# ---- wb_stage ----
--- src/rtl/wb_stage_pkg.sv ---
// Shared CPU definitions for the writeback stage: result-select and load-type
// encodings, the W pipeline register layout and small extension helpers.
package wb_stage_pkg;

    localparam logic [1:0] SEL_ALU = 2'd0;
    localparam logic [1:0] SEL_MEM = 2'd1;
    localparam logic [1:0] SEL_PC8 = 2'd2;

    localparam logic [2:0] LD_W  = 3'd0;
    localparam logic [2:0] LD_H  = 3'd1;
    localparam logic [2:0] LD_HU = 3'd2;
    localparam logic [2:0] LD_B  = 3'd3;
    localparam logic [2:0] LD_BU = 3'd4;

    typedef struct packed {
        logic        valid;
        logic        regwrite;
        logic [4:0]  rd;
        logic [1:0]  sel;
        logic [31:0] pc;
        logic [31:0] alu;
        logic [31:0] mem;
        logic [2:0]  ldtype;
        logic [1:0]  off;
    } w_reg_t;

    function automatic logic [31:0] ext16(input logic [15:0] half, input logic sgn);
        return {{16{sgn & half[15]}}, half};
    endfunction

    function automatic logic [31:0] ext8(input logic [7:0] bval, input logic sgn);
        return {{24{sgn & bval[7]}}, bval};
    endfunction

endpackage

--- src/rtl/load_ext.sv ---
// Load data extraction: picks the addressed halfword/byte out of an aligned
// memory word and sign- or zero-extends it to 32 bits.
module load_ext
    import wb_stage_pkg::*;
(
    input  logic [31:0] word,
    input  logic [1:0]  off,
    input  logic [2:0]  ldtype,
    output logic [31:0] value
);

    logic [15:0] half;
    logic [7:0]  bsel;

    always_comb begin
        // Halfword selection ignores off[0]; misaligned halves are not split.
        half = off[1] ? word[31:16] : word[15:0];
        unique case (off)
            2'd0:    bsel = word[7:0];
            2'd1:    bsel = word[15:8];
            2'd2:    bsel = word[23:16];
            default: bsel = word[31:24];
        endcase
    end

    always_comb begin
        value = word;
        case (ldtype)
            LD_W:    value = word;
            LD_H:    value = ext16(half, 1'b1);
            LD_HU:   value = ext16(half, 1'b0);
            LD_B:    value = ext8(bsel, 1'b1);
            LD_BU:   value = ext8(bsel, 1'b0);
            default: value = word;
        endcase
    end

endmodule

--- src/rtl/wb_stage.sv ---
// Writeback stage: registers the M-stage slot, forms the GPR write and counts
// retired instructions.
module wb_stage
    import wb_stage_pkg::*;
#(
    parameter int unsigned CNT_W = 32
) (
    input  logic             clk,
    input  logic             reset,
    input  logic             m_valid,
    input  logic [31:0]      m_pc,
    input  logic [4:0]       m_rd,
    input  logic             m_regwrite,
    input  logic [1:0]       m_sel,
    input  logic [31:0]      m_alu,
    input  logic [31:0]      m_mem,
    input  logic [2:0]       m_ldtype,
    input  logic [1:0]       m_off,
    input  logic             flush,
    output logic [4:0]       grf_waddr,
    output logic [31:0]      grf_wdata,
    output logic             grf_wen,
    output logic [31:0]      grf_pc,
    output logic [CNT_W-1:0] retired
);

    w_reg_t           w_d, w_q;
    logic [CNT_W-1:0] retired_q;
    logic [31:0]      load_val;

    always_comb begin
        w_d          = '0;
        // A flushed slot enters W as a bubble that can never write.
        w_d.valid    = m_valid & ~flush;
        w_d.regwrite = m_regwrite & ~flush;
        w_d.rd       = m_rd;
        w_d.sel      = m_sel;
        w_d.pc       = m_pc;
        w_d.alu      = m_alu;
        w_d.mem      = m_mem;
        w_d.ldtype   = m_ldtype;
        w_d.off      = m_off;
    end

    always_ff @(posedge clk or posedge reset) begin
        if (reset) begin
            w_q       <= '0;
            retired_q <= '0;
        end else begin
            w_q <= w_d;
            if (w_q.valid) begin
                retired_q <= retired_q + CNT_W'(1);
            end
        end
    end

    load_ext u_load_ext (
        .word   (w_q.mem),
        .off    (w_q.off),
        .ldtype (w_q.ldtype),
        .value  (load_val)
    );

    always_comb begin
        grf_wdata = w_q.alu;
        case (w_q.sel)
            SEL_MEM: grf_wdata = load_val;
            SEL_PC8: grf_wdata = w_q.pc + 32'd8;
            default: grf_wdata = w_q.alu;
        endcase
    end

    assign grf_wen   = w_q.valid & w_q.regwrite & (w_q.rd != 5'd0);
    assign grf_waddr = w_q.rd;
    assign grf_pc    = w_q.pc;
    assign retired   = retired_q;

endmodule

--- config.mk ---
export PLATFORM = sky130hd
export DESIGN_NAME = wb_stage
export DESIGN_NICKNAME = d
export VERILOG_FILES = /design/src/rtl/wb_stage_pkg.sv /design/src/rtl/load_ext.sv /design/src/rtl/wb_stage.sv
export SDC_FILE = /design/constraint.sdc
export NUM_CORES = 1
export LEC_CHECK = 0
export CAP_MARGIN = 0
export CORE_MARGIN = 5
export CORE_UTILIZATION = 52
export CTS_BUF_LIST = sky130_fd_sc_hd__clkbuf_4 sky130_fd_sc_hd__clkbuf_8
export DETAILED_ROUTE_END_ITERATION = 7
export PLACE_DENSITY = 0.89
export SLEW_MARGIN = 20
export SYNTH_ARGS = -nofsm -noshare
export SYNTH_HDL_FRONTEND = slang
export SYNTH_SLANG_ARGS = --single-unit
--- constraint.sdc ---
create_clock -name clk -period 7.1 [get_ports clk]
set_input_delay 1.065 -clock clk [delete_from_list [all_inputs] [get_ports clk]]
set_output_delay 1.065 -clock clk [all_outputs]
set_load 0.005 [all_outputs]
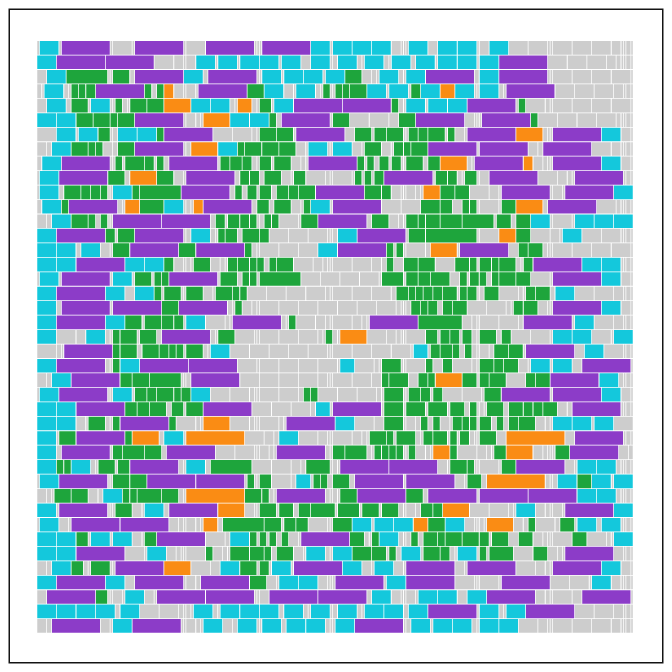
Fig. 1. Placed cells, one colour a class (wb_stage).
Fill, decap, tap and diode cells in grey.
green -> combinational and other logic  # cells 393
purple -> flops  # cells 142
cyan -> other buffers and delay cells  # cells 218
orange -> clock drivers and dummy loads  # cells 32
# rows: 41
Core Region: 0.0125 sq mm
post-layout util: 0.719
sequential share of cell area: 0.395

==> impl_metrics.py <==
# Metrics from the implementation run
metrics = {
    "run_status": {
        "status": "finished clean",
    },
    "synth": {
        "flop_cell": "dfrtp_1",
        "topCellsByArea": "dfrtp_1 (54%), xor2_1 (4.8%), buf_4 (4.4%)",
        "edf_count": 0,
        "ys.flops": 142,
        "syn_inst": 597,
        "synthesis.nets": 714,
        "synth_top_cell_by_count": "dfrtp_1",
        "top_cell_area_share": 0.538,
    },
    "setup_path": {
        "slowest_stage": "dfrtp_1",
        "critPathCapture": "grf_wdata[18]",
        "start_kind": "flip-flop",
        "cp_num_buf_inv": 1,
        "cp_slowest_stage_delay_ns": 1.01,
        "required_ns": 6.03,
        "startpoint": "w_q[1]$_DFF_PP0_",
    },
    "placed_design": {
        "post_dp_cell_area_sq_mm": 0.00857,
        "gp_congestion": 0.967,
    },
    "power_and_ir_drop": {
        "pg_comb_mw": 0.320,
        "max-vdd-ir-drop_uv": 174,
        "p_seq_frac": 0.472,
        "pwr-share-comb": 0.165,
        "power_mw": 1.95,
        "clockPowerShare": 0.363,
        "maxPowerGroup": "sequential cells",
    },
    "clocking": {
        "cts_tree": "done",
        "clock_path_buffers": 2,
        "post_cts.repair.setup_buffers": 0,
        "cts.sinks": 142,
        "cts_buffers": 17,
        "ctsHoldBuffers": 0,
        "insertion_delay_ns": 0.44,
        "htree_levels": 4,
    },
    "final_layout": {
        "buf_share": 0.241,
        "final-clk-cell-share": 0.0481,
        "ff_count": 142,
        "num-clock-buffers": 18,
        "dominant_cells": "registers",
        "finalNetCount": 889,
        "comb_share": 0.287,
        "antenna_cells": 0,
    },
    "floorplanning": {
        "initial_core_util": 0.528,
        "dieWidth_um": 123,
    },
    "final_timing": {
        "fmax_mhz": 225,
        "rsz0062_at_grt": "false",
        "finalSetupViolations": 0,
        "fin_skew_ns": 0.00940,
        "maxSlewViolCount": 0,
    },
    "route": {
        "ant_nets": 0,
        "wire_per_inst_um": 21.2,
        "drc_errors": 0,
        "drt-total-wl_um": 20300,
    },
    "global_routing": {
        "grt_max_degree": 78,
    },
    "flow_run": {
        "max-cap-violations": 0,
    },
}
[cells by family (layout without fill, tap and decap cells)]
| logic type | after synthesis | count (layout) | synth area share |
|---|---|---|---|
| xor gates and xnor gates | 59 | 59 | 0.0794 |
| muxes | 10 | 10 | 0.0174 |
| AOI/OAI and AO/OA | 105 | 105 | 0.119 |
| buffers and inverters | 73 | 261 | 0.0714 |
| and+or+nand+nor | 202 | 202 | 0.165 |
| adders and majority gates | 6 | 6 | 0.0106 |
| DFF | 142 | 142 | 0.538 |

# ---- pending_priority_encoder ----
**config.mk**
```make
export PLATFORM = sky130hd
export DESIGN_NAME = pending_priority_encoder
export DESIGN_NICKNAME = d
export VERILOG_FILES = /design/src/rtl/pending_priority_encoder.sv
export SDC_FILE = /design/constraint.sdc
export NUM_CORES = 1
export LEC_CHECK = 0
export ABC_AREA = 1
export CELL_PAD_IN_SITES_DETAIL_PLACEMENT = 1
export CELL_PAD_IN_SITES_GLOBAL_PLACEMENT = 1
export CORE_MARGIN = 2
export CORE_UTILIZATION = 33
export DETAILED_ROUTE_END_ITERATION = 12
export PLACE_DENSITY = 0.87
export SYNTH_ARGS = -nofsm -noshare
export SYNTH_HDL_FRONTEND = slang
export SYNTH_SLANG_ARGS = --single-unit
```
**constraint.sdc**
```tcl
create_clock -name clk -period 2.4 [get_ports clk]
set_clock_uncertainty 0.15 [all_clocks]
set_input_delay 0.24 -clock clk [delete_from_list [all_inputs] [get_ports clk]]
set_output_delay 0.24 -clock clk [all_outputs]
set_load 0.005 [all_outputs]
```
**src/rtl/pending_priority_encoder.sv**
```systemverilog
// pending_priority_encoder: latched events, highest index presented on valid/ready; define PRIO_ENC_MASK_EN to add a mask port
module pending_priority_encoder #(
  parameter int WIDTH = 8,
  localparam int IDX_W = $clog2(WIDTH)
) (
  input  logic             clk,
  input  logic             rst_n,
  input  logic             enable,
  input  logic [WIDTH-1:0] req,
`ifdef PRIO_ENC_MASK_EN
  input  logic [WIDTH-1:0] mask,
`endif
  input  logic             clr_all,
  output logic             out_valid,
  input  logic             out_ready,
  output logic [IDX_W-1:0] out_idx,
  output logic [WIDTH-1:0] pending,
  output logic             overflow
);
  logic hs, load;
  logic [WIDTH-1:0] clr_bit, cand, elig;
  logic [IDX_W-1:0] top;
  always_comb begin
    hs = out_valid & out_ready;
    clr_bit = hs ? WIDTH'(1) << out_idx : '0;
    cand = pending & ~clr_bit;
`ifdef PRIO_ENC_MASK_EN
    elig = cand & ~mask;
`else
    elig = cand;
`endif
    load = (!out_valid | out_ready) & enable & !clr_all;
    top = out_idx;
    for (int i = 0; i < WIDTH; i++) if (elig[i]) top = IDX_W'(i);
  end
  // a req landing on the index being accepted is a fresh event, not a loss
  always_ff @(posedge clk or negedge rst_n)
    if (!rst_n) begin
      pending <= '0;
      overflow <= 1'b0;
      out_valid <= 1'b0;
      out_idx <= '0;
    end else begin
      pending <= clr_all ? '0 : cand | (enable ? req : '0);
      overflow <= clr_all ? 1'b0 : overflow | (enable & |(req & cand));
      out_valid <= clr_all ? 1'b0 : load ? |elig : out_valid & !hs;
      if (load) out_idx <= top;
    end
endmodule

```
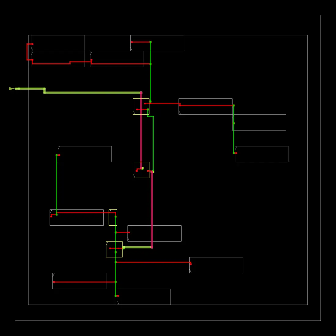
Fig. 2. Clock wiring as the flow saved it (pending_priority_encoder).
Clock group: 0.139 mW
CTS Buf Count: 3

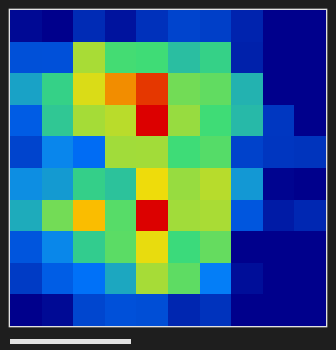
Fig. 3. Signal metal coverage by tile (pending_priority_encoder).
Bar = 20 um. The die is cut into 10 by 10 equal tiles; dark blue is low, red is high, scaled to the fullest tile. Values are wire area over tile area, all layers added.
densest ninth of the die = centre
mean over tiles = 0.12
tiles over half the peak = 31%
Total Routed Length: 2210 um
Via Count: 767

## worst register-to-register path, cell delays in order, from the launching register on
cell	delay [ns]
dfrtp_1	0.46
nand2_1	0.13
o21bai_2	0.26
nand2_4	0.09
nor2_4	0.15
nand2_4	0.08
nand2_4	0.09
nor2_2	0.04
a21oi_2	0.11
## cells in the mapped netlist (all sizes together)
cell type / count
nor3: 1
o21bai: 1
nand2: 36
nand3: 4
a22o: 1
clkbuf: 1
a21oi: 2
o21ai: 8
dfrtp: 13
o22ai: 6
a31oi: 1
inv: 15
nor2: 12
==> impl_metrics.py <==
# Metrics from the implementation run
metrics = {
    "final_timing": {
        "max_slew.worst_pin.slew_ns": 0.599,
        "finalSetupViolations": 0,
        "rsz0062_at_grt": "false",
        "finalSetupTns_ns": 0,
    },
    "synth": {
        "netlist_logic_family_top": "simple AND/OR/NAND/NOR gates",
        "topCellsByArea": "dfrtp_1 (42%), nand2_1 (12%), inv_1 (6.8%)",
        "synthMuxAreaShare": 0,
        "top_cell_area_share": 0.421,
        "synth_cell_type_count": 20,
    },
    "power_and_ir_drop": {
        "p_switching_mw": 0.225,
        "p_int_mw": 0.429,
        "p_seq_frac": 0.435,
        "power_density_mw_per_mm2": 601,
        "p_leak_nw": 0.510,
        "pg_comb_mw": 0.231,
        "clockPowerShare": 0.212,
        "power_mw": 0.654,
    },
    "setup_path": {
        "critPathTopFamily": "buffers and inverters",
        "start_kind": "flip-flop",
        "crit_cells": 1,
        "cp_num_buf_inv": 1,
        "crit_type": "reg2out",
        "startpoint": "out_idx[0]$_DFFE_PN0P_",
        "critPathCapture": "out_idx[0]",
    },
    "clocking": {
        "cts_tree": "done",
        "postCtsResizedCells": 0,
        "cts.sinks": 13,
    },
    "final_layout": {
        "seq_share": 0.299,
        "num-clock-buffers": 4,
        "finalNetCount": 144,
        "comb_share": 0.356,
        "regMostFlops": "pending",
        "reg_top3": "pending (8), out_idx (3)",
    },
    "route": {
        "wl_met1_um": 981,
        "wire_per_inst_um": 14.0,
        "vias_per_cell": 4.85,
    },
    "floorplanning": {
        "chip_area_sq_mm": 0.00275,
    },
    "run_status": {
        "status": "finished clean",
    },
    "global_routing": {
        "grt-busiest-layer": "met2",
        "use_met2": 0.338,
    },
}

# ---- sort_sequencer_flat ----
[config.mk]
export PLATFORM = sky130hd
export DESIGN_NAME = sort_sequencer_flat
export DESIGN_NICKNAME = d
export VERILOG_FILES = /design/src/rtl/sort_sequencer_pkg.sv /design/src/rtl/sort_sequencer_if.sv /design/src/rtl/sort_sequencer.sv /design/src/flat_wrapper.sv
export SDC_FILE = /design/constraint.sdc
export NUM_CORES = 1
export LEC_CHECK = 0
export CORE_MARGIN = 2
export CORE_UTILIZATION = 40
export CTS_CLUSTER_SIZE = 8
export DETAILED_ROUTE_END_ITERATION = 8
export PLACE_DENSITY = 0.89
export SYNTH_ARGS = -nofsm -noshare
export SYNTH_HDL_FRONTEND = slang
export SYNTH_SLANG_ARGS = --single-unit
[constraint.sdc]
create_clock -name clk -period 1.9 [get_ports clk]
set_clock_uncertainty 0.1 [all_clocks]
set_input_delay 0.19 -clock clk [delete_from_list [all_inputs] [get_ports clk]]
set_output_delay 0.19 -clock clk [all_outputs]
set_load 0.01 [all_outputs]
[src/rtl/sort_sequencer_pkg.sv]
// Shared sizes and the state encoding for the sort sequencer.
package sort_seq_pkg;
  localparam int DEPTH  = 8;
  localparam int ADDR_W = 3;
  localparam int DATA_W = 8;

  typedef enum logic [2:0] {LOAD, START, WAIT, READ, PRESENT} state_t;
endpackage

[src/rtl/sort_sequencer_if.sv]
// Load stream, result stream and sorter host port of the sort sequencer.
interface sort_sequencer_if;
  import sort_seq_pkg::*;

  logic              in_valid;
  logic [DATA_W-1:0] in_data;
  logic              in_ready;
  logic              out_valid;
  logic [DATA_W-1:0] out_data;
  logic              out_last;
  logic              out_ready;
  logic              busy;
  logic              s_start;
  logic              s_wr;
  logic [ADDR_W-1:0] s_addr;
  logic [DATA_W-1:0] s_datain;
  logic [DATA_W-1:0] s_dataout;
  logic              s_ready;

  modport master (
    input  in_valid, in_data, out_ready, s_dataout, s_ready,
    output in_ready, out_valid, out_data, out_last, busy,
           s_start, s_wr, s_addr, s_datain
  );
  modport slave (
    output in_valid, in_data, out_ready, s_dataout, s_ready,
    input  in_ready, out_valid, out_data, out_last, busy,
           s_start, s_wr, s_addr, s_datain
  );
endinterface

[src/rtl/sort_sequencer.sv]
// Loads 8 bytes into an external sorter, starts it, then streams the sorted bytes out.
// SORT_SEQ_DESC_EN: read the sorter RAM from address 7 down to 0 (descending results).
module sort_sequencer
  import sort_seq_pkg::*;
(
  input  logic clk,
  input  logic nrst,
  sort_sequencer_if.master bus
);
  state_t            state;
  logic [ADDR_W-1:0] wcnt, rcnt, raddr;
  logic [DATA_W-1:0] hold;
  logic              fresh;
  logic              accept;

  assign accept = (state == LOAD) && bus.in_valid && bus.s_ready;

`ifdef SORT_SEQ_DESC_EN
  assign raddr = ADDR_W'(DEPTH-1) - rcnt;
`else
  assign raddr = rcnt;
`endif

  always_ff @(posedge clk or negedge nrst) begin
    if (!nrst) begin
      state <= LOAD;
      wcnt  <= '0;
      rcnt  <= '0;
      hold  <= '0;
      fresh <= 1'b0;
    end else begin
      case (state)
        LOAD: if (accept) begin
          wcnt <= wcnt + 1'b1;
          if (wcnt == ADDR_W'(DEPTH-1)) state <= START;
        end
        START: state <= WAIT;
        WAIT:  if (bus.s_ready) state <= READ;
        READ: begin
          state <= PRESENT;
          fresh <= 1'b1;
        end
        PRESENT: begin
          // RAM output is only valid from the first PRESENT cycle; latch it there
          if (fresh) begin
            hold  <= bus.s_dataout;
            fresh <= 1'b0;
          end
          if (bus.out_ready) begin
            if (rcnt == ADDR_W'(DEPTH-1)) begin
              rcnt  <= '0;
              state <= LOAD;
            end else begin
              rcnt  <= rcnt + 1'b1;
              state <= READ;
            end
          end
        end
        default: state <= LOAD;
      endcase
    end
  end

  assign bus.in_ready  = (state == LOAD) && bus.s_ready;
  assign bus.s_wr      = accept;
  assign bus.s_datain  = accept ? bus.in_data : '0;
  assign bus.s_start   = (state == START);
  assign bus.s_addr    = (state == LOAD) ? wcnt :
                         (state == READ || state == PRESENT) ? raddr : '0;
  assign bus.out_valid = (state == PRESENT);
  assign bus.out_data  = (state == PRESENT && fresh) ? bus.s_dataout : hold;
  assign bus.out_last  = bus.out_valid && (rcnt == ADDR_W'(DEPTH-1));
  assign bus.busy      = (state != LOAD);
endmodule
[src/flat_wrapper.sv]
// flat-port wrapper written by rule: the top's interface ports become plain ports
module sort_sequencer_flat import sort_seq_pkg::*;
  (clk, nrst, bus_in_valid, bus_in_data, bus_out_ready, bus_s_dataout, bus_s_ready, bus_in_ready, bus_out_valid, bus_out_data, bus_out_last, bus_busy, bus_s_start, bus_s_wr, bus_s_addr, bus_s_datain);
  sort_sequencer_if bus_i ();
  input  logic clk;
  input  logic nrst;
  input wire logic [$bits(bus_i.in_valid)-1:0] bus_in_valid;
  input wire logic [$bits(bus_i.in_data)-1:0] bus_in_data;
  input wire logic [$bits(bus_i.out_ready)-1:0] bus_out_ready;
  input wire logic [$bits(bus_i.s_dataout)-1:0] bus_s_dataout;
  input wire logic [$bits(bus_i.s_ready)-1:0] bus_s_ready;
  output wire logic [$bits(bus_i.in_ready)-1:0] bus_in_ready;
  output wire logic [$bits(bus_i.out_valid)-1:0] bus_out_valid;
  output wire logic [$bits(bus_i.out_data)-1:0] bus_out_data;
  output wire logic [$bits(bus_i.out_last)-1:0] bus_out_last;
  output wire logic [$bits(bus_i.busy)-1:0] bus_busy;
  output wire logic [$bits(bus_i.s_start)-1:0] bus_s_start;
  output wire logic [$bits(bus_i.s_wr)-1:0] bus_s_wr;
  output wire logic [$bits(bus_i.s_addr)-1:0] bus_s_addr;
  output wire logic [$bits(bus_i.s_datain)-1:0] bus_s_datain;
  assign bus_i.in_valid = bus_in_valid;
  assign bus_i.in_data = bus_in_data;
  assign bus_i.out_ready = bus_out_ready;
  assign bus_i.s_dataout = bus_s_dataout;
  assign bus_i.s_ready = bus_s_ready;
  assign bus_in_ready = bus_i.in_ready;
  assign bus_out_valid = bus_i.out_valid;
  assign bus_out_data = bus_i.out_data;
  assign bus_out_last = bus_i.out_last;
  assign bus_busy = bus_i.busy;
  assign bus_s_start = bus_i.s_start;
  assign bus_s_wr = bus_i.s_wr;
  assign bus_s_addr = bus_i.s_addr;
  assign bus_s_datain = bus_i.s_datain;
  sort_sequencer u_core (.clk(clk), .nrst(nrst), .bus(bus_i));
endmodule
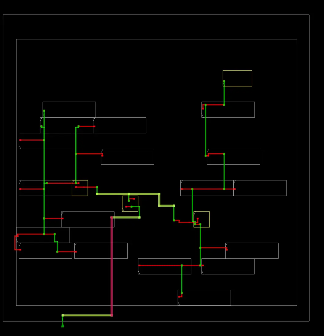
Fig. 4. Clock wiring as the flow saved it (sort_sequencer_flat).
Sink Count: 18
Flops: 18

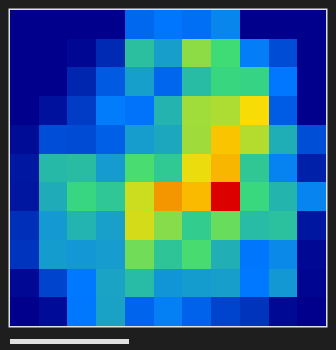
Fig. 5. Signal metal coverage by tile (sort_sequencer_flat).
Bar = 20 um. The die is cut into 11 by 11 equal tiles; dark blue is low, red is high, scaled to the fullest tile. Values are wire area over tile area, all layers added.
nearly empty tiles = 18%
fullest tile = 0.67
emptiest ninth of the die = upper left
tiles over half the peak = 17%
mean over tiles = 0.20
densest ninth of the die = centre
Total Routed Length: 3530 um
Via Count: 1,015

[stage by stage]
stage                     power, mW  cell area, sq um  setup WS [ns]
final                          2.26              1780         -0.293
after floorplan                1.11               968         0.0885
after CTS                      2.14              1740         -0.261
after global placement         1.59              1510         -0.281
after detailed placement       1.66              1510         -0.334
after global routing           2.36              1780         -0.323
[final cells by class]
cell class	instances	area (sq um)
Clock buffer	4	36.3
Sequential cell	18	450
Fill cell	131	475
Timing Repair Buffer	71	674
Inverter	2	8.76
Tap cell	28	35.0
Multi-Input combinational cell	63	574
==> impl_metrics.py <==
# Metrics from the implementation run
metrics = {
    "run_status": {
        "status": "complete, but fails checks",
        "violations": "negative setup slack",
    },
    "final_timing": {
        "max_slew.worst_pin.slew_ns": 0.430,
        "finalSetupViolations": 19,
        "worst_slack_ns": -0.293,
    },
    "setup_path": {
        "r2r_start": "u_core.state[1]$_DFFE_PN0P_",
        "cp_cell_sequence": "or3b_4 > clkinv_2 > and2_4 > buf_6 > mux2_4 > buf_6",
        "start_kind": "flip-flop",
        "slowest_stage": "or3b_4",
        "crit_fanout": 4,
    },
    "power_and_ir_drop": {
        "maxPowerGroup": "combinational logic",
        "p_seq_frac": 0.284,
        "pwr-share-comb": 0.612,
    },
    "final_layout": {
        "finalNetCount": 184,
    },
    "clocking": {
        "ctsHoldBuffers": 0,
        "post_cts.repair.setup_buffers": 11,
    },
    "global_routing": {
        "antenna_found_initial": 0,
    },
    "placed_design": {
        "placedCellCount": 168,
    },
    "floorplanning": {
        "ios": 46,
    },
}

# ---- fifo_share_ctrl ----
Fig. 6: fifo_share_ctrl, placed cells, one colour a class
Fill, decap, tap and diode cells in grey.
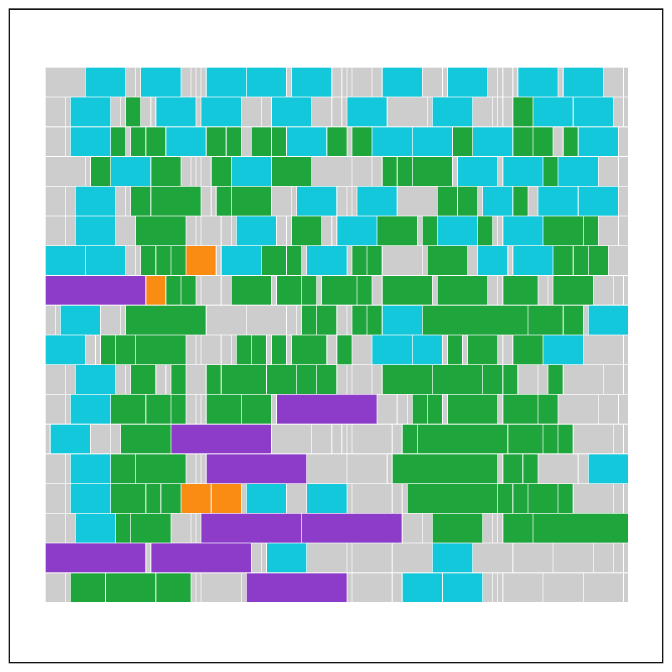
Fig. 7: fifo_share_ctrl, signal metal coverage by tile
Bar = 20 um. The die is cut into 12 by 12 equal tiles; dark blue is low, red is high, scaled to the fullest tile. Values are wire area over tile area, all layers added.
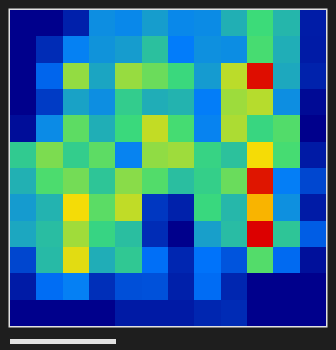
===== src/rtl/fifo_share_pkg.sv =====
// Shared types and sizing helpers for the shared-FIFO write/read controller.
package fifo_share_pkg;

  typedef enum logic {
    RUN   = 1'b0,
    DRAIN = 1'b1
  } state_t;

  localparam int DEF_ADDR_BITWIDTH = 4;
  localparam int DEF_DEPTH         = 1 << DEF_ADDR_BITWIDTH;

  function automatic int fifo_depth(input int addr_bits);
    return 1 << addr_bits;
  endfunction

  // Occupancy needs one extra bit so that DEPTH itself is representable.
  function automatic int count_width(input int addr_bits);
    return addr_bits + 1;
  endfunction

endpackage


===== src/rtl/rr_arbiter.sv =====
// Combinational round-robin arbiter: first requester at or after ptr wins.
module rr_arbiter #(
  parameter int NUM_REQ = 4,
  parameter int PTR_W   = $clog2(NUM_REQ)
) (
  input  logic [NUM_REQ-1:0] req,
  input  logic [PTR_W-1:0]   ptr,
  output logic [NUM_REQ-1:0] grant
);

  logic found;

  always_comb begin
    grant = '0;
    found = 1'b0;
    for (int k = 0; k < NUM_REQ; k++) begin
      if (!found && req[(int'(ptr) + k) % NUM_REQ]) begin
        grant[(int'(ptr) + k) % NUM_REQ] = 1'b1;
        found = 1'b1;
      end
    end
  end

endmodule


===== src/rtl/fifo_share_ctrl.sv =====
// Shares one flag-less FIFO among NUM_REQ writers and one reader, with flush/drain.
// Optional high-water-mark output enabled by defining FIFO_SHARE_CTRL_HWM_EN.
module fifo_share_ctrl
  import fifo_share_pkg::*;
#(
  parameter int DATA_BITWIDTH = 8,
  parameter int ADDR_BITWIDTH = 4,
  parameter int NUM_REQ       = 4
) (
  input  logic                             clk,
  input  logic                             rstN,
  input  logic [NUM_REQ-1:0]               req_valid,
  input  logic [NUM_REQ*DATA_BITWIDTH-1:0] req_data,
  output logic [NUM_REQ-1:0]               req_ready,
  input  logic                             rd_req,
  output logic                             rd_ready,
  output logic                             rd_valid,
  input  logic                             flush,
  output logic                             busy,
  output logic                             fifo_en,
  output logic                             fifo_wea,
  output logic [DATA_BITWIDTH-1:0]         fifo_din,
  output logic [ADDR_BITWIDTH:0]           count,
  output logic                             full,
  output logic                             empty
`ifdef FIFO_SHARE_CTRL_HWM_EN
  ,
  output logic [ADDR_BITWIDTH:0]           hwm
`endif
);

  localparam int                CW      = count_width(ADDR_BITWIDTH);
  localparam int                PW      = $clog2(NUM_REQ);
  localparam logic [CW-1:0]     DEPTH_C = CW'(fifo_depth(ADDR_BITWIDTH));
  localparam logic [PW-1:0]     LAST_C  = PW'(NUM_REQ - 1);

  state_t               state, state_d;
  logic [PW-1:0]        rr_ptr;
  logic [PW-1:0]        gidx;
  logic [NUM_REQ-1:0]   grant;
  logic                 wr_ok;
  logic                 flush_acc;
  logic [CW-1:0]        count_d;

  rr_arbiter #(
    .NUM_REQ (NUM_REQ),
    .PTR_W   (PW)
  ) u_arb (
    .req   (req_valid),
    .ptr   (rr_ptr),
    .grant (grant)
  );

  assign full  = (count == DEPTH_C);
  assign empty = (count == '0);
  assign busy  = (state == DRAIN);

  always_comb begin
    gidx = '0;
    for (int i = 0; i < NUM_REQ; i++) begin
      if (grant[i]) gidx = PW'(i);
    end
  end

  // In DRAIN the FIFO is emptied unconditionally and writers are held off.
  always_comb begin
    rd_ready  = (state == RUN) && rd_req && !empty;
    fifo_en   = (state == RUN) ? rd_ready : !empty;
    wr_ok     = (state == RUN) && (!full || rd_ready);
    req_ready = grant & {NUM_REQ{wr_ok}};
    fifo_wea  = |req_ready;
    fifo_din  = req_data[gidx*DATA_BITWIDTH +: DATA_BITWIDTH];
    count_d   = count + CW'(fifo_wea) - CW'(fifo_en);
    flush_acc = (state == RUN) && flush;
    state_d   = state;
    case (state)
      RUN:     if (flush) state_d = DRAIN;
      DRAIN:   if (count_d == '0) state_d = RUN;
      default: state_d = RUN;
    endcase
  end

  // Registered control: state, occupancy, pointer and read-valid strobe.
  always_ff @(posedge clk or negedge rstN) begin
    if (!rstN) begin
      state    <= RUN;
      count    <= '0;
      rr_ptr   <= '0;
      rd_valid <= 1'b0;
    end else begin
      state    <= state_d;
      count    <= count_d;
      rd_valid <= rd_ready;
      if (fifo_wea) rr_ptr <= (gidx == LAST_C) ? '0 : gidx + PW'(1);
    end
  end

`ifdef FIFO_SHARE_CTRL_HWM_EN
  function automatic logic [CW-1:0] max_cnt(input logic [CW-1:0] a, input logic [CW-1:0] b);
    return (a > b) ? a : b;
  endfunction

  always_ff @(posedge clk or negedge rstN) begin
    if (!rstN)          hwm <= '0;
    else if (flush_acc) hwm <= '0;
    else                hwm <= max_cnt(hwm, count_d);
  end
`endif

endmodule


===== config.mk =====
export PLATFORM = sky130hd
export DESIGN_NAME = fifo_share_ctrl
export DESIGN_NICKNAME = d
export VERILOG_FILES = /design/src/rtl/fifo_share_pkg.sv /design/src/rtl/rr_arbiter.sv /design/src/rtl/fifo_share_ctrl.sv
export SDC_FILE = /design/constraint.sdc
export NUM_CORES = 1
export LEC_CHECK = 0
export CORE_MARGIN = 3
export CORE_UTILIZATION = 40
export CTS_BUF_LIST = sky130_fd_sc_hd__clkbuf_4
export CTS_CLUSTER_SIZE = 8
export DETAILED_ROUTE_END_ITERATION = 10
export GPL_ROUTABILITY_DRIVEN = 0
export GPL_TIMING_DRIVEN = 0
export PLACE_DENSITY = 0.81
export REMOVE_ABC_BUFFERS = 1
export SLEW_MARGIN = 20
export SYNTH_ARGS = -nofsm -noshare
export SYNTH_HDL_FRONTEND = slang
export SYNTH_HIERARCHICAL = 1
export SYNTH_SLANG_ARGS = --single-unit

===== constraint.sdc =====
create_clock -name clk -period 9.2 [get_ports clk]
set_clock_uncertainty 0.15 [all_clocks]
set_input_delay 1.84 -clock clk [delete_from_list [all_inputs] [get_ports clk]]
set_output_delay 1.84 -clock clk [all_outputs]
set_load 0.05 [all_outputs]

==> impl_metrics.py <==
# Metrics from the implementation run
metrics = {
    "run_status": {
        "status": "finished clean",
    },
    "global_routing": {
        "antenna_found_initial": 0,
        "grt_pass1_wl_um": 5830,
        "use_met3": 0.0283,
    },
    "floorplanning": {
        "rows": 18,
        "die_y_um": 59.6,
        "tap_cells": 30,
    },
    "placed_design": {
        "placedCellCount": 232,
    },
    "final_layout": {
        "largest_reg_flops": 5,
        "final_common_cell": "clkdlybuf4s50_1",
        "antenna_cells": 0,
        "num-clock-buffers": 3,
        "reg_top3": "count (5), rr_ptr (2)",
        "flop_area_sq_um": 225,
        "ff_count": 9,
    },
    "synth": {
        "synth_top_cell_by_count": "nor2_1",
        "topCellsByArea": "dfrtp_1 (20%), ha_1 (13%), a21oi_1 (7.0%)",
        "synthMuxAreaShare": 0.154,
        "top_cell_area_share": 0.196,
        "flop_cell": "dfrtp_1",
    },
    "power_and_ir_drop": {
        "switching_share": 0.580,
        "pg_comb_mw": 0.698,
        "powerClk_mw": 0.0321,
        "clockPowerShare": 0.039,
    },
    "clocking": {
        "cts-root-buf": "clkbuf_4",
        "postCtsResizedCells": 0,
        "path_clk_slew_ns": 0.07,
    },
    "setup_path": {
        "rrSetupSlack_ns": 4.50,
        "cp_num_buf_inv": 3,
        "critPathTopFamily": "buffers and inverters",
        "worstSetupEndpointType": "primary output",
    },
    "final_timing": {
        "period_used_share": 0.794,
        "finalSetupViolations": 0,
        "max_slew.worst_pin.slew_ns": 0.795,
        "finalSetupTns_ns": 0,
    },
    "route": {
        "wl_met1_um": 1400,
    },
}
## Picture notes: Fig. 6
purple -> flops  # cells 9
green -> combinational and other logic  # cells 127
cyan -> other buffers and delay cells  # cells 66
orange -> clock drivers and dummy loads  # cells 4
Final Cell Area: 0.00184 sq mm
sequential share of cell area: 0.123

## Picture notes: Fig. 7
mean over tiles = 0.16
tiles over half the peak = 23%
fullest tile = 0.50
nearly empty tiles = 12%
Total Routing Usage GR: 0.214
Via Count: 1,269
wire length per cell: 15.7 um
Total Routed Length: 3700 um

==> path summary, 6_finish.rpt <==
check	end	cells after the start
worst min register to register	count[4]$_DFF_PN0_	2
max in group asynchronous	rr_ptr[0]$_DFFE_PN0N_	1
min in group asynchronous	count[3]$_DFF_PN0_	1
worst max-delay path	fifo_din[1]	11
worst max register to register	busy$_DFF_PN0_	15
worst min-delay path	count[4]$_DFF_PN0_	2
==> tightest hold or removal path: stages, from the launching register on <==
cell	delay [ns]
dfrtp_1	0.38
xor2_1	0.09
xnor2_1	0.14

# ---- mux64_serializer_flat ----
### src/rtl/mux64_serializer_if.sv
// ---------------------------------------------------------------------------
// mux64_serializer_if
//   Bundles the parallel input handshake and the serial output handshake of
//   mux64_serializer.
//
//   Signals:
//     in_data   [63:0]  parallel word offered by the producer
//     in_valid          producer offers in_data
//     in_ready          serializer can capture a word
//     out_bit           current serial bit
//     out_sel   [5:0]   index of the bit currently on out_bit
//     out_valid         out_bit/out_sel/out_last are valid
//     out_ready         consumer accepts the current bit
//     out_last          current bit is the final bit of the word
//     busy              serializer is not idle
//
//   Modports:
//     master : the serializer itself (drives the serial stream and in_ready)
//     slave  : the environment (producer + serial consumer)
// ---------------------------------------------------------------------------
interface mux64_serializer_if;
  logic [63:0] in_data;
  logic        in_valid;
  logic        in_ready;
  logic        out_bit;
  logic [5:0]  out_sel;
  logic        out_valid;
  logic        out_ready;
  logic        out_last;
  logic        busy;

  modport master (
    input  in_data, in_valid, out_ready,
    output in_ready, out_bit, out_sel, out_valid, out_last, busy
  );

  modport slave (
    output in_data, in_valid, out_ready,
    input  in_ready, out_bit, out_sel, out_valid, out_last, busy
  );
endinterface

### src/rtl/mux64_serializer.sv
// ---------------------------------------------------------------------------
// mux64_serializer
//   Parallel-to-serial converter: captures a 64-bit word on the input
//   valid/ready handshake, then walks a 6-bit select counter across a 64:1
//   mux and presents one bit per accepted transfer on the output handshake.
//   The select index travels with each bit so a downstream 64-way demux can
//   route it directly.
//
//   Parameters:
//     MSB_FIRST  0: bit 0 first (sel 0..63); 1: bit 63 first (sel 63..0)
//
//   Ports:
//     clk   system clock, rising edge
//     rst   asynchronous active-high reset
//     bus   mux64_serializer_if.master (in_data/in_valid/in_ready,
//           out_bit/out_sel/out_valid/out_ready/out_last, busy)
//
//   Build option:
//     MUX64_SERIALIZER_PARITY_EN  when defined, an extra even-parity bit
//     (out_sel=0) follows the 64 data bits and carries out_last instead of
//     the final data bit.
// ---------------------------------------------------------------------------
module mux64_serializer #(
  parameter int MSB_FIRST = 0
) (
  input  logic                clk,
  input  logic                rst,
  mux64_serializer_if.master  bus
);

`ifdef MUX64_SERIALIZER_PARITY_EN
  typedef enum logic [1:0] {IDLE, SHIFT, PARITY} state_t;
`else
  typedef enum logic [1:0] {IDLE, SHIFT} state_t;
`endif

  localparam logic [5:0] SEL_FIRST = (MSB_FIRST != 0) ? 6'd63 : 6'd0;
  localparam logic [5:0] SEL_FINAL = (MSB_FIRST != 0) ? 6'd0  : 6'd63;

`ifdef MUX64_SERIALIZER_PARITY_EN
  function automatic logic even_parity(input logic [63:0] w);
    return ^w;
  endfunction
`endif

  state_t      state_q, state_d;
  logic [63:0] word_reg;
  logic [5:0]  sel;
  logic        load, step;

  logic        in_ready_c;
  logic        out_bit_c;
  logic [5:0]  out_sel_c;
  logic        out_valid_c;
  logic        out_last_c;
  logic        busy_c;

  // Next-state and output decode. Serial outputs depend only on state_q,
  // word_reg and sel, so nothing on the input side reaches them
  // combinationally; in_ready is additionally gated by rst so it reads 0
  // for the whole time reset is held.
  always_comb begin
    state_d     = state_q;
    load        = 1'b0;
    step        = 1'b0;
    in_ready_c  = 1'b0;
    out_bit_c   = 1'b0;
    out_sel_c   = 6'd0;
    out_valid_c = 1'b0;
    out_last_c  = 1'b0;
    busy_c      = 1'b0;
    unique case (state_q)
      IDLE: begin
        in_ready_c = ~rst;
        if (bus.in_valid && !rst) begin
          load    = 1'b1;
          state_d = SHIFT;
        end
      end
      SHIFT: begin
        out_valid_c = 1'b1;
        busy_c      = 1'b1;
        out_bit_c   = word_reg[sel];
        out_sel_c   = sel;
`ifndef MUX64_SERIALIZER_PARITY_EN
        out_last_c  = (sel == SEL_FINAL);
`endif
        if (bus.out_ready) begin
          if (sel == SEL_FINAL) begin
`ifdef MUX64_SERIALIZER_PARITY_EN
            state_d = PARITY;
`else
            state_d = IDLE;
`endif
          end else begin
            step = 1'b1;
          end
        end
      end
`ifdef MUX64_SERIALIZER_PARITY_EN
      PARITY: begin
        out_valid_c = 1'b1;
        busy_c      = 1'b1;
        out_bit_c   = even_parity(word_reg);
        out_last_c  = 1'b1;
        if (bus.out_ready) state_d = IDLE;
      end
`endif
      default: state_d = IDLE;
    endcase
  end

  // State, captured word and select counter. The final select value always
  // leaves SHIFT, so the counter never wraps.
  always_ff @(posedge clk or posedge rst) begin
    if (rst) begin
      state_q  <= IDLE;
      word_reg <= '0;
      sel      <= '0;
    end else begin
      state_q <= state_d;
      if (load) begin
        word_reg <= bus.in_data;
        sel      <= SEL_FIRST;
      end else if (step) begin
        sel <= (MSB_FIRST != 0) ? sel - 6'd1 : sel + 6'd1;
      end
    end
  end

  assign bus.in_ready  = in_ready_c;
  assign bus.out_bit   = out_bit_c;
  assign bus.out_sel   = out_sel_c;
  assign bus.out_valid = out_valid_c;
  assign bus.out_last  = out_last_c;
  assign bus.busy      = busy_c;

endmodule

### src/flat_wrapper.sv
// flat-port wrapper written by rule: the top's interface ports become plain ports
module mux64_serializer_flat 
#(
  parameter int MSB_FIRST = 0
)
  (clk, rst, bus_in_data, bus_in_valid, bus_out_ready, bus_in_ready, bus_out_bit, bus_out_sel, bus_out_valid, bus_out_last, bus_busy);
  mux64_serializer_if bus_i ();
  input  logic clk;
  input  logic rst;
  input wire logic [$bits(bus_i.in_data)-1:0] bus_in_data;
  input wire logic [$bits(bus_i.in_valid)-1:0] bus_in_valid;
  input wire logic [$bits(bus_i.out_ready)-1:0] bus_out_ready;
  output wire logic [$bits(bus_i.in_ready)-1:0] bus_in_ready;
  output wire logic [$bits(bus_i.out_bit)-1:0] bus_out_bit;
  output wire logic [$bits(bus_i.out_sel)-1:0] bus_out_sel;
  output wire logic [$bits(bus_i.out_valid)-1:0] bus_out_valid;
  output wire logic [$bits(bus_i.out_last)-1:0] bus_out_last;
  output wire logic [$bits(bus_i.busy)-1:0] bus_busy;
  assign bus_i.in_data = bus_in_data;
  assign bus_i.in_valid = bus_in_valid;
  assign bus_i.out_ready = bus_out_ready;
  assign bus_in_ready = bus_i.in_ready;
  assign bus_out_bit = bus_i.out_bit;
  assign bus_out_sel = bus_i.out_sel;
  assign bus_out_valid = bus_i.out_valid;
  assign bus_out_last = bus_i.out_last;
  assign bus_busy = bus_i.busy;
  mux64_serializer #(.MSB_FIRST(MSB_FIRST)) u_core (.clk(clk), .rst(rst), .bus(bus_i));
endmodule
### config.mk
export PLATFORM = sky130hd
export DESIGN_NAME = mux64_serializer_flat
export DESIGN_NICKNAME = d
export VERILOG_FILES = /design/src/rtl/mux64_serializer_if.sv /design/src/rtl/mux64_serializer.sv /design/src/flat_wrapper.sv
export SDC_FILE = /design/constraint.sdc
export NUM_CORES = 1
export LEC_CHECK = 0
export CAP_MARGIN = 20
export CORE_MARGIN = 2
export CORE_UTILIZATION = 35
export CTS_BUF_LIST = sky130_fd_sc_hd__clkbuf_4
export CTS_CLUSTER_SIZE = 30
export DETAILED_ROUTE_END_ITERATION = 10
export MAX_ROUTING_LAYER = met4
export PLACE_DENSITY_LB_ADDON = 0.08
export SLEW_MARGIN = 20
export SYNTH_ARGS = -nofsm -noshare
export SYNTH_HDL_FRONTEND = slang
export SYNTH_SLANG_ARGS = --single-unit
### constraint.sdc
create_clock -name clk -period 6.5 [get_ports clk]
set_input_delay 1.3 -clock clk [delete_from_list [all_inputs] [get_ports clk]]
set_output_delay 1.3 -clock clk [all_outputs]
set_load 0.01 [all_outputs]
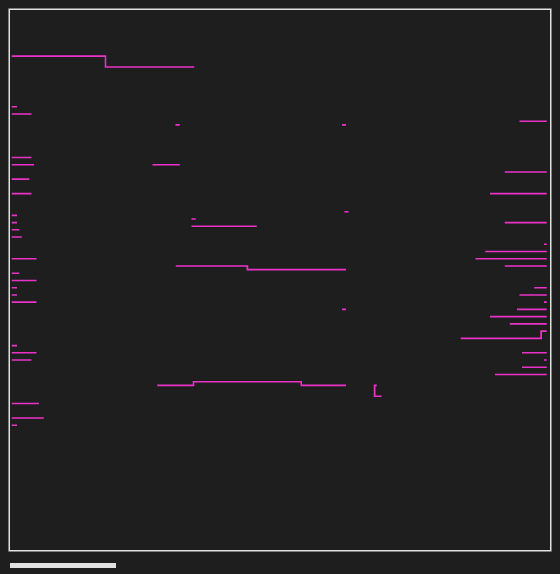
Fig. 8. Metal 3 (mux64_serializer_flat).
Bar = 20 um.
nets with wire on the layer = 44
main direction = horizontal
wire length on this layer = 311 um
share of all routed wire = 4.4%
longest straight run = 20.2 um
met3 usage: 0.0393
Total Routed Length: 7000 um
Via Count: 2,120

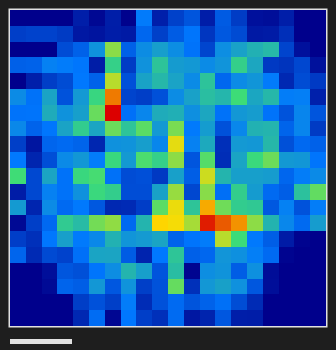
Fig. 9. Signal metal coverage by tile (mux64_serializer_flat).
Bar = 20 um. The die is cut into 20 by 20 equal tiles; dark blue is low, red is high, scaled to the fullest tile. Values are wire area over tile area, all layers added.
nearly empty tiles = 12%
densest ninth of the die = centre
fullest tile = 0.43
mean over tiles = 0.11
wire length per cell: 16.0 um
Total Routing Usage GR: 0.151

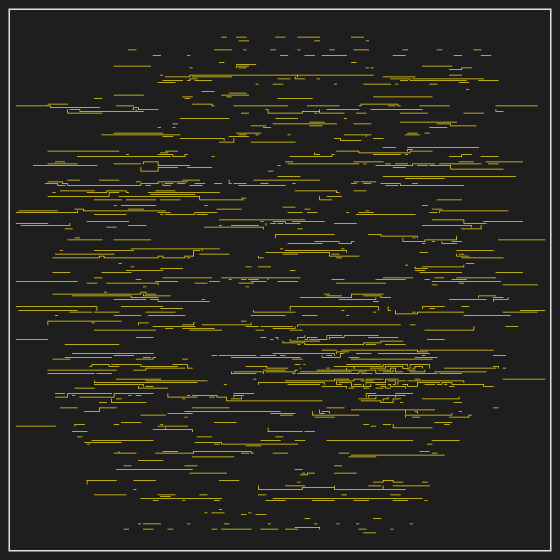
Fig. 10. The metal 1 layer (mux64_serializer_flat).
longest straight run = 34.5 um
nets with wire on the layer = 320
share of all routed wire = 46%
met1 layer usage reported by global route: 0.197

==> impl_metrics.py <==
# Metrics from the implementation run
metrics = {
    "run_status": {
        "status": "finished clean",
    },
    "final_layout": {
        "dominant_cells": "registers",
        "logic_gates": 139,
        "area_growth_pct": 30.9,
    },
    "flow_run": {
        "warning_count": 26,
    },
    "clocking": {
        "cts.sinks": 71,
    },
    "global_routing": {
        "grt-ovfl-total": 0,
    },
    "final_timing": {
        "max_slew.worst_pin.slew_ns": 0.948,
    },
    "synth": {
        "yosysSeqAreaShare": 0.534,
        "async_reset_ff_frac": 1.00,
    },
    "floorplanning": {
        "rows": 35,
        "initial_core_util": 0.360,
    },
    "setup_path": {
        "start_kind": "flip-flop",
        "arrival_ns": 2.92,
    },
    "power_and_ir_drop": {
        "p_switching_mw": 0.541,
    },
    "route": {
        "drc_errors": 0,
    },
}
layout by cell type, fill, tap and decap left out, drive strengths merged, types with 3 or more instances in the layout:
cell           instances
nor2                  11
clkbuf                10
mux4                  16
inv                    3
mux2i                  7
mux2                  64
clkdlybuf4s50         78
clkinv                 3
nand2                 13
and2                   6
dfrtp                 71
worst max-delay path: cells and delay by family (launching register included):
family,cells,cell delay [ns]
mux,3,0.89
compound gates,2,0.28
flops,1,0.51
buf+inv,2,0.83

# ---- score_accumulator_flat ----
File: src/rtl/ktt_score_pkg.sv
// Shared types and Q1.7 constants for the score accumulator.
package ktt_score_pkg;

    typedef enum logic [1:0] {
        IDLE = 2'd0,
        MUL  = 2'd1,
        ACC  = 2'd2
    } state_e;

    localparam int         Q_FRAC_BITS = 7;
    localparam logic [7:0] Q_ONE       = 8'd128;
    localparam logic [7:0] Q_HALF      = 8'd64;

endpackage

File: src/rtl/score_accumulator_if.sv
// Hit handshake between the decay-multiplier stage (master) and the score accumulator (slave).
interface score_accumulator_if #(
    parameter int POINTS_W = 8
);
    logic                hit_valid;
    logic                hit_ready;
    logic [POINTS_W-1:0] hit_points;
    logic [7:0]          multiple;

    modport master (output hit_valid, output hit_points, output multiple, input hit_ready);
    modport slave  (input hit_valid, input hit_points, input multiple, output hit_ready);
endinterface

File: src/rtl/score_accumulator_sat_add.sv
// Unsigned saturating adder: clips to all-ones and flags when the true sum does not fit.
module sat_add #(
    parameter int W = 16
) (
    input  logic [W-1:0] a,
    input  logic [W-1:0] b,
    output logic [W-1:0] sum,
    output logic         ovf
);
    logic [W:0] full;

    assign full = {1'b0, a} + {1'b0, b};
    assign ovf  = full[W];
    assign sum  = ovf ? '1 : full[W-1:0];
endmodule

File: src/rtl/score_accumulator.sv
// Scales each accepted hit by the Q1.7 multiple and adds it into a saturating score.
// Build option: define SCORE_ROUND_EN for round-half-up scaling; otherwise the product is truncated.
module score_accumulator
    import ktt_score_pkg::*;
#(
    parameter int POINTS_W = 8,
    parameter int SCORE_W  = 16
) (
    input  logic                clk,
    input  logic                rst,
    input  logic                clear,
    score_accumulator_if.slave  hit,
    output logic [SCORE_W-1:0]  score,
    output logic                score_upd,
    output logic                saturated
);

`ifdef SCORE_ROUND_EN
    localparam logic [POINTS_W+7:0] RND = (POINTS_W+8)'(Q_HALF);
`else
    localparam logic [POINTS_W+7:0] RND = '0;
`endif

    state_e              state_q, state_d;
    logic [POINTS_W-1:0] pts_q, pts_d;
    logic [7:0]          mul_q, mul_d;
    logic [POINTS_W:0]   scaled_q, scaled_d;
    logic [SCORE_W-1:0]  score_q, score_d;
    logic                upd_q, upd_d;
    logic                sat_q, sat_d;

    logic [POINTS_W+7:0] prod;
    logic [SCORE_W-1:0]  sum;
    logic                sum_ovf;

    assign prod = (POINTS_W+8)'(pts_q) * (POINTS_W+8)'(mul_q);

    sat_add #(.W(SCORE_W)) u_sat_add (
        .a   (score_q),
        .b   (SCORE_W'(scaled_q)),
        .sum (sum),
        .ovf (sum_ovf)
    );

    // NOTE: every output of this block gets a default first, so no path can infer a latch.
    always_comb begin
        state_d       = state_q;
        pts_d         = pts_q;
        mul_d         = mul_q;
        scaled_d      = scaled_q;
        score_d       = score_q;
        sat_d         = sat_q;
        upd_d         = 1'b0;
        hit.hit_ready = 1'b0;

        if (clear) begin
            state_d = IDLE;
            score_d = '0;
            sat_d   = 1'b0;
        end else begin
            case (state_q)
                IDLE: begin
                    hit.hit_ready = 1'b1;
                    if (hit.hit_valid) begin
                        pts_d   = hit.hit_points;
                        mul_d   = hit.multiple;
                        state_d = MUL;
                    end
                end
                MUL: begin
                    scaled_d = (POINTS_W+1)'((prod + RND) >> Q_FRAC_BITS);
                    state_d  = ACC;
                end
                ACC: begin
                    score_d = sum;
                    if (sum_ovf) sat_d = 1'b1;
                    upd_d   = 1'b1;
                    state_d = IDLE;
                end
                default: state_d = IDLE;
            endcase
        end
    end

    // NOTE: state updates use non-blocking assignments so all registers sample the same pre-edge values.
    always_ff @(posedge clk or negedge rst) begin
        if (!rst) begin
            state_q  <= IDLE;
            pts_q    <= '0;
            mul_q    <= '0;
            scaled_q <= '0;
            score_q  <= '0;
            upd_q    <= 1'b0;
            sat_q    <= 1'b0;
        end else begin
            state_q  <= state_d;
            pts_q    <= pts_d;
            mul_q    <= mul_d;
            scaled_q <= scaled_d;
            score_q  <= score_d;
            upd_q    <= upd_d;
            sat_q    <= sat_d;
        end
    end

    assign score     = score_q;
    assign score_upd = upd_q;
    assign saturated = sat_q;

endmodule

File: src/flat_wrapper.sv
// flat-port wrapper written by rule: the top's interface ports become plain ports
module score_accumulator_flat import ktt_score_pkg::*;
#(
    parameter int POINTS_W = 8,
    parameter int SCORE_W  = 16
)
  (clk, rst, clear, score, score_upd, saturated, hit_hit_valid, hit_hit_points, hit_multiple, hit_hit_ready);
  score_accumulator_if #(.POINTS_W(POINTS_W)) hit_i ();
  input  logic clk;
  input  logic rst;
  input  logic clear;
  output logic [SCORE_W-1:0] score;
  output logic score_upd;
  output logic saturated;
  input wire logic [$bits(hit_i.hit_valid)-1:0] hit_hit_valid;
  input wire logic [$bits(hit_i.hit_points)-1:0] hit_hit_points;
  input wire logic [$bits(hit_i.multiple)-1:0] hit_multiple;
  output wire logic [$bits(hit_i.hit_ready)-1:0] hit_hit_ready;
  assign hit_i.hit_valid = hit_hit_valid;
  assign hit_i.hit_points = hit_hit_points;
  assign hit_i.multiple = hit_multiple;
  assign hit_hit_ready = hit_i.hit_ready;
  score_accumulator #(.POINTS_W(POINTS_W), .SCORE_W(SCORE_W)) u_core (.clk(clk), .rst(rst), .clear(clear), .hit(hit_i), .score(score), .score_upd(score_upd), .saturated(saturated));
endmodule
File: config.mk
export PLATFORM = sky130hd
export DESIGN_NAME = score_accumulator_flat
export DESIGN_NICKNAME = d
export VERILOG_FILES = /design/src/rtl/ktt_score_pkg.sv /design/src/rtl/score_accumulator_if.sv /design/src/rtl/score_accumulator_sat_add.sv /design/src/rtl/score_accumulator.sv /design/src/flat_wrapper.sv
export SDC_FILE = /design/constraint.sdc
export NUM_CORES = 1
export LEC_CHECK = 0
export ABC_CLOCK_PERIOD_IN_PS = 4650
export CORE_MARGIN = 1.5
export CORE_UTILIZATION = 45
export CTS_BUF_LIST = sky130_fd_sc_hd__clkbuf_8
export DETAILED_ROUTE_END_ITERATION = 16
export PLACE_DENSITY = 0.64
export SLEW_MARGIN = 5
export SYNTH_ARGS = -nofsm -noshare
export SYNTH_HDL_FRONTEND = slang
export SYNTH_HIERARCHICAL = 1
export SYNTH_SLANG_ARGS = --single-unit
File: constraint.sdc
create_clock -name clk -period 4.65 [get_ports clk]
set_input_delay 0.465 -clock clk [delete_from_list [all_inputs] [get_ports clk]]
set_output_delay 0.465 -clock clk [all_outputs]
set_load 0.05 [all_outputs]
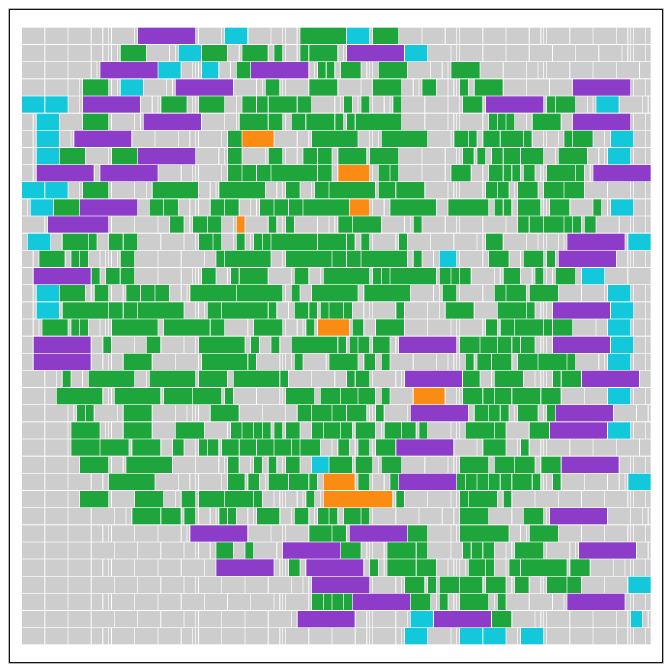
Fig. 11. Placed cells, one colour a class (score_accumulator_flat).
Fill, decap, tap and diode cells in grey.
cyan -> other buffers and delay cells  # cells 41
green -> combinational and other logic  # cells 415
orange -> clock drivers and dummy loads  # cells 8
purple -> flops  # cells 45
sequential share of cell area: 0.217
Final Cell Area: 0.00519 sq mm
# rows: 36
Core Region: 0.00977 sq mm

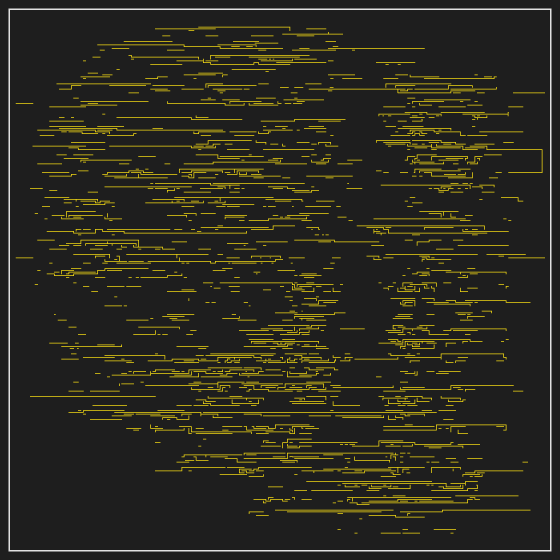
Fig. 12. The metal 1 layer (score_accumulator_flat).
longest straight run = 44.6 um
nets with wire on the layer = 546
main direction = horizontal
wire length on this layer = 4,280 um
share of all routed wire = 46%
met1 layer usage reported by global route: 0.249
Via Count: 3,430
Total Routed Length: 9350 um

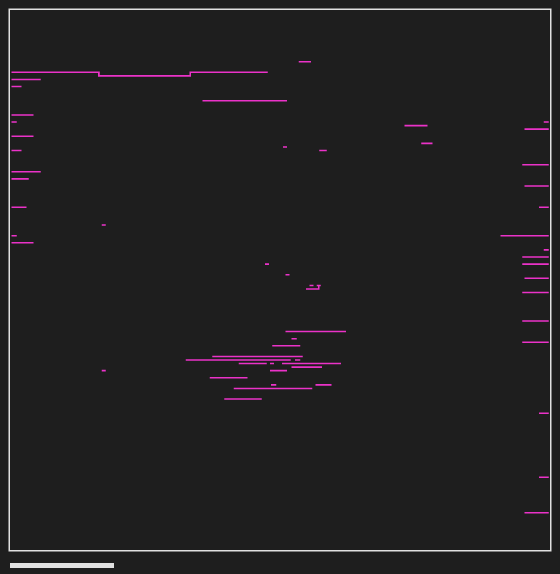
Fig. 13. Metal 3 (score_accumulator_flat).
Bar = 20 um.
share of all routed wire = 3.0%
wire length on this layer = 284 um
met3 usage: 0.0222

## logic make-up (layout without fill, tap and decap cells)
kind of cell    Yosys count  in the layout  share of synthesized area
xor+xnor                 14             14                     0.0270
buf+inv                  57             95                     0.0491
fa+ha+maj                85             85                      0.294
other cells               1              7                   0.000827
simple gates            153            153                      0.182
compound gates           90             90                      0.150
flops                    45             45                      0.248
mux                      20             20                     0.0486
## sequential cells by signal, summed over array words and instances (netlist names)
name / cells
u_core/mul_q: 8
u_core/scaled_q: 9
u_core/state_q: 2
u_core/score: 16
u_core/score_upd: 1
u_core/pts_q: 8
u_core/saturated: 1
==> impl_metrics.py <==
# Metrics from the implementation run
metrics = {
    "run_status": {
        "status": "finished clean",
    },
    "synth": {
        "synth_top_cell_by_count": "and2_1",
        "yosysWarnings": 6,
        "yosysChipArea_sq_mm": 0.00454,
        "netlist_area_sq_mm": 0.00454,
        "topCellsByArea": "dfrtp_1 (25%), fa_1 (16%), ha_1 (14%)",
        "avgSynthCellArea_sq_um": 9.75,
    },
    "setup_path": {
        "cp_cell_sequence": "and2_1 > fa_1 > fa_1 > fa_1 > inv_1 > fa_1 > inv_1 > ha_1 > a21oi_2 > o21a_1 > o21ai_1 > o21a_1 > a311o_2",
        "cp_common_cell": "fa_1",
        "critPathCapture": "u_core/scaled_q[8]$_DFFE_PN0P_",
        "rr_endpoint": "u_core/scaled_q[8]$_DFFE_PN0P_",
        "arrival_ns": 4.60,
        "startpoint": "u_core/pts_q[3]$_DFFE_PN0P_",
        "cp_slowest_stage_delay_ns": 0.54,
    },
    "clocking": {
        "cts-root-buf": "clkbuf_8",
        "cts_buffers": 5,
        "htree_levels": 2,
        "path_clk_slew_ns": 0.09,
    },
    "final_layout": {
        "most-common-layout-cells": "and2_1 (51), ha_1 (49), nand2_1 (46), inv_1 (45), dfrtp_1 (44)",
        "nonClockBufferCount": 41,
        "num-fill-cells": 917,
        "final_common_cell": "and2_1",
        "instances_no_fill": 642,
        "num-nonclk-inverters": 46,
        "area_growth_pct": 14.4,
        "ff_count": 45,
        "drive_gt1_frac": 0.0884,
        "final_core_util": 0.531,
    },
    "route": {
        "drt_iter0_markers": 109,
        "vias_per_cell": 5.34,
        "highest_layer": "met4",
        "ant_nets": 0,
    },
    "final_timing": {
        "fin_crit_ns": 4.40,
        "finalSetupViolations": 0,
        "max_slew.worst_pin.slew_ns": 1.11,
        "hold_ws_ns": 0.335,
        "maxSlewViolCount": 0,
        "period_used_share": 0.946,
    },
    "floorplanning": {
        "ios": 39,
        "die_y_um": 103,
        "chip_area_sq_mm": 0.0107,
    },
    "power_and_ir_drop": {
        "switching_share": 0.519,
        "powerClk_mw": 0.309,
        "p_int_mw": 1.78,
        "power_mw": 3.71,
        "power_density_mw_per_mm2": 715,
    },
    "placed_design": {
        "dp_hpwl_um": 7460,
        "post_dp_cell_area_sq_mm": 0.00507,
        "placedCellCount": 634,
    },
    "global_routing": {
        "grt-ovfl-total": 0,
    },
}

# ---- pc_unit_param ----
Fig. 14: pc_unit_param, the metal 1 layer
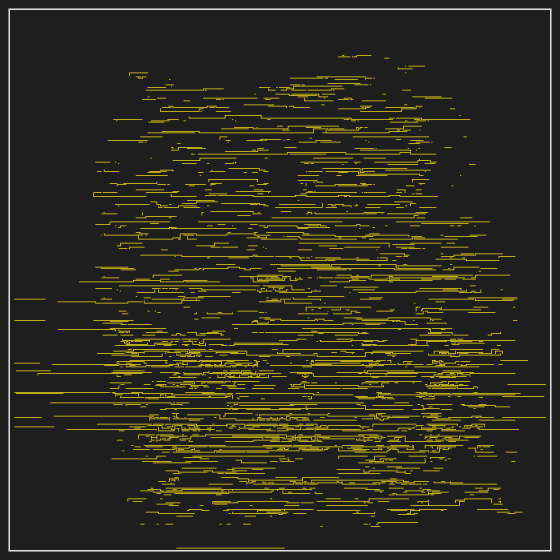
Fig. 15: pc_unit_param, placed cells, one colour a class
Fill, decap, tap and diode cells in grey.
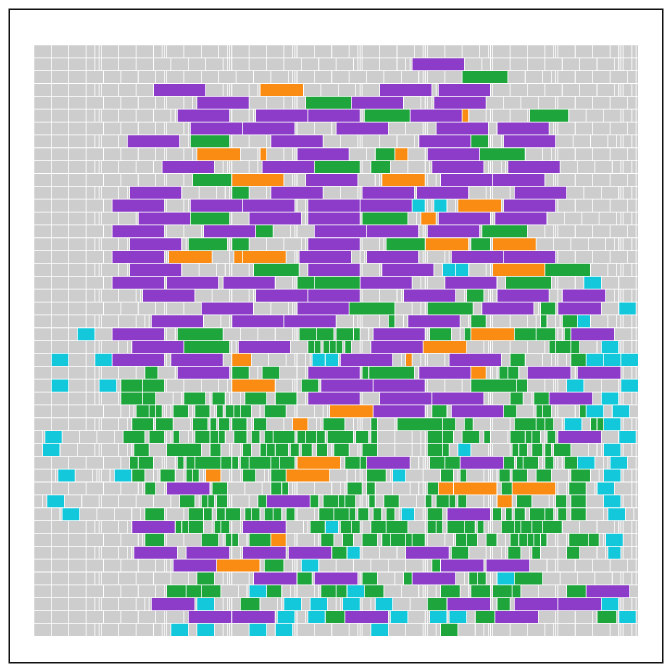
File: src/rtl/pc_unit_param.sv
// Program-counter unit: PC register, next-PC selection, LIFO return-address
// stack and a single-level interrupt save register with sticky error flags.
module pc_unit_param #(
  parameter int                ADDR_W   = 12,
  parameter int                DISP_W   = 8,
  parameter int                DEPTH    = 8,
  parameter logic [ADDR_W-1:0] RESET_PC = '0,
  parameter logic [ADDR_W-1:0] ISR_VEC  = ADDR_W'(1)
) (
  input  logic                         clk,
  input  logic                         rst,
  input  logic                         cen,
  input  logic                         pc_en,
  input  logic [3:0]                   pc_op,
  input  logic                         zero_i,
  input  logic                         carry_i,
  input  logic [ADDR_W-1:0]            addr_i,
  input  logic [DISP_W-1:0]            disp_i,
  input  logic                         err_clr,
  output logic [ADDR_W-1:0]            pc_o,
  output logic                         intz_o,
  output logic                         intc_o,
  output logic                         int_active_o,
  output logic [$clog2(DEPTH+1)-1:0]   sp_o,
  output logic                         full_o,
  output logic                         empty_o,
  output logic                         ovf_o,
  output logic                         unf_o,
  output logic                         int_err_o
);

  localparam int SP_W  = $clog2(DEPTH + 1);
  localparam int IDX_W = $clog2(DEPTH);

  localparam logic [3:0] OP_INC  = 4'd0;
  localparam logic [3:0] OP_BZ   = 4'd1;
  localparam logic [3:0] OP_BNZ  = 4'd2;
  localparam logic [3:0] OP_BC   = 4'd3;
  localparam logic [3:0] OP_BNC  = 4'd4;
  localparam logic [3:0] OP_JMP  = 4'd5;
  localparam logic [3:0] OP_JSB  = 4'd6;
  localparam logic [3:0] OP_RET  = 4'd7;
  localparam logic [3:0] OP_INT  = 4'd8;
  localparam logic [3:0] OP_RETI = 4'd9;

  logic [ADDR_W-1:0] pc_q, pc_d;
  logic [ADDR_W-1:0] saved_pc_q, saved_pc_d;
  logic [SP_W-1:0]   sp_q, sp_d;
  logic              intz_q, intz_d;
  logic              intc_q, intc_d;
  logic              act_q, act_d;
  logic              ovf_q, ovf_d;
  logic              unf_q, unf_d;
  logic              ierr_q, ierr_d;

  logic [ADDR_W-1:0] stk_q [DEPTH];
  logic              push;
  logic [IDX_W-1:0]  push_idx;
  logic [IDX_W-1:0]  top_idx;
  logic [ADDR_W-1:0] seq;
  logic [ADDR_W-1:0] tgt;
  logic              full;
  logic              empty;

  // Sign-extends the displacement and adds it to the sequential PC; wraps.
  function automatic logic [ADDR_W-1:0] branch_target(
    input logic [ADDR_W-1:0] base,
    input logic [DISP_W-1:0] disp
  );
    logic signed [DISP_W-1:0] ds;
    logic signed [ADDR_W-1:0] ext;
    ds  = disp;
    ext = ADDR_W'(ds);
    return base + ext;
  endfunction

  assign seq      = pc_q + ADDR_W'(1);
  assign tgt      = branch_target(seq, disp_i);
  assign full     = (sp_q == SP_W'(DEPTH));
  assign empty    = (sp_q == '0);
  assign push_idx = IDX_W'(sp_q);
  assign top_idx  = IDX_W'(sp_q - SP_W'(1));

  always_comb begin
    pc_d       = pc_q;
    sp_d       = sp_q;
    saved_pc_d = saved_pc_q;
    intz_d     = intz_q;
    intc_d     = intc_q;
    act_d      = act_q;
    ovf_d      = ovf_q  & ~err_clr;
    unf_d      = unf_q  & ~err_clr;
    ierr_d     = ierr_q & ~err_clr;
    push       = 1'b0;
    if (pc_en) begin
      case (pc_op)
        OP_INC: pc_d = seq;
        OP_BZ:  pc_d = zero_i   ? tgt : seq;
        OP_BNZ: pc_d = !zero_i  ? tgt : seq;
        OP_BC:  pc_d = carry_i  ? tgt : seq;
        OP_BNC: pc_d = !carry_i ? tgt : seq;
        OP_JMP: pc_d = addr_i;
        OP_JSB: begin
          pc_d = addr_i;
          if (full) begin
            ovf_d = 1'b1;
          end else begin
            push = 1'b1;
            sp_d = sp_q + SP_W'(1);
          end
        end
        OP_RET: begin
          if (empty) begin
            pc_d  = seq;
            unf_d = 1'b1;
          end else begin
            pc_d = stk_q[top_idx];
            sp_d = sp_q - SP_W'(1);
          end
        end
        OP_INT: begin
          if (act_q) begin
            pc_d   = seq;
            ierr_d = 1'b1;
          end else begin
            saved_pc_d = pc_q;
            intz_d     = zero_i;
            intc_d     = carry_i;
            act_d      = 1'b1;
            pc_d       = ISR_VEC;
          end
        end
        OP_RETI: begin
          if (act_q) begin
            pc_d  = saved_pc_q;
            act_d = 1'b0;
          end else begin
            pc_d   = seq;
            ierr_d = 1'b1;
          end
        end
        default: ;
      endcase
    end
  end

  always_ff @(posedge clk or negedge rst) begin
    if (!rst) begin
      pc_q       <= RESET_PC;
      sp_q       <= '0;
      saved_pc_q <= '0;
      intz_q     <= 1'b0;
      intc_q     <= 1'b0;
      act_q      <= 1'b0;
      ovf_q      <= 1'b0;
      unf_q      <= 1'b0;
      ierr_q     <= 1'b0;
    end else if (cen) begin
      pc_q       <= pc_d;
      sp_q       <= sp_d;
      saved_pc_q <= saved_pc_d;
      intz_q     <= intz_d;
      intc_q     <= intc_d;
      act_q      <= act_d;
      ovf_q      <= ovf_d;
      unf_q      <= unf_d;
      ierr_q     <= ierr_d;
    end
  end

  // Stack storage carries no reset; only sp_q defines which entries are live.
  always_ff @(posedge clk) begin
    if (cen && push) begin
      stk_q[push_idx] <= seq;
    end
  end

  assign pc_o         = pc_q;
  assign intz_o       = intz_q;
  assign intc_o       = intc_q;
  assign int_active_o = act_q;
  assign sp_o         = sp_q;
  assign full_o       = full;
  assign empty_o      = empty;
  assign ovf_o        = ovf_q;
  assign unf_o        = unf_q;
  assign int_err_o    = ierr_q;

endmodule

File: config.mk
export PLATFORM = sky130hd
export DESIGN_NAME = pc_unit_param
export DESIGN_NICKNAME = d
export VERILOG_FILES = /design/src/rtl/pc_unit_param.sv
export SDC_FILE = /design/constraint.sdc
export NUM_CORES = 1
export LEC_CHECK = 0
export CORE_MARGIN = 5
export CORE_UTILIZATION = 40
export DETAILED_ROUTE_END_ITERATION = 7
export GPL_ROUTABILITY_DRIVEN = 0
export PLACE_DENSITY = 0.64
export SKIP_LAST_GASP = 1
export SLEW_MARGIN = 20
export SYNTH_ARGS = -nofsm -noshare
export SYNTH_HDL_FRONTEND = slang
export SYNTH_SLANG_ARGS = --single-unit
File: constraint.sdc
create_clock -name clk -period 5.3 [get_ports clk]
set_input_delay 1.06 -clock clk [delete_from_list [all_inputs] [get_ports clk]]
set_output_delay 1.06 -clock clk [all_outputs]
set_load 0.005 [all_outputs]
==> impl_metrics.py <==
# Metrics from the implementation run
metrics = {
    "clocking": {
        "postCtsResizedCells": 0,
        "cts_tree": "done",
        "cts-root-buf": "clkbuf_16",
        "path_clk_slew_ns": 0.06,
    },
    "synth": {
        "top_cell_area_share": 0.440,
        "yosysWarnings": 0,
        "topCellsByArea": "edfxtp_1 (44%), dfrtp_1 (13%), mux4_1 (7.2%)",
        "avgSynthCellArea_sq_um": 14.2,
        "ys_sh_simple": 0.0881,
        "yosysSeqAreaShare": 0.570,
    },
    "floorplanning": {
        "tap_cells": 216,
        "chip_area_sq_mm": 0.0190,
    },
    "hold_path": {
        "hold_depth": 2,
    },
    "final_layout": {
        "buf_share": 0.0807,
        "nonClockBufferCount": 67,
        "combGateArea_sq_mm": 0.00265,
        "num-clock-buffers": 18,
        "antenna_cells": 0,
        "num-nonclk-inverters": 10,
    },
    "route": {
        "highest_layer": "met4",
        "drc_errors": 0,
        "wl_met3_um": 1150,
        "drt_first_pass_iters": 5,
        "ant_nets": 0,
        "wl_met1_um": 7210,
    },
    "power_and_ir_drop": {
        "p_int_mw": 2.68,
        "p_seq_frac": 0.343,
        "seq-power_mw": 1.42,
        "clockPowerShare": 0.280,
        "pwr-share-comb": 0.376,
        "switching_share": 0.351,
        "p_leak_nw": 2.87,
        "pg_comb_mw": 1.55,
    },
    "final_timing": {
        "rsz0062_at_grt": "false",
        "worst_slack_ns": 1.74,
        "timing_hold_violations_final": 0,
        "slew_headroom": 0.305,
        "fin_crit_ns": 3.56,
        "maxSlewViolCount": 0,
    },
    "flow_run": {
        "max-cap-violations": 0,
    },
    "global_routing": {
        "use_met2": 0.284,
        "grt.total_usage": 0.182,
    },
    "placed_design": {
        "placedCellCount": 722,
    },
    "run_status": {
        "status": "finished clean",
    },
}
## Picture notes: Fig. 14
nets with wire on the layer = 524
main direction = horizontal
share of all routed wire = 44%
wire length on this layer = 7,210 um
Total Routed Length: 16,300 um
Via Count: 4,331
met1 layer usage reported by global route: 0.247

## Picture notes: Fig. 15
green -> combinational and other logic  # cells 309
cyan -> other buffers and delay cells  # cells 67
purple -> flops  # cells 130
orange -> clock drivers and dummy loads  # cells 32
sequential share of cell area: 0.472
post-layout util: 0.494
Final Cell Area: 0.00791 sq mm
Core Region: 0.0160 sq mm
# rows: 46

==> path summary, 6_finish.rpt <==
path                                      from             endpoint  slack, ns
max                        pc_o[0]$_DFFE_PN0P_  pc_o[9]$_DFFE_PN0P_       1.74
max reg2reg                pc_o[0]$_DFFE_PN0P_  pc_o[9]$_DFFE_PN0P_       1.74
max in group asynchronous                  rst  pc_o[4]$_DFFE_PN0P_       3.91
min in group asynchronous                  rst   intc_o$_DFFE_PN0P_       1.06
min                          unf_o$_DFFE_PN0P_    unf_o$_DFFE_PN0P_       0.48
min reg2reg                  unf_o$_DFFE_PN0P_    unf_o$_DFFE_PN0P_       0.48

# ---- bus_datapath_seq ----
Fig. 16: bus_datapath_seq, the metal 1 layer
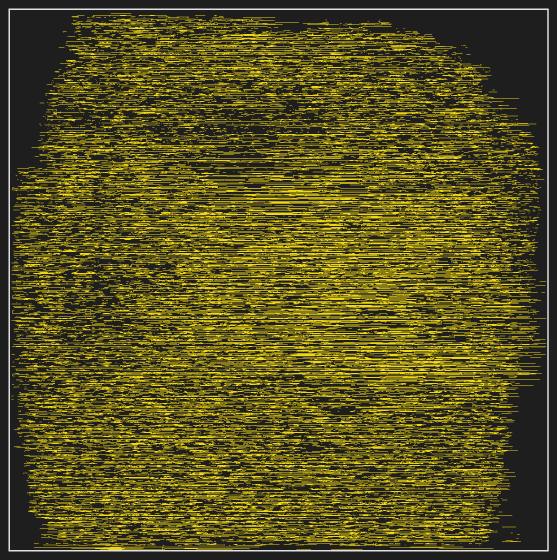
Fig. 17: bus_datapath_seq, signal metal coverage by tile
Bar = 100 um. The die is cut into 39 by 40 equal tiles; dark blue is low, red is high, scaled to the fullest tile. Values are wire area over tile area, all layers added.
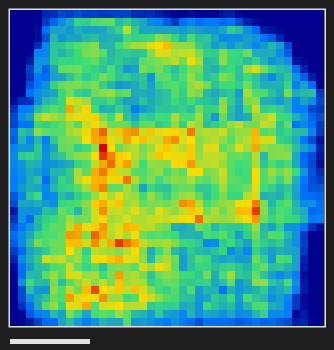
## src/rtl/bus_datapath_seq.sv

```systemverilog
// bus_datapath_seq
// Register-file datapath with a shared internal bus, an ALU, and a small
// micro-sequencer. One start pulse runs a three-phase register-register
// operation:
//   RB: Y <= R[rb]
//   RC: {Z_HI,Z_LO} <= ALU(op, Y, R[rc])
//   WB: write back to R[ra], or to HI/LO for MUL. Update z_flag and pulse done.
//
// Ports:
//   clk      - clock. All state updates on the rising edge.
//   clr      - asynchronous active-low reset.
//   start    - operation request. Sampled only while idle.
//   op       - 5-bit operation code, captured together with start.
//   ra/rb/rc - destination / source-1 / source-2 register indices.
//   ld_en    - external load strobe. Honoured only while not busy.
//   ld_addr  - index of the register to load.
//   ld_data  - value to load.
//   rd_addr  - debug read index.
//   rd_data  - combinational R[rd_addr]. Reads 0 for R0 when R0_ZERO=1.
//   busy     - an operation is in progress (states RB, RC, WB).
//   done     - one-cycle pulse after writeback.
//   err      - one-cycle pulse, together with done, for an illegal op.
//   z_flag   - zero flag of the last completed legal operation.
//   hi_out   - HI register contents.
//   lo_out   - LO register contents.
module bus_datapath_seq #(
    parameter int DATA_W  = 32,
    parameter int NREGS   = 16,
    parameter int R0_ZERO = 0
) (
    input  logic                     clk,
    input  logic                     clr,
    input  logic                     start,
    input  logic [4:0]               op,
    input  logic [$clog2(NREGS)-1:0] ra,
    input  logic [$clog2(NREGS)-1:0] rb,
    input  logic [$clog2(NREGS)-1:0] rc,
    input  logic                     ld_en,
    input  logic [$clog2(NREGS)-1:0] ld_addr,
    input  logic [DATA_W-1:0]        ld_data,
    input  logic [$clog2(NREGS)-1:0] rd_addr,
    output logic [DATA_W-1:0]        rd_data,
    output logic                     busy,
    output logic                     done,
    output logic                     err,
    output logic                     z_flag,
    output logic [DATA_W-1:0]        hi_out,
    output logic [DATA_W-1:0]        lo_out
);
    localparam int AW = $clog2(NREGS);
    localparam int SW = $clog2(DATA_W);

    localparam logic [1:0] IDLE = 2'd0;
    localparam logic [1:0] RB   = 2'd1;
    localparam logic [1:0] RC   = 2'd2;
    localparam logic [1:0] WB   = 2'd3;

    localparam logic [4:0] OP_ADD  = 5'd0;
    localparam logic [4:0] OP_SUB  = 5'd1;
    localparam logic [4:0] OP_AND  = 5'd2;
    localparam logic [4:0] OP_OR   = 5'd3;
    localparam logic [4:0] OP_XOR  = 5'd4;
    localparam logic [4:0] OP_SHL  = 5'd5;
    localparam logic [4:0] OP_SHR  = 5'd6;
    localparam logic [4:0] OP_SHRA = 5'd7;
    localparam logic [4:0] OP_MUL  = 5'd8;
    localparam logic [4:0] OP_MFHI = 5'd9;
    localparam logic [4:0] OP_MFLO = 5'd10;

    logic [1:0]        state_q, state_d;
    logic [4:0]        op_q, op_d;
    logic [AW-1:0]     ra_q, ra_d, rb_q, rb_d, rc_q, rc_d;
    logic [DATA_W-1:0] y_q, y_d, zhi_q, zhi_d, zlo_q, zlo_d;
    logic [DATA_W-1:0] hi_q, hi_d, lo_q, lo_d;
    logic              z_flag_q, z_flag_d, done_q, done_d, err_q, err_d;

    logic [DATA_W-1:0] rf_q [NREGS];
    logic [DATA_W-1:0] rf_d [NREGS];

    logic              wr_en;
    logic [AW-1:0]     wr_addr;
    logic [DATA_W-1:0] wr_data;

    logic [AW-1:0]         bus_sel;
    logic [DATA_W-1:0]     bus;
    logic [DATA_W-1:0]     alu_hi, alu_lo;
    logic [SW-1:0]         shamt;
    logic signed [2*DATA_W-1:0] mul_a, mul_b, mul_prod;
    logic                  illegal;

    // The bus carries rb during RB and rc during RC. R0_ZERO masks R0 here too.
    assign bus_sel = (state_q == RB) ? rb_q : rc_q;
    assign bus     = ((R0_ZERO != 0) && (bus_sel == '0)) ? '0 : rf_q[bus_sel];
    assign shamt   = bus[SW-1:0];

    // Both operands are sign-extended to full product width, so the truncated
    // product is the exact signed 2*DATA_W result.
    assign mul_a    = {{DATA_W{y_q[DATA_W-1]}}, y_q};
    assign mul_b    = {{DATA_W{bus[DATA_W-1]}}, bus};
    assign mul_prod = mul_a * mul_b;

    assign illegal = (op_q > OP_MFLO);

    always_comb begin
        alu_hi = '0;
        alu_lo = '0;
        case (op_q)
            OP_ADD:  alu_lo = y_q + bus;
            OP_SUB:  alu_lo = y_q - bus;
            OP_AND:  alu_lo = y_q & bus;
            OP_OR:   alu_lo = y_q | bus;
            OP_XOR:  alu_lo = y_q ^ bus;
            OP_SHL:  alu_lo = y_q << shamt;
            OP_SHR:  alu_lo = y_q >> shamt;
            OP_SHRA: alu_lo = $unsigned($signed(y_q) >>> shamt);
            OP_MUL:  {alu_hi, alu_lo} = mul_prod;
            OP_MFHI: alu_lo = hi_q;
            OP_MFLO: alu_lo = lo_q;
            default: begin
                alu_hi = '0;
                alu_lo = '0;
            end
        endcase
    end

    always_comb begin
        state_d  = state_q;
        op_d     = op_q;
        ra_d     = ra_q;
        rb_d     = rb_q;
        rc_d     = rc_q;
        y_d      = y_q;
        zhi_d    = zhi_q;
        zlo_d    = zlo_q;
        hi_d     = hi_q;
        lo_d     = lo_q;
        z_flag_d = z_flag_q;
        done_d   = 1'b0;
        err_d    = 1'b0;
        wr_en    = 1'b0;
        wr_addr  = ld_addr;
        wr_data  = ld_data;
        case (state_q)
            IDLE: begin
                // An external load can share this cycle with start. It commits
                // on the same edge, before RB reads the file.
                wr_en = ld_en;
                if (start) begin
                    op_d    = op;
                    ra_d    = ra;
                    rb_d    = rb;
                    rc_d    = rc;
                    state_d = RB;
                end
            end
            RB: begin
                y_d     = bus;
                state_d = RC;
            end
            RC: begin
                zhi_d   = alu_hi;
                zlo_d   = alu_lo;
                state_d = WB;
            end
            default: begin
                done_d  = 1'b1;
                err_d   = illegal;
                state_d = IDLE;
                if (!illegal) begin
                    if (op_q == OP_MUL) begin
                        hi_d     = zhi_q;
                        lo_d     = zlo_q;
                        z_flag_d = (zhi_q == '0) && (zlo_q == '0);
                    end else begin
                        wr_en    = 1'b1;
                        wr_addr  = ra_q;
                        wr_data  = zlo_q;
                        z_flag_d = (zlo_q == '0);
                    end
                end
            end
        endcase
        // Writes to R0 are dropped entirely when R0 is hardwired to zero.
        if ((R0_ZERO != 0) && (wr_addr == '0)) begin
            wr_en = 1'b0;
        end
    end

    generate
        for (genvar gi = 0; gi < NREGS; gi++) begin : g_rf
            assign rf_d[gi] = (wr_en && (wr_addr == AW'(gi))) ? wr_data : rf_q[gi];

            always_ff @(posedge clk or negedge clr) begin
                if (!clr) begin
                    rf_q[gi] <= '0;
                end else begin
                    rf_q[gi] <= rf_d[gi];
                end
            end
        end
    endgenerate

    always_ff @(posedge clk or negedge clr) begin
        if (!clr) begin
            state_q  <= IDLE;
            op_q     <= '0;
            ra_q     <= '0;
            rb_q     <= '0;
            rc_q     <= '0;
            y_q      <= '0;
            zhi_q    <= '0;
            zlo_q    <= '0;
            hi_q     <= '0;
            lo_q     <= '0;
            z_flag_q <= 1'b0;
            done_q   <= 1'b0;
            err_q    <= 1'b0;
        end else begin
            state_q  <= state_d;
            op_q     <= op_d;
            ra_q     <= ra_d;
            rb_q     <= rb_d;
            rc_q     <= rc_d;
            y_q      <= y_d;
            zhi_q    <= zhi_d;
            zlo_q    <= zlo_d;
            hi_q     <= hi_d;
            lo_q     <= lo_d;
            z_flag_q <= z_flag_d;
            done_q   <= done_d;
            err_q    <= err_d;
        end
    end

    assign rd_data = ((R0_ZERO != 0) && (rd_addr == '0)) ? '0 : rf_q[rd_addr];
    assign busy    = (state_q != IDLE);
    assign done    = done_q;
    assign err     = err_q;
    assign z_flag  = z_flag_q;
    assign hi_out  = hi_q;
    assign lo_out  = lo_q;

endmodule

```

## config.mk

```make
export PLATFORM = sky130hd
export DESIGN_NAME = bus_datapath_seq
export DESIGN_NICKNAME = d
export VERILOG_FILES = /design/src/rtl/bus_datapath_seq.sv
export SDC_FILE = /design/constraint.sdc
export NUM_CORES = 2
export LEC_CHECK = 0
export CELL_PAD_IN_SITES_DETAIL_PLACEMENT = 1
export CELL_PAD_IN_SITES_GLOBAL_PLACEMENT = 1
export CORE_AREA = 2 2 391 393
export DETAILED_ROUTE_END_ITERATION = 12
export DIE_AREA = 0 0 393 395
export MAX_ROUTING_LAYER = met4
export PLACE_DENSITY = 0.87
export SLEW_MARGIN = 5
export SYNTH_ARGS = -nofsm -noshare
export SYNTH_HDL_FRONTEND = slang
export SYNTH_SLANG_ARGS = --single-unit
export TNS_END_PERCENT = 5
```

## constraint.sdc

```tcl
create_clock -name clk -period 13.2 [get_ports clk]
set_clock_uncertainty 0.15 [all_clocks]
set_input_delay 1.32 -clock clk [delete_from_list [all_inputs] [get_ports clk]]
set_output_delay 1.32 -clock clk [all_outputs]
set_load 0.03 [all_outputs]
```

==> impl_metrics.py <==
# Metrics from the implementation run
metrics = {
    "run_status": {
        "status": "finished clean",
    },
    "hold_path": {
        "hold_depth": 2,
        "min_from": "rf_q[59]$_DFFE_PN0P_",
    },
    "synth": {
        "yosysSeqAreaShare": 0.227,
        "ys_cells": 8314,
        "avgSynthCellArea_sq_um": 9.20,
        "synth_adder_area_share": 0.330,
    },
    "setup_path": {
        "critPathTopFamily": "adder cells",
        "r2r_cells": 32,
        "crit_fanout": 23,
    },
    "final_timing": {
        "finalSetupViolations": 0,
        "maxSlewViolCount": 0,
    },
    "route": {
        "vias_per_cell": 6.73,
    },
    "global_routing": {
        "use_met3": 0.168,
    },
    "floorplanning": {
        "dieWidth_um": 393,
    },
    "final_layout": {
        "buf_share": 0.0422,
    },
}
Notes on Fig. 16 above:
share of all routed wire = 35%
main direction = horizontal
Total Routed Length: 355,000 um
Via Count: 69,555
met1 layer usage reported by global route: 0.580

Notes on Fig. 17 above:
mean over tiles = 0.41
densest ninth of the die = centre
fullest tile = 0.93
emptiest ninth of the die = upper right
nearly empty tiles = 7.2%
wire length per cell: 34.4 um
Total Routing Usage GR: 0.474

## stage by stage
step / setup WS (ns) / util / instance area (sq um) / hold slack [ns]
floorplan: 2.95 / - / 76500 / 0.308
global placement: 1.20 / 0.532 / 80400 / 0.325
detailed placement: 0.904 / 0.532 / 80400 / 0.342
CTS: 0.818 / 0.550 / 83100 / 0.360
global route: 0.0972 / 0.550 / 83200 / 0.391
finish: 0.334 / 0.550 / 83200 / 0.358

# ---- i2s_sample_tx ----
Fig. 18: i2s_sample_tx, signal metal coverage by tile
Bar = 20 um. The die is cut into 14 by 14 equal tiles; dark blue is low, red is high, scaled to the fullest tile. Values are wire area over tile area, all layers added.
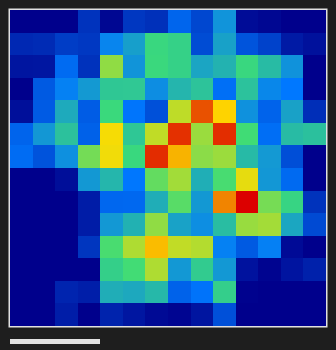
Fig. 19: i2s_sample_tx, placed cells, one colour a class
Fill, decap, tap and diode cells in grey.
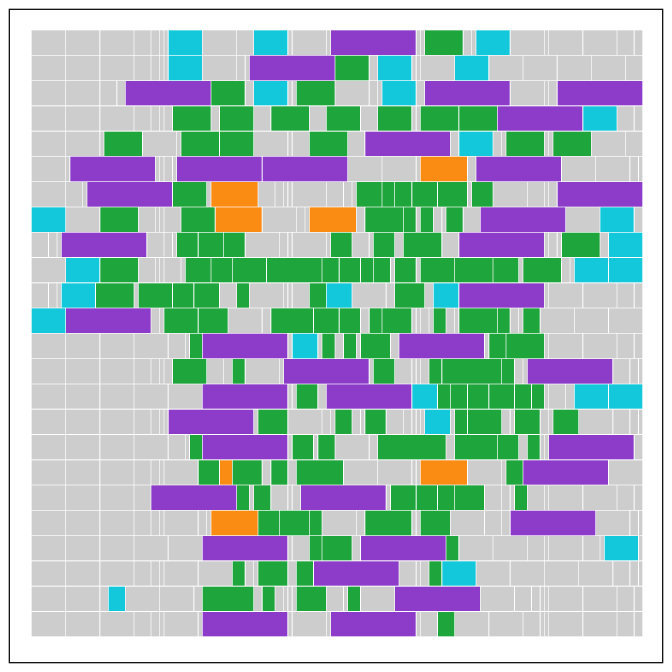
Fig. 20: i2s_sample_tx, metal 3
Bar = 20 um.
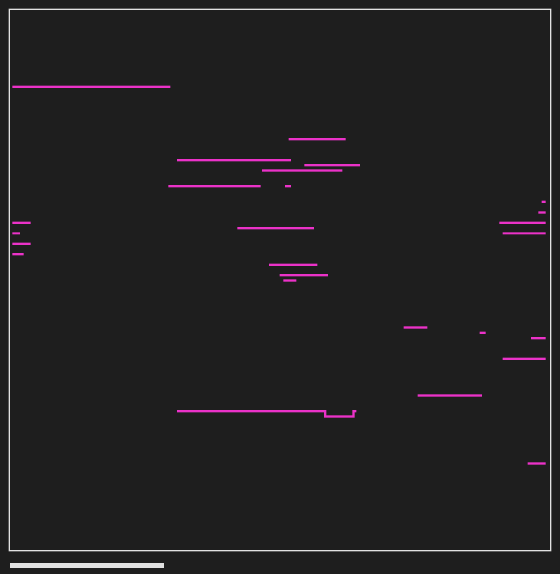
File: src/rtl/i2s_sample_tx_pkg.sv
// Shared constants and state type for the left-justified I2S sample transmitter.
package i2s_sample_tx_pkg;

    localparam int FRAME_SLOTS = 32;
    localparam int SAMPLE_BITS = 16;
    localparam int SLOT_W      = $clog2(FRAME_SLOTS);

    typedef enum logic [1:0] {
        IDLE,
        RUN,
        DRAIN
    } state_t;

    // Both channel groups send the word MSB first, so the bit index is 15 - (slot mod 16).
    function automatic logic [3:0] slot_bit_index(input logic [3:0] slot_lo);
        return ~slot_lo;
    endfunction

endpackage

File: src/rtl/i2s_bit_timer.sv
// Bit-clock divider and frame slot counter; counters rest at zero while disabled.
module i2s_bit_timer
    import i2s_sample_tx_pkg::*;
#(
    parameter int CLK_DIV = 4
) (
    input  logic              clk,
    input  logic              i_rst_n,
    input  logic              i_en,
    output logic              o_half_tick,
    output logic              o_slot_start,
    output logic [SLOT_W-1:0] o_slot,
    output logic              o_frame_last
);

    logic [7:0]        r_div;
    logic              r_half;
    logic [SLOT_W-1:0] r_slot;

    always_ff @(posedge clk or negedge i_rst_n) begin
        if (!i_rst_n) begin
            r_div  <= '0;
            r_half <= 1'b0;
            r_slot <= '0;
        end else if (!i_en) begin
            r_div  <= '0;
            r_half <= 1'b0;
            r_slot <= '0;
        end else if (o_half_tick) begin
            r_div  <= '0;
            r_half <= ~r_half;
            if (r_half) begin
                r_slot <= r_slot + 1'b1;
            end
        end else begin
            r_div <= r_div + 8'd1;
        end
    end

    // Strobes describe the current cycle: the next cycle starts a new half-period / slot.
    assign o_half_tick  = (r_div == 8'(CLK_DIV - 1));
    assign o_slot_start = o_half_tick & r_half;
    assign o_slot       = r_slot;
    assign o_frame_last = o_slot_start & (r_slot == SLOT_W'(FRAME_SLOTS - 1));

endmodule

File: src/rtl/i2s_sample_tx.sv
// Serialises one mono sample per frame onto both channels of a left-justified link
// and issues the new_frame pacing pulse to the upstream player.
module i2s_sample_tx
    import i2s_sample_tx_pkg::*;
#(
    parameter int CLK_DIV     = 4,
    parameter int SAMPLE_BITS = 16
) (
    input  logic                   clk,
    input  logic                   reset,
    input  logic                   enable,
    input  logic [SAMPLE_BITS-1:0] sample,
    output logic                   new_frame,
    output logic                   bclk,
    output logic                   lrclk,
    output logic                   sdata,
    output logic                   busy
);

    state_t                 r_state;
    state_t                 w_state_nxt;
    logic                   w_start;
    logic                   w_capture;
    logic                   w_timer_en;
    logic                   w_half_tick;
    logic                   w_slot_start;
    logic                   w_frame_last;
    logic [SLOT_W-1:0]      w_slot;
    logic [SLOT_W-1:0]      w_slot_nxt;
    logic [3:0]             w_bit_idx;
    logic [SAMPLE_BITS-1:0] r_hold;
    logic [SAMPLE_BITS-1:0] w_hold_nxt;
    logic                   r_bclk;
    logic                   r_lrclk;
    logic                   r_sdata;
    logic                   r_new_frame;
    logic                   r_busy;

    assign w_timer_en = (r_state != IDLE);

    i2s_bit_timer #(
        .CLK_DIV (CLK_DIV)
    ) u_timer (
        .clk          (clk),
        .i_rst_n      (reset),
        .i_en         (w_timer_en),
        .o_half_tick  (w_half_tick),
        .o_slot_start (w_slot_start),
        .o_slot       (w_slot),
        .o_frame_last (w_frame_last)
    );

    always_ff @(posedge clk or negedge reset) begin
        if (!reset) begin
            r_state <= IDLE;
        end else begin
            r_state <= w_state_nxt;
        end
    end

    always_comb begin
        w_state_nxt = r_state;
        w_start     = 1'b0;
        w_capture   = 1'b0;
        case (r_state)
            IDLE: begin
                if (enable) begin
                    w_state_nxt = RUN;
                    w_start     = 1'b1;
                    w_capture   = 1'b1;
                end
            end
            RUN: begin
                if (w_frame_last) begin
                    w_capture = 1'b1;
                    if (!enable) begin
                        w_state_nxt = IDLE;
                    end
                end else if (!enable) begin
                    w_state_nxt = DRAIN;
                end
            end
            DRAIN: begin
                if (w_frame_last) begin
                    if (enable) begin
                        w_capture   = 1'b1;
                        w_state_nxt = RUN;
                    end else begin
                        w_state_nxt = IDLE;
                    end
                end else if (enable) begin
                    w_state_nxt = RUN;
                end
            end
            default: w_state_nxt = IDLE;
        endcase
    end

    // Outputs are registered, so they are computed from the position the timer moves to next.
    assign w_hold_nxt = w_capture ? sample : r_hold;
    assign w_slot_nxt = w_slot_start ? w_slot + 1'b1 : w_slot;
    assign w_bit_idx  = slot_bit_index(w_slot_nxt[3:0]);

    always_ff @(posedge clk or negedge reset) begin
        if (!reset) begin
            r_hold <= '0;
        end else if (w_capture) begin
            r_hold <= sample;
        end
    end

    always_ff @(posedge clk or negedge reset) begin
        if (!reset) begin
            r_bclk      <= 1'b0;
            r_lrclk     <= 1'b0;
            r_sdata     <= 1'b0;
            r_new_frame <= 1'b0;
            r_busy      <= 1'b0;
        end else if (w_state_nxt == IDLE) begin
            r_bclk      <= 1'b0;
            r_lrclk     <= 1'b0;
            r_sdata     <= 1'b0;
            r_new_frame <= 1'b0;
            r_busy      <= 1'b0;
        end else if (w_start || w_slot_start) begin
            r_bclk      <= 1'b0;
            r_lrclk     <= ~w_slot_nxt[SLOT_W-1];
            r_sdata     <= w_hold_nxt[w_bit_idx];
            r_new_frame <= (w_slot_nxt == '0);
            r_busy      <= 1'b1;
        end else begin
            r_new_frame <= 1'b0;
            r_busy      <= 1'b1;
            if (w_half_tick) begin
                r_bclk <= 1'b1;
            end
        end
    end

    assign new_frame = r_new_frame;
    assign bclk      = r_bclk;
    assign lrclk     = r_lrclk;
    assign sdata     = r_sdata;
    assign busy      = r_busy;

endmodule

File: config.mk
export PLATFORM = sky130hd
export DESIGN_NAME = i2s_sample_tx
export DESIGN_NICKNAME = d
export VERILOG_FILES = /design/src/rtl/i2s_sample_tx_pkg.sv /design/src/rtl/i2s_bit_timer.sv /design/src/rtl/i2s_sample_tx.sv
export SDC_FILE = /design/constraint.sdc
export NUM_CORES = 1
export LEC_CHECK = 0
export CAP_MARGIN = 5
export CORE_MARGIN = 2
export CORE_UTILIZATION = 45
export CTS_CLUSTER_SIZE = 8
export DETAILED_ROUTE_END_ITERATION = 10
export PLACE_DENSITY = 0.7
export SLEW_MARGIN = 20
export SYNTH_ARGS = -nofsm -noshare
export SYNTH_HDL_FRONTEND = slang
export SYNTH_SLANG_ARGS = --single-unit
File: constraint.sdc
create_clock -name clk -period 2.9 [get_ports clk]
set_input_delay 0.435 -clock clk [delete_from_list [all_inputs] [get_ports clk]]
set_output_delay 0.435 -clock clk [all_outputs]
set_load 0.02 [all_outputs]
==> impl_metrics.py <==
# Metrics from the implementation run
metrics = {
    "run_status": {
        "status": "finished clean",
    },
    "synth": {
        "flop_cell": "dfrtp_1",
        "edf_count": 0,
        "ys_sh_xor": 0.0572,
        "yosys-top-cells-count": "dfrtp_1 (37), nor2_1 (21), mux2_2 (16)",
        "ys_sh_simple": 0.147,
        "avgSynthCellArea_sq_um": 11.2,
        "yosysTopAreaCell": "dfrtp_1",
        "top_cell_area_share": 0.470,
        "ys_cells": 176,
        "netlist_logic_family_top": "multiplexers",
        "yosysWarnings": 0,
        "yosysChipArea_sq_mm": 0.00197,
        "synthesis.nets": 198,
        "topCellsByArea": "dfrtp_1 (47%), mux2_2 (9.1%), mux2i_1 (6.6%)",
    },
    "final_timing": {
        "finalSetupTns_ns": 0,
        "hold_ws_ns": 0.242,
        "finalSetupViolations": 0,
        "worst_slack_ns": 0.118,
        "slew_headroom": 0.454,
        "fmax_mhz": 359,
        "fin_skew_ns": 0.00554,
        "timing_hold_violations_final": 0,
        "rsz0062_at_grt": "false",
        "maxSlewViolCount": 0,
        "period_used_share": 0.959,
    },
    "setup_path": {
        "startpoint": "u_timer.r_div[0]$_DFF_PN0_",
        "r2r_start": "u_timer.r_div[0]$_DFF_PN0_",
        "crit_fanout": 9,
        "critPathCapture": "sdata$_DFFE_PN0N_",
        "rrSetupSlack_ns": 0.12,
        "r2r_cells": 8,
    },
    "power_and_ir_drop": {
        "power_mw": 1.47,
    },
    "global_routing": {
        "use_met2": 0.263,
        "grt-busiest-layer": "met2",
        "grt_pass1_vias": 1437,
    },
    "clocking": {
        "clock_path_buffers": 2,
        "cts-root-buf": "clkbuf_8",
        "cts.sinks": 37,
        "cts_buffers": 5,
        "post_cts.repair.setup_buffers": 0,
        "ctsHoldBuffers": 0,
    },
    "placed_design": {
        "gp_congestion": 0.855,
        "place_ws_ns": 0.105,
    },
    "final_layout": {
        "largest_reg_flops": 16,
        "finalNetCount": 225,
    },
    "flow_run": {
        "max-cap-violations": 0,
        "warning_count": 26,
    },
    "route": {
        "route.met2.wl_um": 1810,
        "drt_iter0_markers": 62,
    },
    "floorplanning": {
        "die_y_um": 70.2,
        "initial_core_util": 0.459,
        "ios": 24,
    },
    "hold_path": {
        "hold_class": "in2async",
    },
}
About Fig. 18:
fullest tile = 0.44
densest ninth of the die = centre
mean over tiles = 0.12
emptiest ninth of the die = lower left
Total Routing Usage GR: 0.169
wire length per cell: 14.9 um
Via Count: 1,441
Total Routed Length: 3810 um

About Fig. 19:
cyan -> other buffers and delay cells  # cells 28
purple -> flops  # cells 37
green -> combinational and other logic  # cells 131
orange -> clock drivers and dummy loads  # cells 7
post-layout util: 0.546
Final Cell Area: 0.00234 sq mm
# rows: 24
sequential share of cell area: 0.395

About Fig. 20:
wire length on this layer = 156 um
longest straight run = 20.2 um
nets with wire on the layer = 20
share of all routed wire = 4.1%
main direction = horizontal
met3 usage: 0.0462

## critical path, cell delays in order (launching register included)
cell and delay [ns]:
dfrtp_1 0.39, ha_2 0.23, or4b_4 0.53, nor2_8 0.13, a31o_4 0.23, mux2_2 0.36, o221a_1 0.26, o221a_1 0.23
o32a_1 0.29
## where the power goes
group          switching (mW)  internal [mW]
registers              0.0635          0.617
clock network           0.169          0.188
logic                   0.206          0.223
total                   0.438           1.03
## cell type report
cell class	instances	area, sq um
Clock buffer	7	86.3
Fill cell	369	1950
Inverter	2	7.51
Multi-Input combinational cell	129	996
Sequential cell	37	926
Tap cell	52	65.1
Timing Repair Buffer	28	263

# ---- byte_serializer ----
Fig. 21: byte_serializer, signal metal coverage by tile
Bar = 10 um. The die is cut into 9 by 9 equal tiles; dark blue is low, red is high, scaled to the fullest tile. Values are wire area over tile area, all layers added.
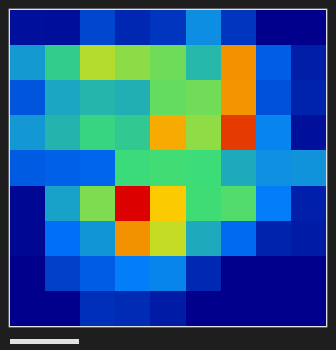
Fig. 22: byte_serializer, metal 3
Bar = 10 um.
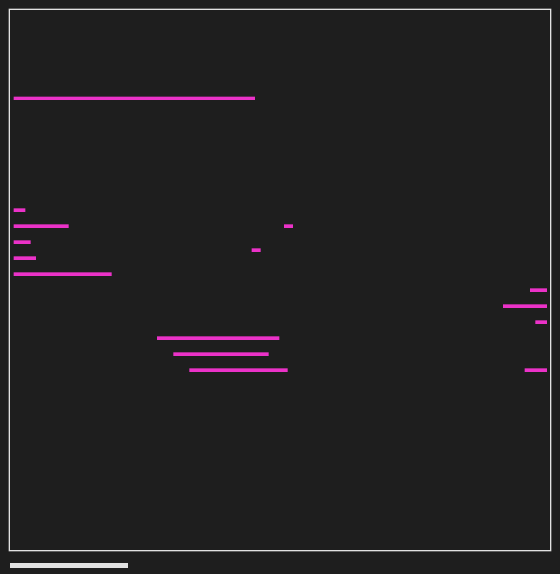
Fig. 23: byte_serializer, the metal 1 layer
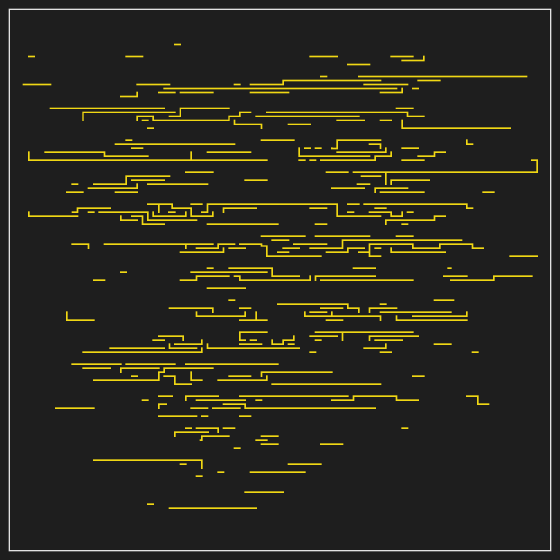
**src/rtl/byte_serializer.sv**
```systemverilog
// byte_serializer: parallel-to-serial feeder for the deserializer/queue.
// Takes bytes over a valid/ready handshake and replays each one MSB-first as
// data_out/write_out bit strobes, one bit every BIT_PERIOD clocks.
// Optional build macro: BYTE_SERIALIZER_STALL_EN -- when defined, hold_in
// also freezes the slot counter of a byte already in flight.
module byte_serializer #(
  parameter int BIT_PERIOD = 10
) (
  input  logic       clock_1M,
  input  logic       reset,
  input  logic [7:0] byte_in,
  input  logic       byte_valid,
  output logic       byte_ready,
  input  logic       hold_in,
  output logic       data_out,
  output logic       write_out,
  output logic       busy_out,
  output logic [3:0] bits_left
);

  localparam int CNT_W = $clog2(BIT_PERIOD);
  // Counter is loaded with BIT_PERIOD-2 so that SLOT plus the one STROBE
  // cycle together span exactly BIT_PERIOD clocks.
  localparam logic [CNT_W-1:0] RELOAD = CNT_W'(BIT_PERIOD - 2);

  typedef enum logic [1:0] {
    IDLE,
    SLOT,
    STROBE
  } state_t;

  state_t           state;
  state_t           state_nxt;
  logic [CNT_W-1:0] cnt;
  logic [CNT_W-1:0] cnt_nxt;
  logic [7:0]       shift;
  logic [7:0]       shift_nxt;
  logic [3:0]       bits;
  logic [3:0]       bits_nxt;
  logic             slot_frozen;

`ifdef BYTE_SERIALIZER_STALL_EN
  // Downstream full pauses the slot timer; a strobe in progress is not cut.
  assign slot_frozen = hold_in;
`else
  // Downstream full only gates acceptance; bytes in flight run to completion.
  assign slot_frozen = 1'b0;
`endif

  // State, slot counter, shift register and bit count; reset aborts a byte.
  always_ff @(posedge clock_1M or negedge reset) begin
    if (!reset) begin
      state <= IDLE;
      cnt   <= '0;
      shift <= '0;
      bits  <= '0;
    end else begin
      state <= state_nxt;
      cnt   <= cnt_nxt;
      shift <= shift_nxt;
      bits  <= bits_nxt;
    end
  end

  // Next-state logic: accept, count down the slot, strobe and shift.
  always_comb begin
    state_nxt = state;
    cnt_nxt   = cnt;
    shift_nxt = shift;
    bits_nxt  = bits;
    case (state)
      IDLE: begin
        if (byte_valid && !hold_in) begin
          shift_nxt = byte_in;
          bits_nxt  = 4'd8;
          cnt_nxt   = RELOAD;
          state_nxt = SLOT;
        end
      end
      SLOT: begin
        if (!slot_frozen) begin
          if (cnt == '0) begin
            state_nxt = STROBE;
          end else begin
            cnt_nxt = cnt - 1'b1;
          end
        end
      end
      STROBE: begin
        shift_nxt = {shift[6:0], 1'b0};
        bits_nxt  = bits - 4'd1;
        if (bits == 4'd1) begin
          state_nxt = IDLE;
        end else begin
          cnt_nxt   = RELOAD;
          state_nxt = SLOT;
        end
      end
      default: begin
        state_nxt = IDLE;
      end
    endcase
  end

  assign byte_ready = (state == IDLE) && !hold_in;
  assign write_out  = (state == STROBE);
  assign busy_out   = (state != IDLE);
  assign data_out   = shift[7];
  assign bits_left  = bits;

endmodule

```
**config.mk**
```make
export PLATFORM = sky130hd
export DESIGN_NAME = byte_serializer
export DESIGN_NICKNAME = d
export VERILOG_FILES = /design/src/rtl/byte_serializer.sv
export SDC_FILE = /design/constraint.sdc
export NUM_CORES = 1
export LEC_CHECK = 0
export CORE_UTILIZATION = 49
export DETAILED_ROUTE_END_ITERATION = 8
export PLACE_DENSITY = 0.87
export REMOVE_ABC_BUFFERS = 1
export SETUP_SLACK_MARGIN = 0.05
export SYNTH_ARGS = -nofsm -noshare
export SYNTH_HDL_FRONTEND = slang
export SYNTH_SLANG_ARGS = --single-unit
```
**constraint.sdc**
```tcl
create_clock -name clock_1M -period 3 [get_ports clock_1M]
set_clock_uncertainty 0.05 [all_clocks]
set_input_delay 0.6 -clock clock_1M [delete_from_list [all_inputs] [get_ports clock_1M]]
set_output_delay 0.6 -clock clock_1M [all_outputs]
set_load 0.005 [all_outputs]
```
==> impl_metrics.py <==
# Metrics from the implementation run
metrics = {
    "run_status": {
        "status": "finished clean",
    },
    "final_layout": {
        "combGateArea_sq_um": 445,
        "final_core_util": 0.667,
        "area_growth_pct": 24.3,
        "final-clk-cell-share": 0.0309,
        "most-common-layout-cells": "clkdlybuf4s50_1 (19), dfrtp_1 (18), nand2_1 (14), nor2_1 (8), o21ai_0 (7)",
        "seq_share": 0.383,
        "ff_count": 18,
        "flop_area_sq_um": 450,
        "stdcell_area_sq_mm": 0.00118,
        "finalNetCount": 134,
        "nonClockBufferCount": 19,
        "dominant_cells": "registers",
        "antenna_cells": 0,
        "final_common_cell": "clkdlybuf4s50_1",
    },
    "clocking": {
        "postCtsResizedCells": 0,
        "insertion_delay_ns": 0.29,
        "cts_tree": "done",
        "path_clk_slew_ns": 0.10,
        "ctsHoldBuffers": 0,
        "clock_path_buffers": 2,
        "post_cts.repair.setup_buffers": 0,
    },
    "setup_path": {
        "worstSetupEndpointType": "primary output",
        "r2r_cells": 6,
        "crit_type": "reg2out",
        "startpoint": "state[0]$_DFFE_PN0P_",
        "crit_cells": 3,
        "slowest_stage": "clkdlybuf4s50_1",
    },
    "floorplanning": {
        "die_y_um": 45.9,
        "initial_core_util": 0.536,
    },
    "synth": {
        "topCellsByArea": "dfrtp_1 (48%), nand2_1 (5.6%), ha_1 (5.3%)",
        "ys.flops": 18,
        "edf_count": 0,
        "yosysChipArea_sq_um": 946,
        "syn_inst": 97,
        "avgSynthCellArea_sq_um": 9.75,
        "yosysTopAreaCell": "dfrtp_1",
        "ys_cells": 97,
        "yosysSeqAreaShare": 0.476,
        "yosysWarnings": 0,
    },
    "route": {
        "ant_nets": 0,
        "drc_errors": 0,
        "drt_iter0_markers": 9,
        "drt_first_pass_iters": 4,
        "wl_met3_um": 69,
    },
    "hold_path": {
        "hold_depth": 2,
        "min_from": "shift[6]$_DFFE_PN0P_",
        "hold_class": "reg2reg",
        "holdPathEnd": "shift[7]$_DFFE_PN0P_",
    },
    "placed_design": {
        "post_dp_cell_area_sq_mm": 0.00114,
        "placedCellCount": 138,
    },
    "power_and_ir_drop": {
        "p_leak_nw": 0.500,
        "pg_comb_mw": 0.0213,
        "power_density_mw_per_mm2": 351,
        "powerClk_mw": 0.149,
        "pwr-share-comb": 0.052,
        "maxPowerGroup": "sequential cells",
        "seq-power_mw": 0.242,
        "clockPowerShare": 0.361,
        "switching_share": 0.201,
    },
    "global_routing": {
        "grt_pass1_vias": 679,
        "grt_max_degree": 19,
        "grt-busiest-layer": "met2",
    },
    "final_timing": {
        "slew_headroom": 0.473,
        "worst_slack_ns": 0.491,
        "rsz0062_at_grt": "false",
        "max_slew.worst_pin.slew_ns": 0.788,
        "hold_ws_ns": 0.453,
    },
    "flow_run": {
        "max-cap-violations": 0,
    },
}
About Fig. 21:
mean over tiles = 0.13
nearly empty tiles = 17%
emptiest ninth of the die = lower right
Via Count: 739
Total Routed Length: 1710 um
Total Routing Usage GR: 0.195
wire length per cell: 12.0 um

About Fig. 22:
main direction = horizontal
share of all routed wire = 4.1%
met3 usage: 0.0516

About Fig. 23:
nets with wire on the layer = 115
main direction = horizontal
wire length on this layer = 807 um
met1 layer usage reported by global route: 0.275

## cells by family (layout without fill, tap and decap cells)
logic type / Yosys count / in the layout / share of synthesized area
AND-OR/OR-AND: 25 / 25 / 0.163
adder cells (fa/ha/maj): 4 / 4 / 0.0529
buffers and inverters: 9 / 29 / 0.0529
flip-flops: 18 / 18 / 0.476
multiplexers: 4 / 4 / 0.0423
AND/OR/NAND/NOR: 37 / 37 / 0.213
## state kept, by name, summed over array words and instances, names as in the netlist
name and count:
state 2, bits_left 4, shift 8, cnt 4

# ---- jk_excite_driver ----
Fig. 24: jk_excite_driver, the metal 1 layer
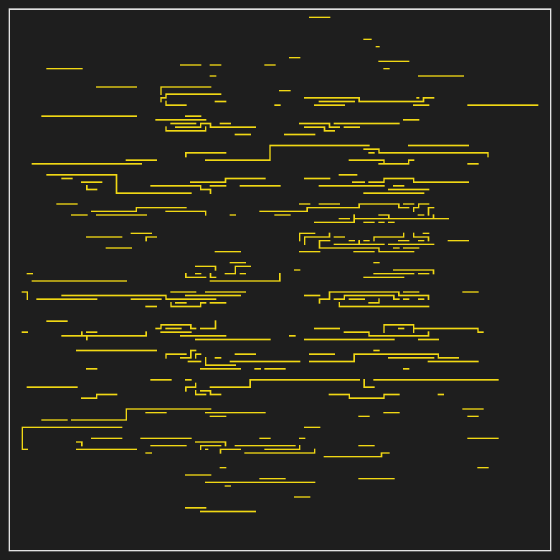
Fig. 25: jk_excite_driver, clock wiring as the flow saved it
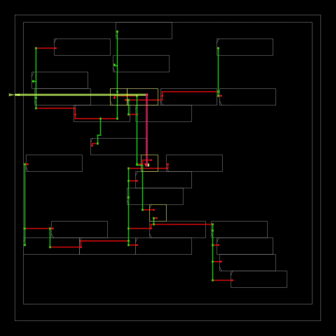
[src/rtl/jk_pkg.sv]
// Shared encodings for the JK excitation driver: per-bit {J,K} codes and FSM state codes.
package jk_pkg;

    localparam logic [1:0] JK_HOLD = 2'b00;
    localparam logic [1:0] JK_RST  = 2'b01;
    localparam logic [1:0] JK_SET  = 2'b10;
    localparam logic [1:0] JK_TGL  = 2'b11;

    typedef enum logic [1:0] {
        ST_IDLE  = 2'd0,
        ST_DRIVE = 2'd1,
        ST_WAIT  = 2'd2
    } jk_state_t;

    // Don't-care terms take the XFILL value, so xfill=1 turns hold/set/reset into toggle where legal.
    function automatic logic [1:0] jk_excite(input logic q, input logic t, input logic xfill);
        logic [1:0] code;
        case ({q, t})
            2'b00:   code = xfill ? JK_RST  : JK_HOLD;
            2'b01:   code = xfill ? JK_TGL  : JK_SET;
            2'b10:   code = xfill ? JK_TGL  : JK_RST;
            default: code = xfill ? JK_SET  : JK_HOLD;
        endcase
        return code;
    endfunction

endpackage

[src/rtl/jk_excite_bit.sv]
// Single-bit JK excitation: current Q and target T to the J/K pair that moves Q to T.
module jk_excite_bit
    import jk_pkg::*;
#(
    parameter bit XFILL = 1'b0
) (
    input  logic q,
    input  logic t,
    output logic j,
    output logic k
);

    logic [1:0] code;

    always_comb begin
        code   = jk_excite(q, t, XFILL);
        {j, k} = code;
    end

endmodule

[src/rtl/jk_excite_driver.sv]
// Drives a JK flip-flop bank to a requested state for one cycle, then reads Q back and scores it.
module jk_excite_driver
    import jk_pkg::*;
#(
    parameter int WIDTH      = 4,
    parameter int SETTLE_CYC = 1,
    parameter bit XFILL      = 1'b0,
    parameter int CNT_W      = 8
) (
    input  logic             clk,
    input  logic             rst,
    input  logic             tgt_valid,
    output logic             tgt_ready,
    input  logic [WIDTH-1:0] tgt_data,
    input  logic [WIDTH-1:0] q_fb,
    output logic [WIDTH-1:0] j,
    output logic [WIDTH-1:0] k,
    output logic             busy,
    output logic             chk_valid,
    output logic             chk_pass,
    output logic [CNT_W-1:0] err_cnt
);

    localparam int SC_W = (SETTLE_CYC > 1) ? $clog2(SETTLE_CYC) : 1;
    localparam logic [SC_W-1:0] CNT_INIT = SC_W'(SETTLE_CYC - 1);

    jk_state_t        state_q, state_d;
    logic [WIDTH-1:0] j_q, j_d, k_q, k_d;
    logic [WIDTH-1:0] tgt_r, tgt_d;
    logic [WIDTH-1:0] j_ex, k_ex;
    logic [SC_W-1:0]  cnt_q, cnt_d;
    logic             cv_q, cv_d, cp_q, cp_d;
    logic [CNT_W-1:0] err_q, err_d;
    logic             accept;

    for (genvar i = 0; i < WIDTH; i++) begin : g_bit
        jk_excite_bit #(.XFILL(XFILL)) u_bit (
            .q (q_fb[i]),
            .t (tgt_data[i]),
            .j (j_ex[i]),
            .k (k_ex[i])
        );
    end

    assign tgt_ready = (state_q == ST_IDLE);
    assign busy      = (state_q == ST_DRIVE) || (state_q == ST_WAIT);
    assign accept    = tgt_valid && tgt_ready;

    always_comb begin
        state_d = state_q;
        j_d     = '0;
        k_d     = '0;
        tgt_d   = tgt_r;
        cnt_d   = cnt_q;
        cv_d    = 1'b0;
        cp_d    = cp_q;
        err_d   = err_q;
        case (state_q)
            ST_IDLE: begin
                if (accept) begin
                    tgt_d   = tgt_data;
                    j_d     = j_ex;
                    k_d     = k_ex;
                    state_d = ST_DRIVE;
                end
            end
            ST_DRIVE: begin
                cnt_d   = CNT_INIT;
                state_d = ST_WAIT;
            end
            ST_WAIT: begin
                if (cnt_q == '0) begin
                    cv_d    = 1'b1;
                    cp_d    = (q_fb == tgt_r);
                    state_d = ST_IDLE;
                    if ((q_fb != tgt_r) && (err_q != '1)) begin
                        err_d = err_q + CNT_W'(1);
                    end
                end else begin
                    cnt_d = cnt_q - SC_W'(1);
                end
            end
            default: state_d = ST_IDLE;
        endcase
    end

    always_ff @(posedge clk or posedge rst) begin
        if (rst) begin
            state_q <= ST_IDLE;
            j_q     <= '0;
            k_q     <= '0;
            tgt_r   <= '0;
            cnt_q   <= '0;
            cv_q    <= 1'b0;
            cp_q    <= 1'b0;
            err_q   <= '0;
        end else begin
            state_q <= state_d;
            j_q     <= j_d;
            k_q     <= k_d;
            tgt_r   <= tgt_d;
            cnt_q   <= cnt_d;
            cv_q    <= cv_d;
            cp_q    <= cp_d;
            err_q   <= err_d;
        end
    end

    assign j         = j_q;
    assign k         = k_q;
    assign chk_valid = cv_q;
    assign chk_pass  = cp_q;
    assign err_cnt   = err_q;

endmodule
[config.mk]
export PLATFORM = sky130hd
export DESIGN_NAME = jk_excite_driver
export DESIGN_NICKNAME = d
export VERILOG_FILES = /design/src/rtl/jk_pkg.sv /design/src/rtl/jk_excite_bit.sv /design/src/rtl/jk_excite_driver.sv
export SDC_FILE = /design/constraint.sdc
export NUM_CORES = 1
export LEC_CHECK = 0
export CORE_UTILIZATION = 45
export CTS_CLUSTER_DIAMETER = 150
export DETAILED_ROUTE_END_ITERATION = 10
export GPL_TIMING_DRIVEN = 0
export PLACE_DENSITY = 0.86
export SYNTH_ARGS = -nofsm -noshare
export SYNTH_HDL_FRONTEND = slang
export SYNTH_SLANG_ARGS = --single-unit
[constraint.sdc]
create_clock -name clk -period 1.89 [get_ports clk]
set_input_delay 0.378 -clock clk [delete_from_list [all_inputs] [get_ports clk]]
set_output_delay 0.378 -clock clk [all_outputs]
set_load 0.005 [all_outputs]
==> impl_metrics.py <==
# Metrics from the implementation run
metrics = {
    "final_layout": {
        "buf_share": 0.225,
        "finalNetCount": 136,
        "dominant_cells": "registers",
        "combGateArea_sq_um": 433,
        "stdcell_area_sq_mm": 0.00145,
        "area_growth_pct": 38.8,
        "num-fill-cells": 172,
        "flop_area_sq_um": 601,
        "final_common_cell": "clkdlybuf4s50_1",
        "seq_share": 0.415,
    },
    "floorplanning": {
        "chip_area_sq_mm": 0.00252,
        "core_sq_mm": 0.00219,
        "dieWidth_um": 50.2,
        "ios": 31,
        "initial_core_util": 0.476,
        "rows": 17,
        "die_y_um": 50.2,
    },
    "global_routing": {
        "antenna_found_initial": 0,
        "grt.total_usage": 0.175,
    },
    "run_status": {
        "status": "finished clean",
    },
    "route": {
        "wire_per_inst_um": 12.7,
        "drt_iter0_markers": 3,
        "wl_met3_um": 95,
        "route.met2.wl_um": 992,
        "drc_errors": 0,
        "drt_first_pass_iters": 4,
    },
    "clocking": {
        "ctsHoldBuffers": 0,
        "postCtsResizedCells": 3,
        "cts_tree": "done",
    },
    "setup_path": {
        "r2r_start": "err_cnt[0]$_DFFE_PP0P_",
        "slowest_stage": "clkdlybuf4s50_1",
        "arrival_ns": 1.45,
        "crit_type": "reg2out",
        "required_ns": 1.51,
        "critPathTopFamily": "buffers and inverters",
        "rrSetupSlack_ns": 0.15,
    },
    "final_timing": {
        "finalSetupViolations": 0,
        "fmax_mhz": 547,
        "worst_slack_ns": 0.0627,
        "slew_headroom": 0.432,
        "maxSlewViolCount": 0,
        "finalSetupTns_ns": 0,
    },
    "synth": {
        "synth_adder_area_share": 0.0480,
        "synthAoiAreaFrac": 0.0168,
        "synth_cell_type_count": 18,
        "netlist_logic_family_top": "simple AND/OR/NAND/NOR gates",
        "ys_sh_simple": 0.176,
        "avgSynthCellArea_sq_um": 12.6,
        "ys.flops": 24,
    },
    "power_and_ir_drop": {
        "p_switching_mw": 0.600,
        "maxPowerGroup": "sequential cells",
        "powerClk_mw": 0.259,
        "power_mw": 1.86,
        "max-vdd-ir-drop_uv": 923,
        "seq-power_mw": 0.819,
        "p_int_mw": 1.26,
    },
}
## Picture notes: Fig. 24
wire length on this layer = 775 um
main direction = horizontal
share of all routed wire = 41%
nets with wire on the layer = 112
longest straight run = 11.5 um
met1 layer usage reported by global route: 0.210
Total Routed Length: 1870 um
Via Count: 766

## Picture notes: Fig. 25
Sink Count: 24
clock skew: 0.00381 ns
CTS Buf Count: 3
final-layout clock buffer total: 4
Latency at later pin: 0.30 ns

-- synthesized netlist by cell type (all sizes together) --
cell type  count  share of area
dfrtp         24           0.58
nor3b          9          0.065
mux2           8          0.086
xor2           8          0.067
inv            5          0.018
ha             4          0.048
nand4          4          0.024
nor2           4          0.014
nand2          3          0.011
nor3           3          0.014
nor4           3          0.032
nand3          2         0.0096
o21ai          2         0.0096
clkbuf         1         0.0036
nand2b         1         0.0060
o31ai          1         0.0072
xnor2          1         0.0084
-- kinds of logic after synthesis --
group           Yosys count
xor+xnor                  9
flops                    24
fa+ha+maj                 4
simple gates             29
compound gates            3
buf+inv                   6
mux                       8


==> screenshots <==
The metal 1 layer.
panel A
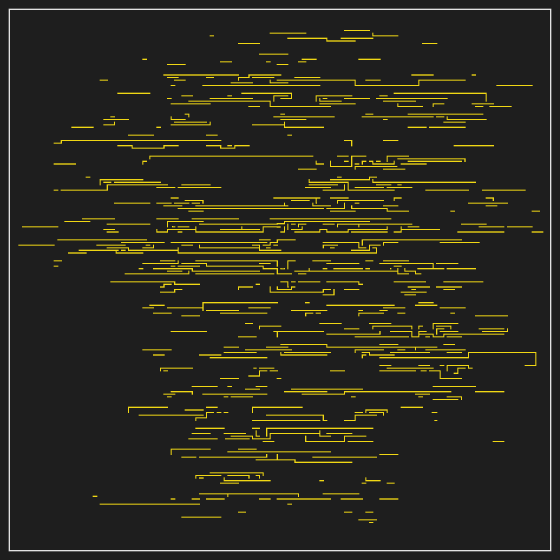
panel B
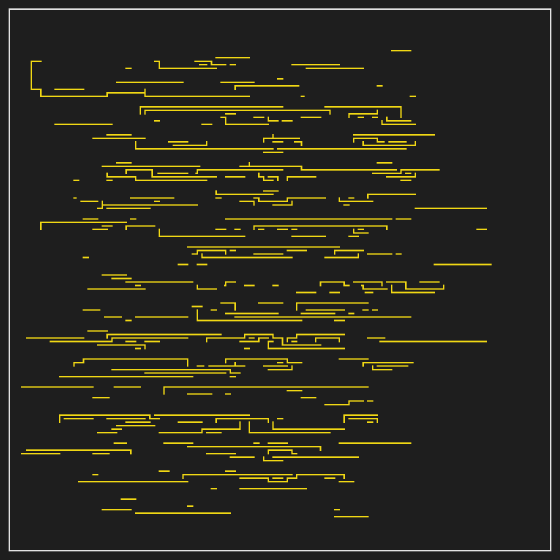
panel C
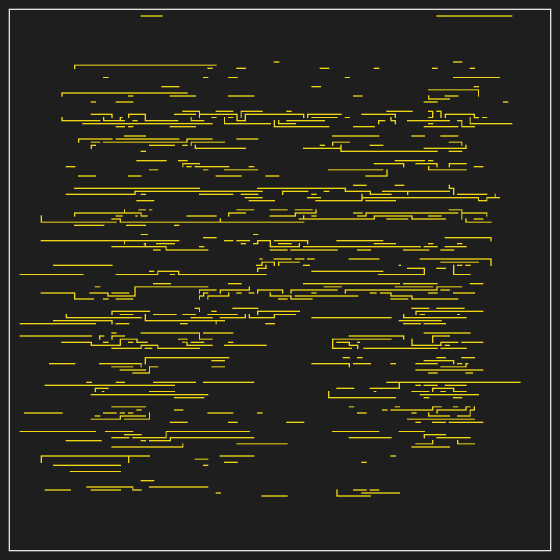
panel D
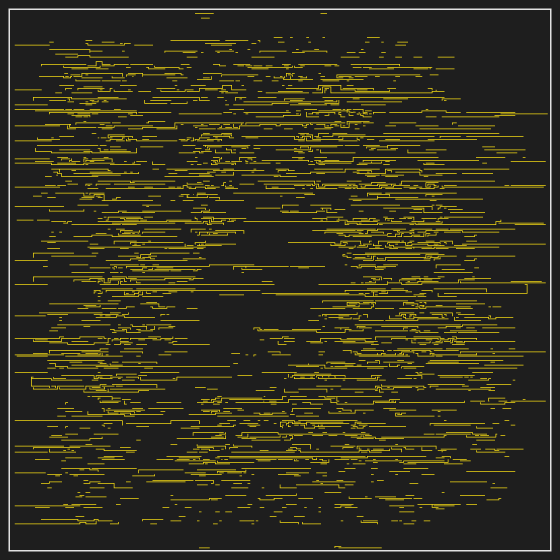
panel E
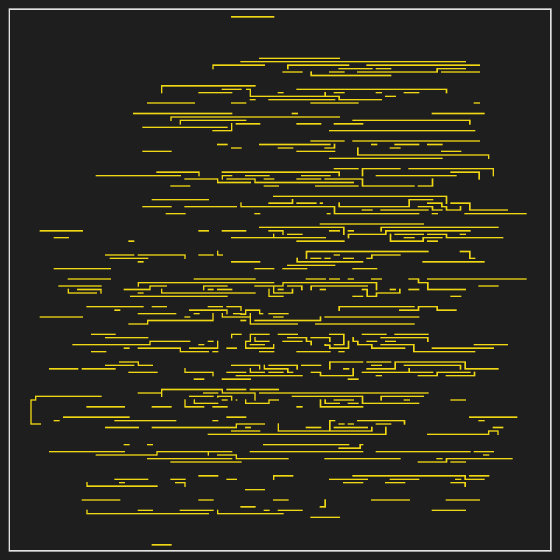
panel E -> sort_sequencer_flat
panel C -> fifo_share_ctrl
panel A -> i2s_sample_tx
panel B -> pending_priority_encoder
panel D -> wb_stage


==> layout pictures side by side <==
Signal metal coverage by tile.
shot_01.png
Bar = 20 um. The die is cut into 25 by 25 equal tiles; dark blue is low, red is high, scaled to the fullest tile. Values are wire area over tile area, all layers added.
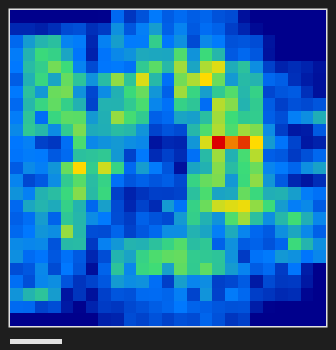
shot_02.png
Bar = 50 um. The die is cut into 28 by 28 equal tiles; dark blue is low, red is high, scaled to the fullest tile. Values are wire area over tile area, all layers added.
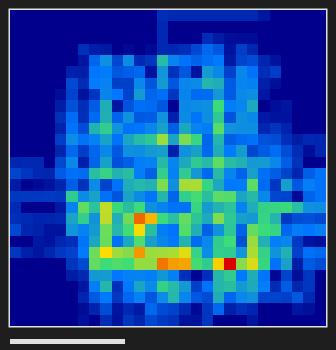
shot_03.png
Bar = 20 um. The die is cut into 10 by 10 equal tiles; dark blue is low, red is high, scaled to the fullest tile. Values are wire area over tile area, all layers added.
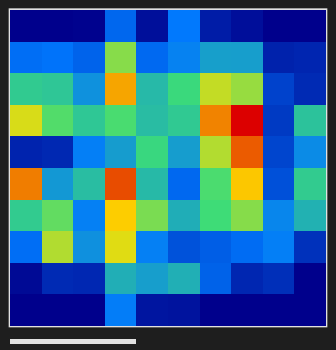
shot_04.png
Bar = 20 um. The die is cut into 21 by 21 equal tiles; dark blue is low, red is high, scaled to the fullest tile. Values are wire area over tile area, all layers added.
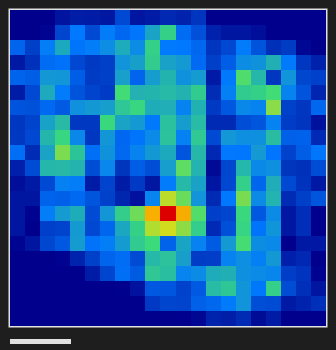
shot_01.png comes from wb_stage.
shot_03.png comes from jk_excite_driver.
shot_04.png comes from score_accumulator_flat.
shot_02.png comes from pc_unit_param.
The one with the smallest die is shot_03.png.
The one with the largest die is shot_02.png.

Power is estimated from default activity; no workload was simulated.
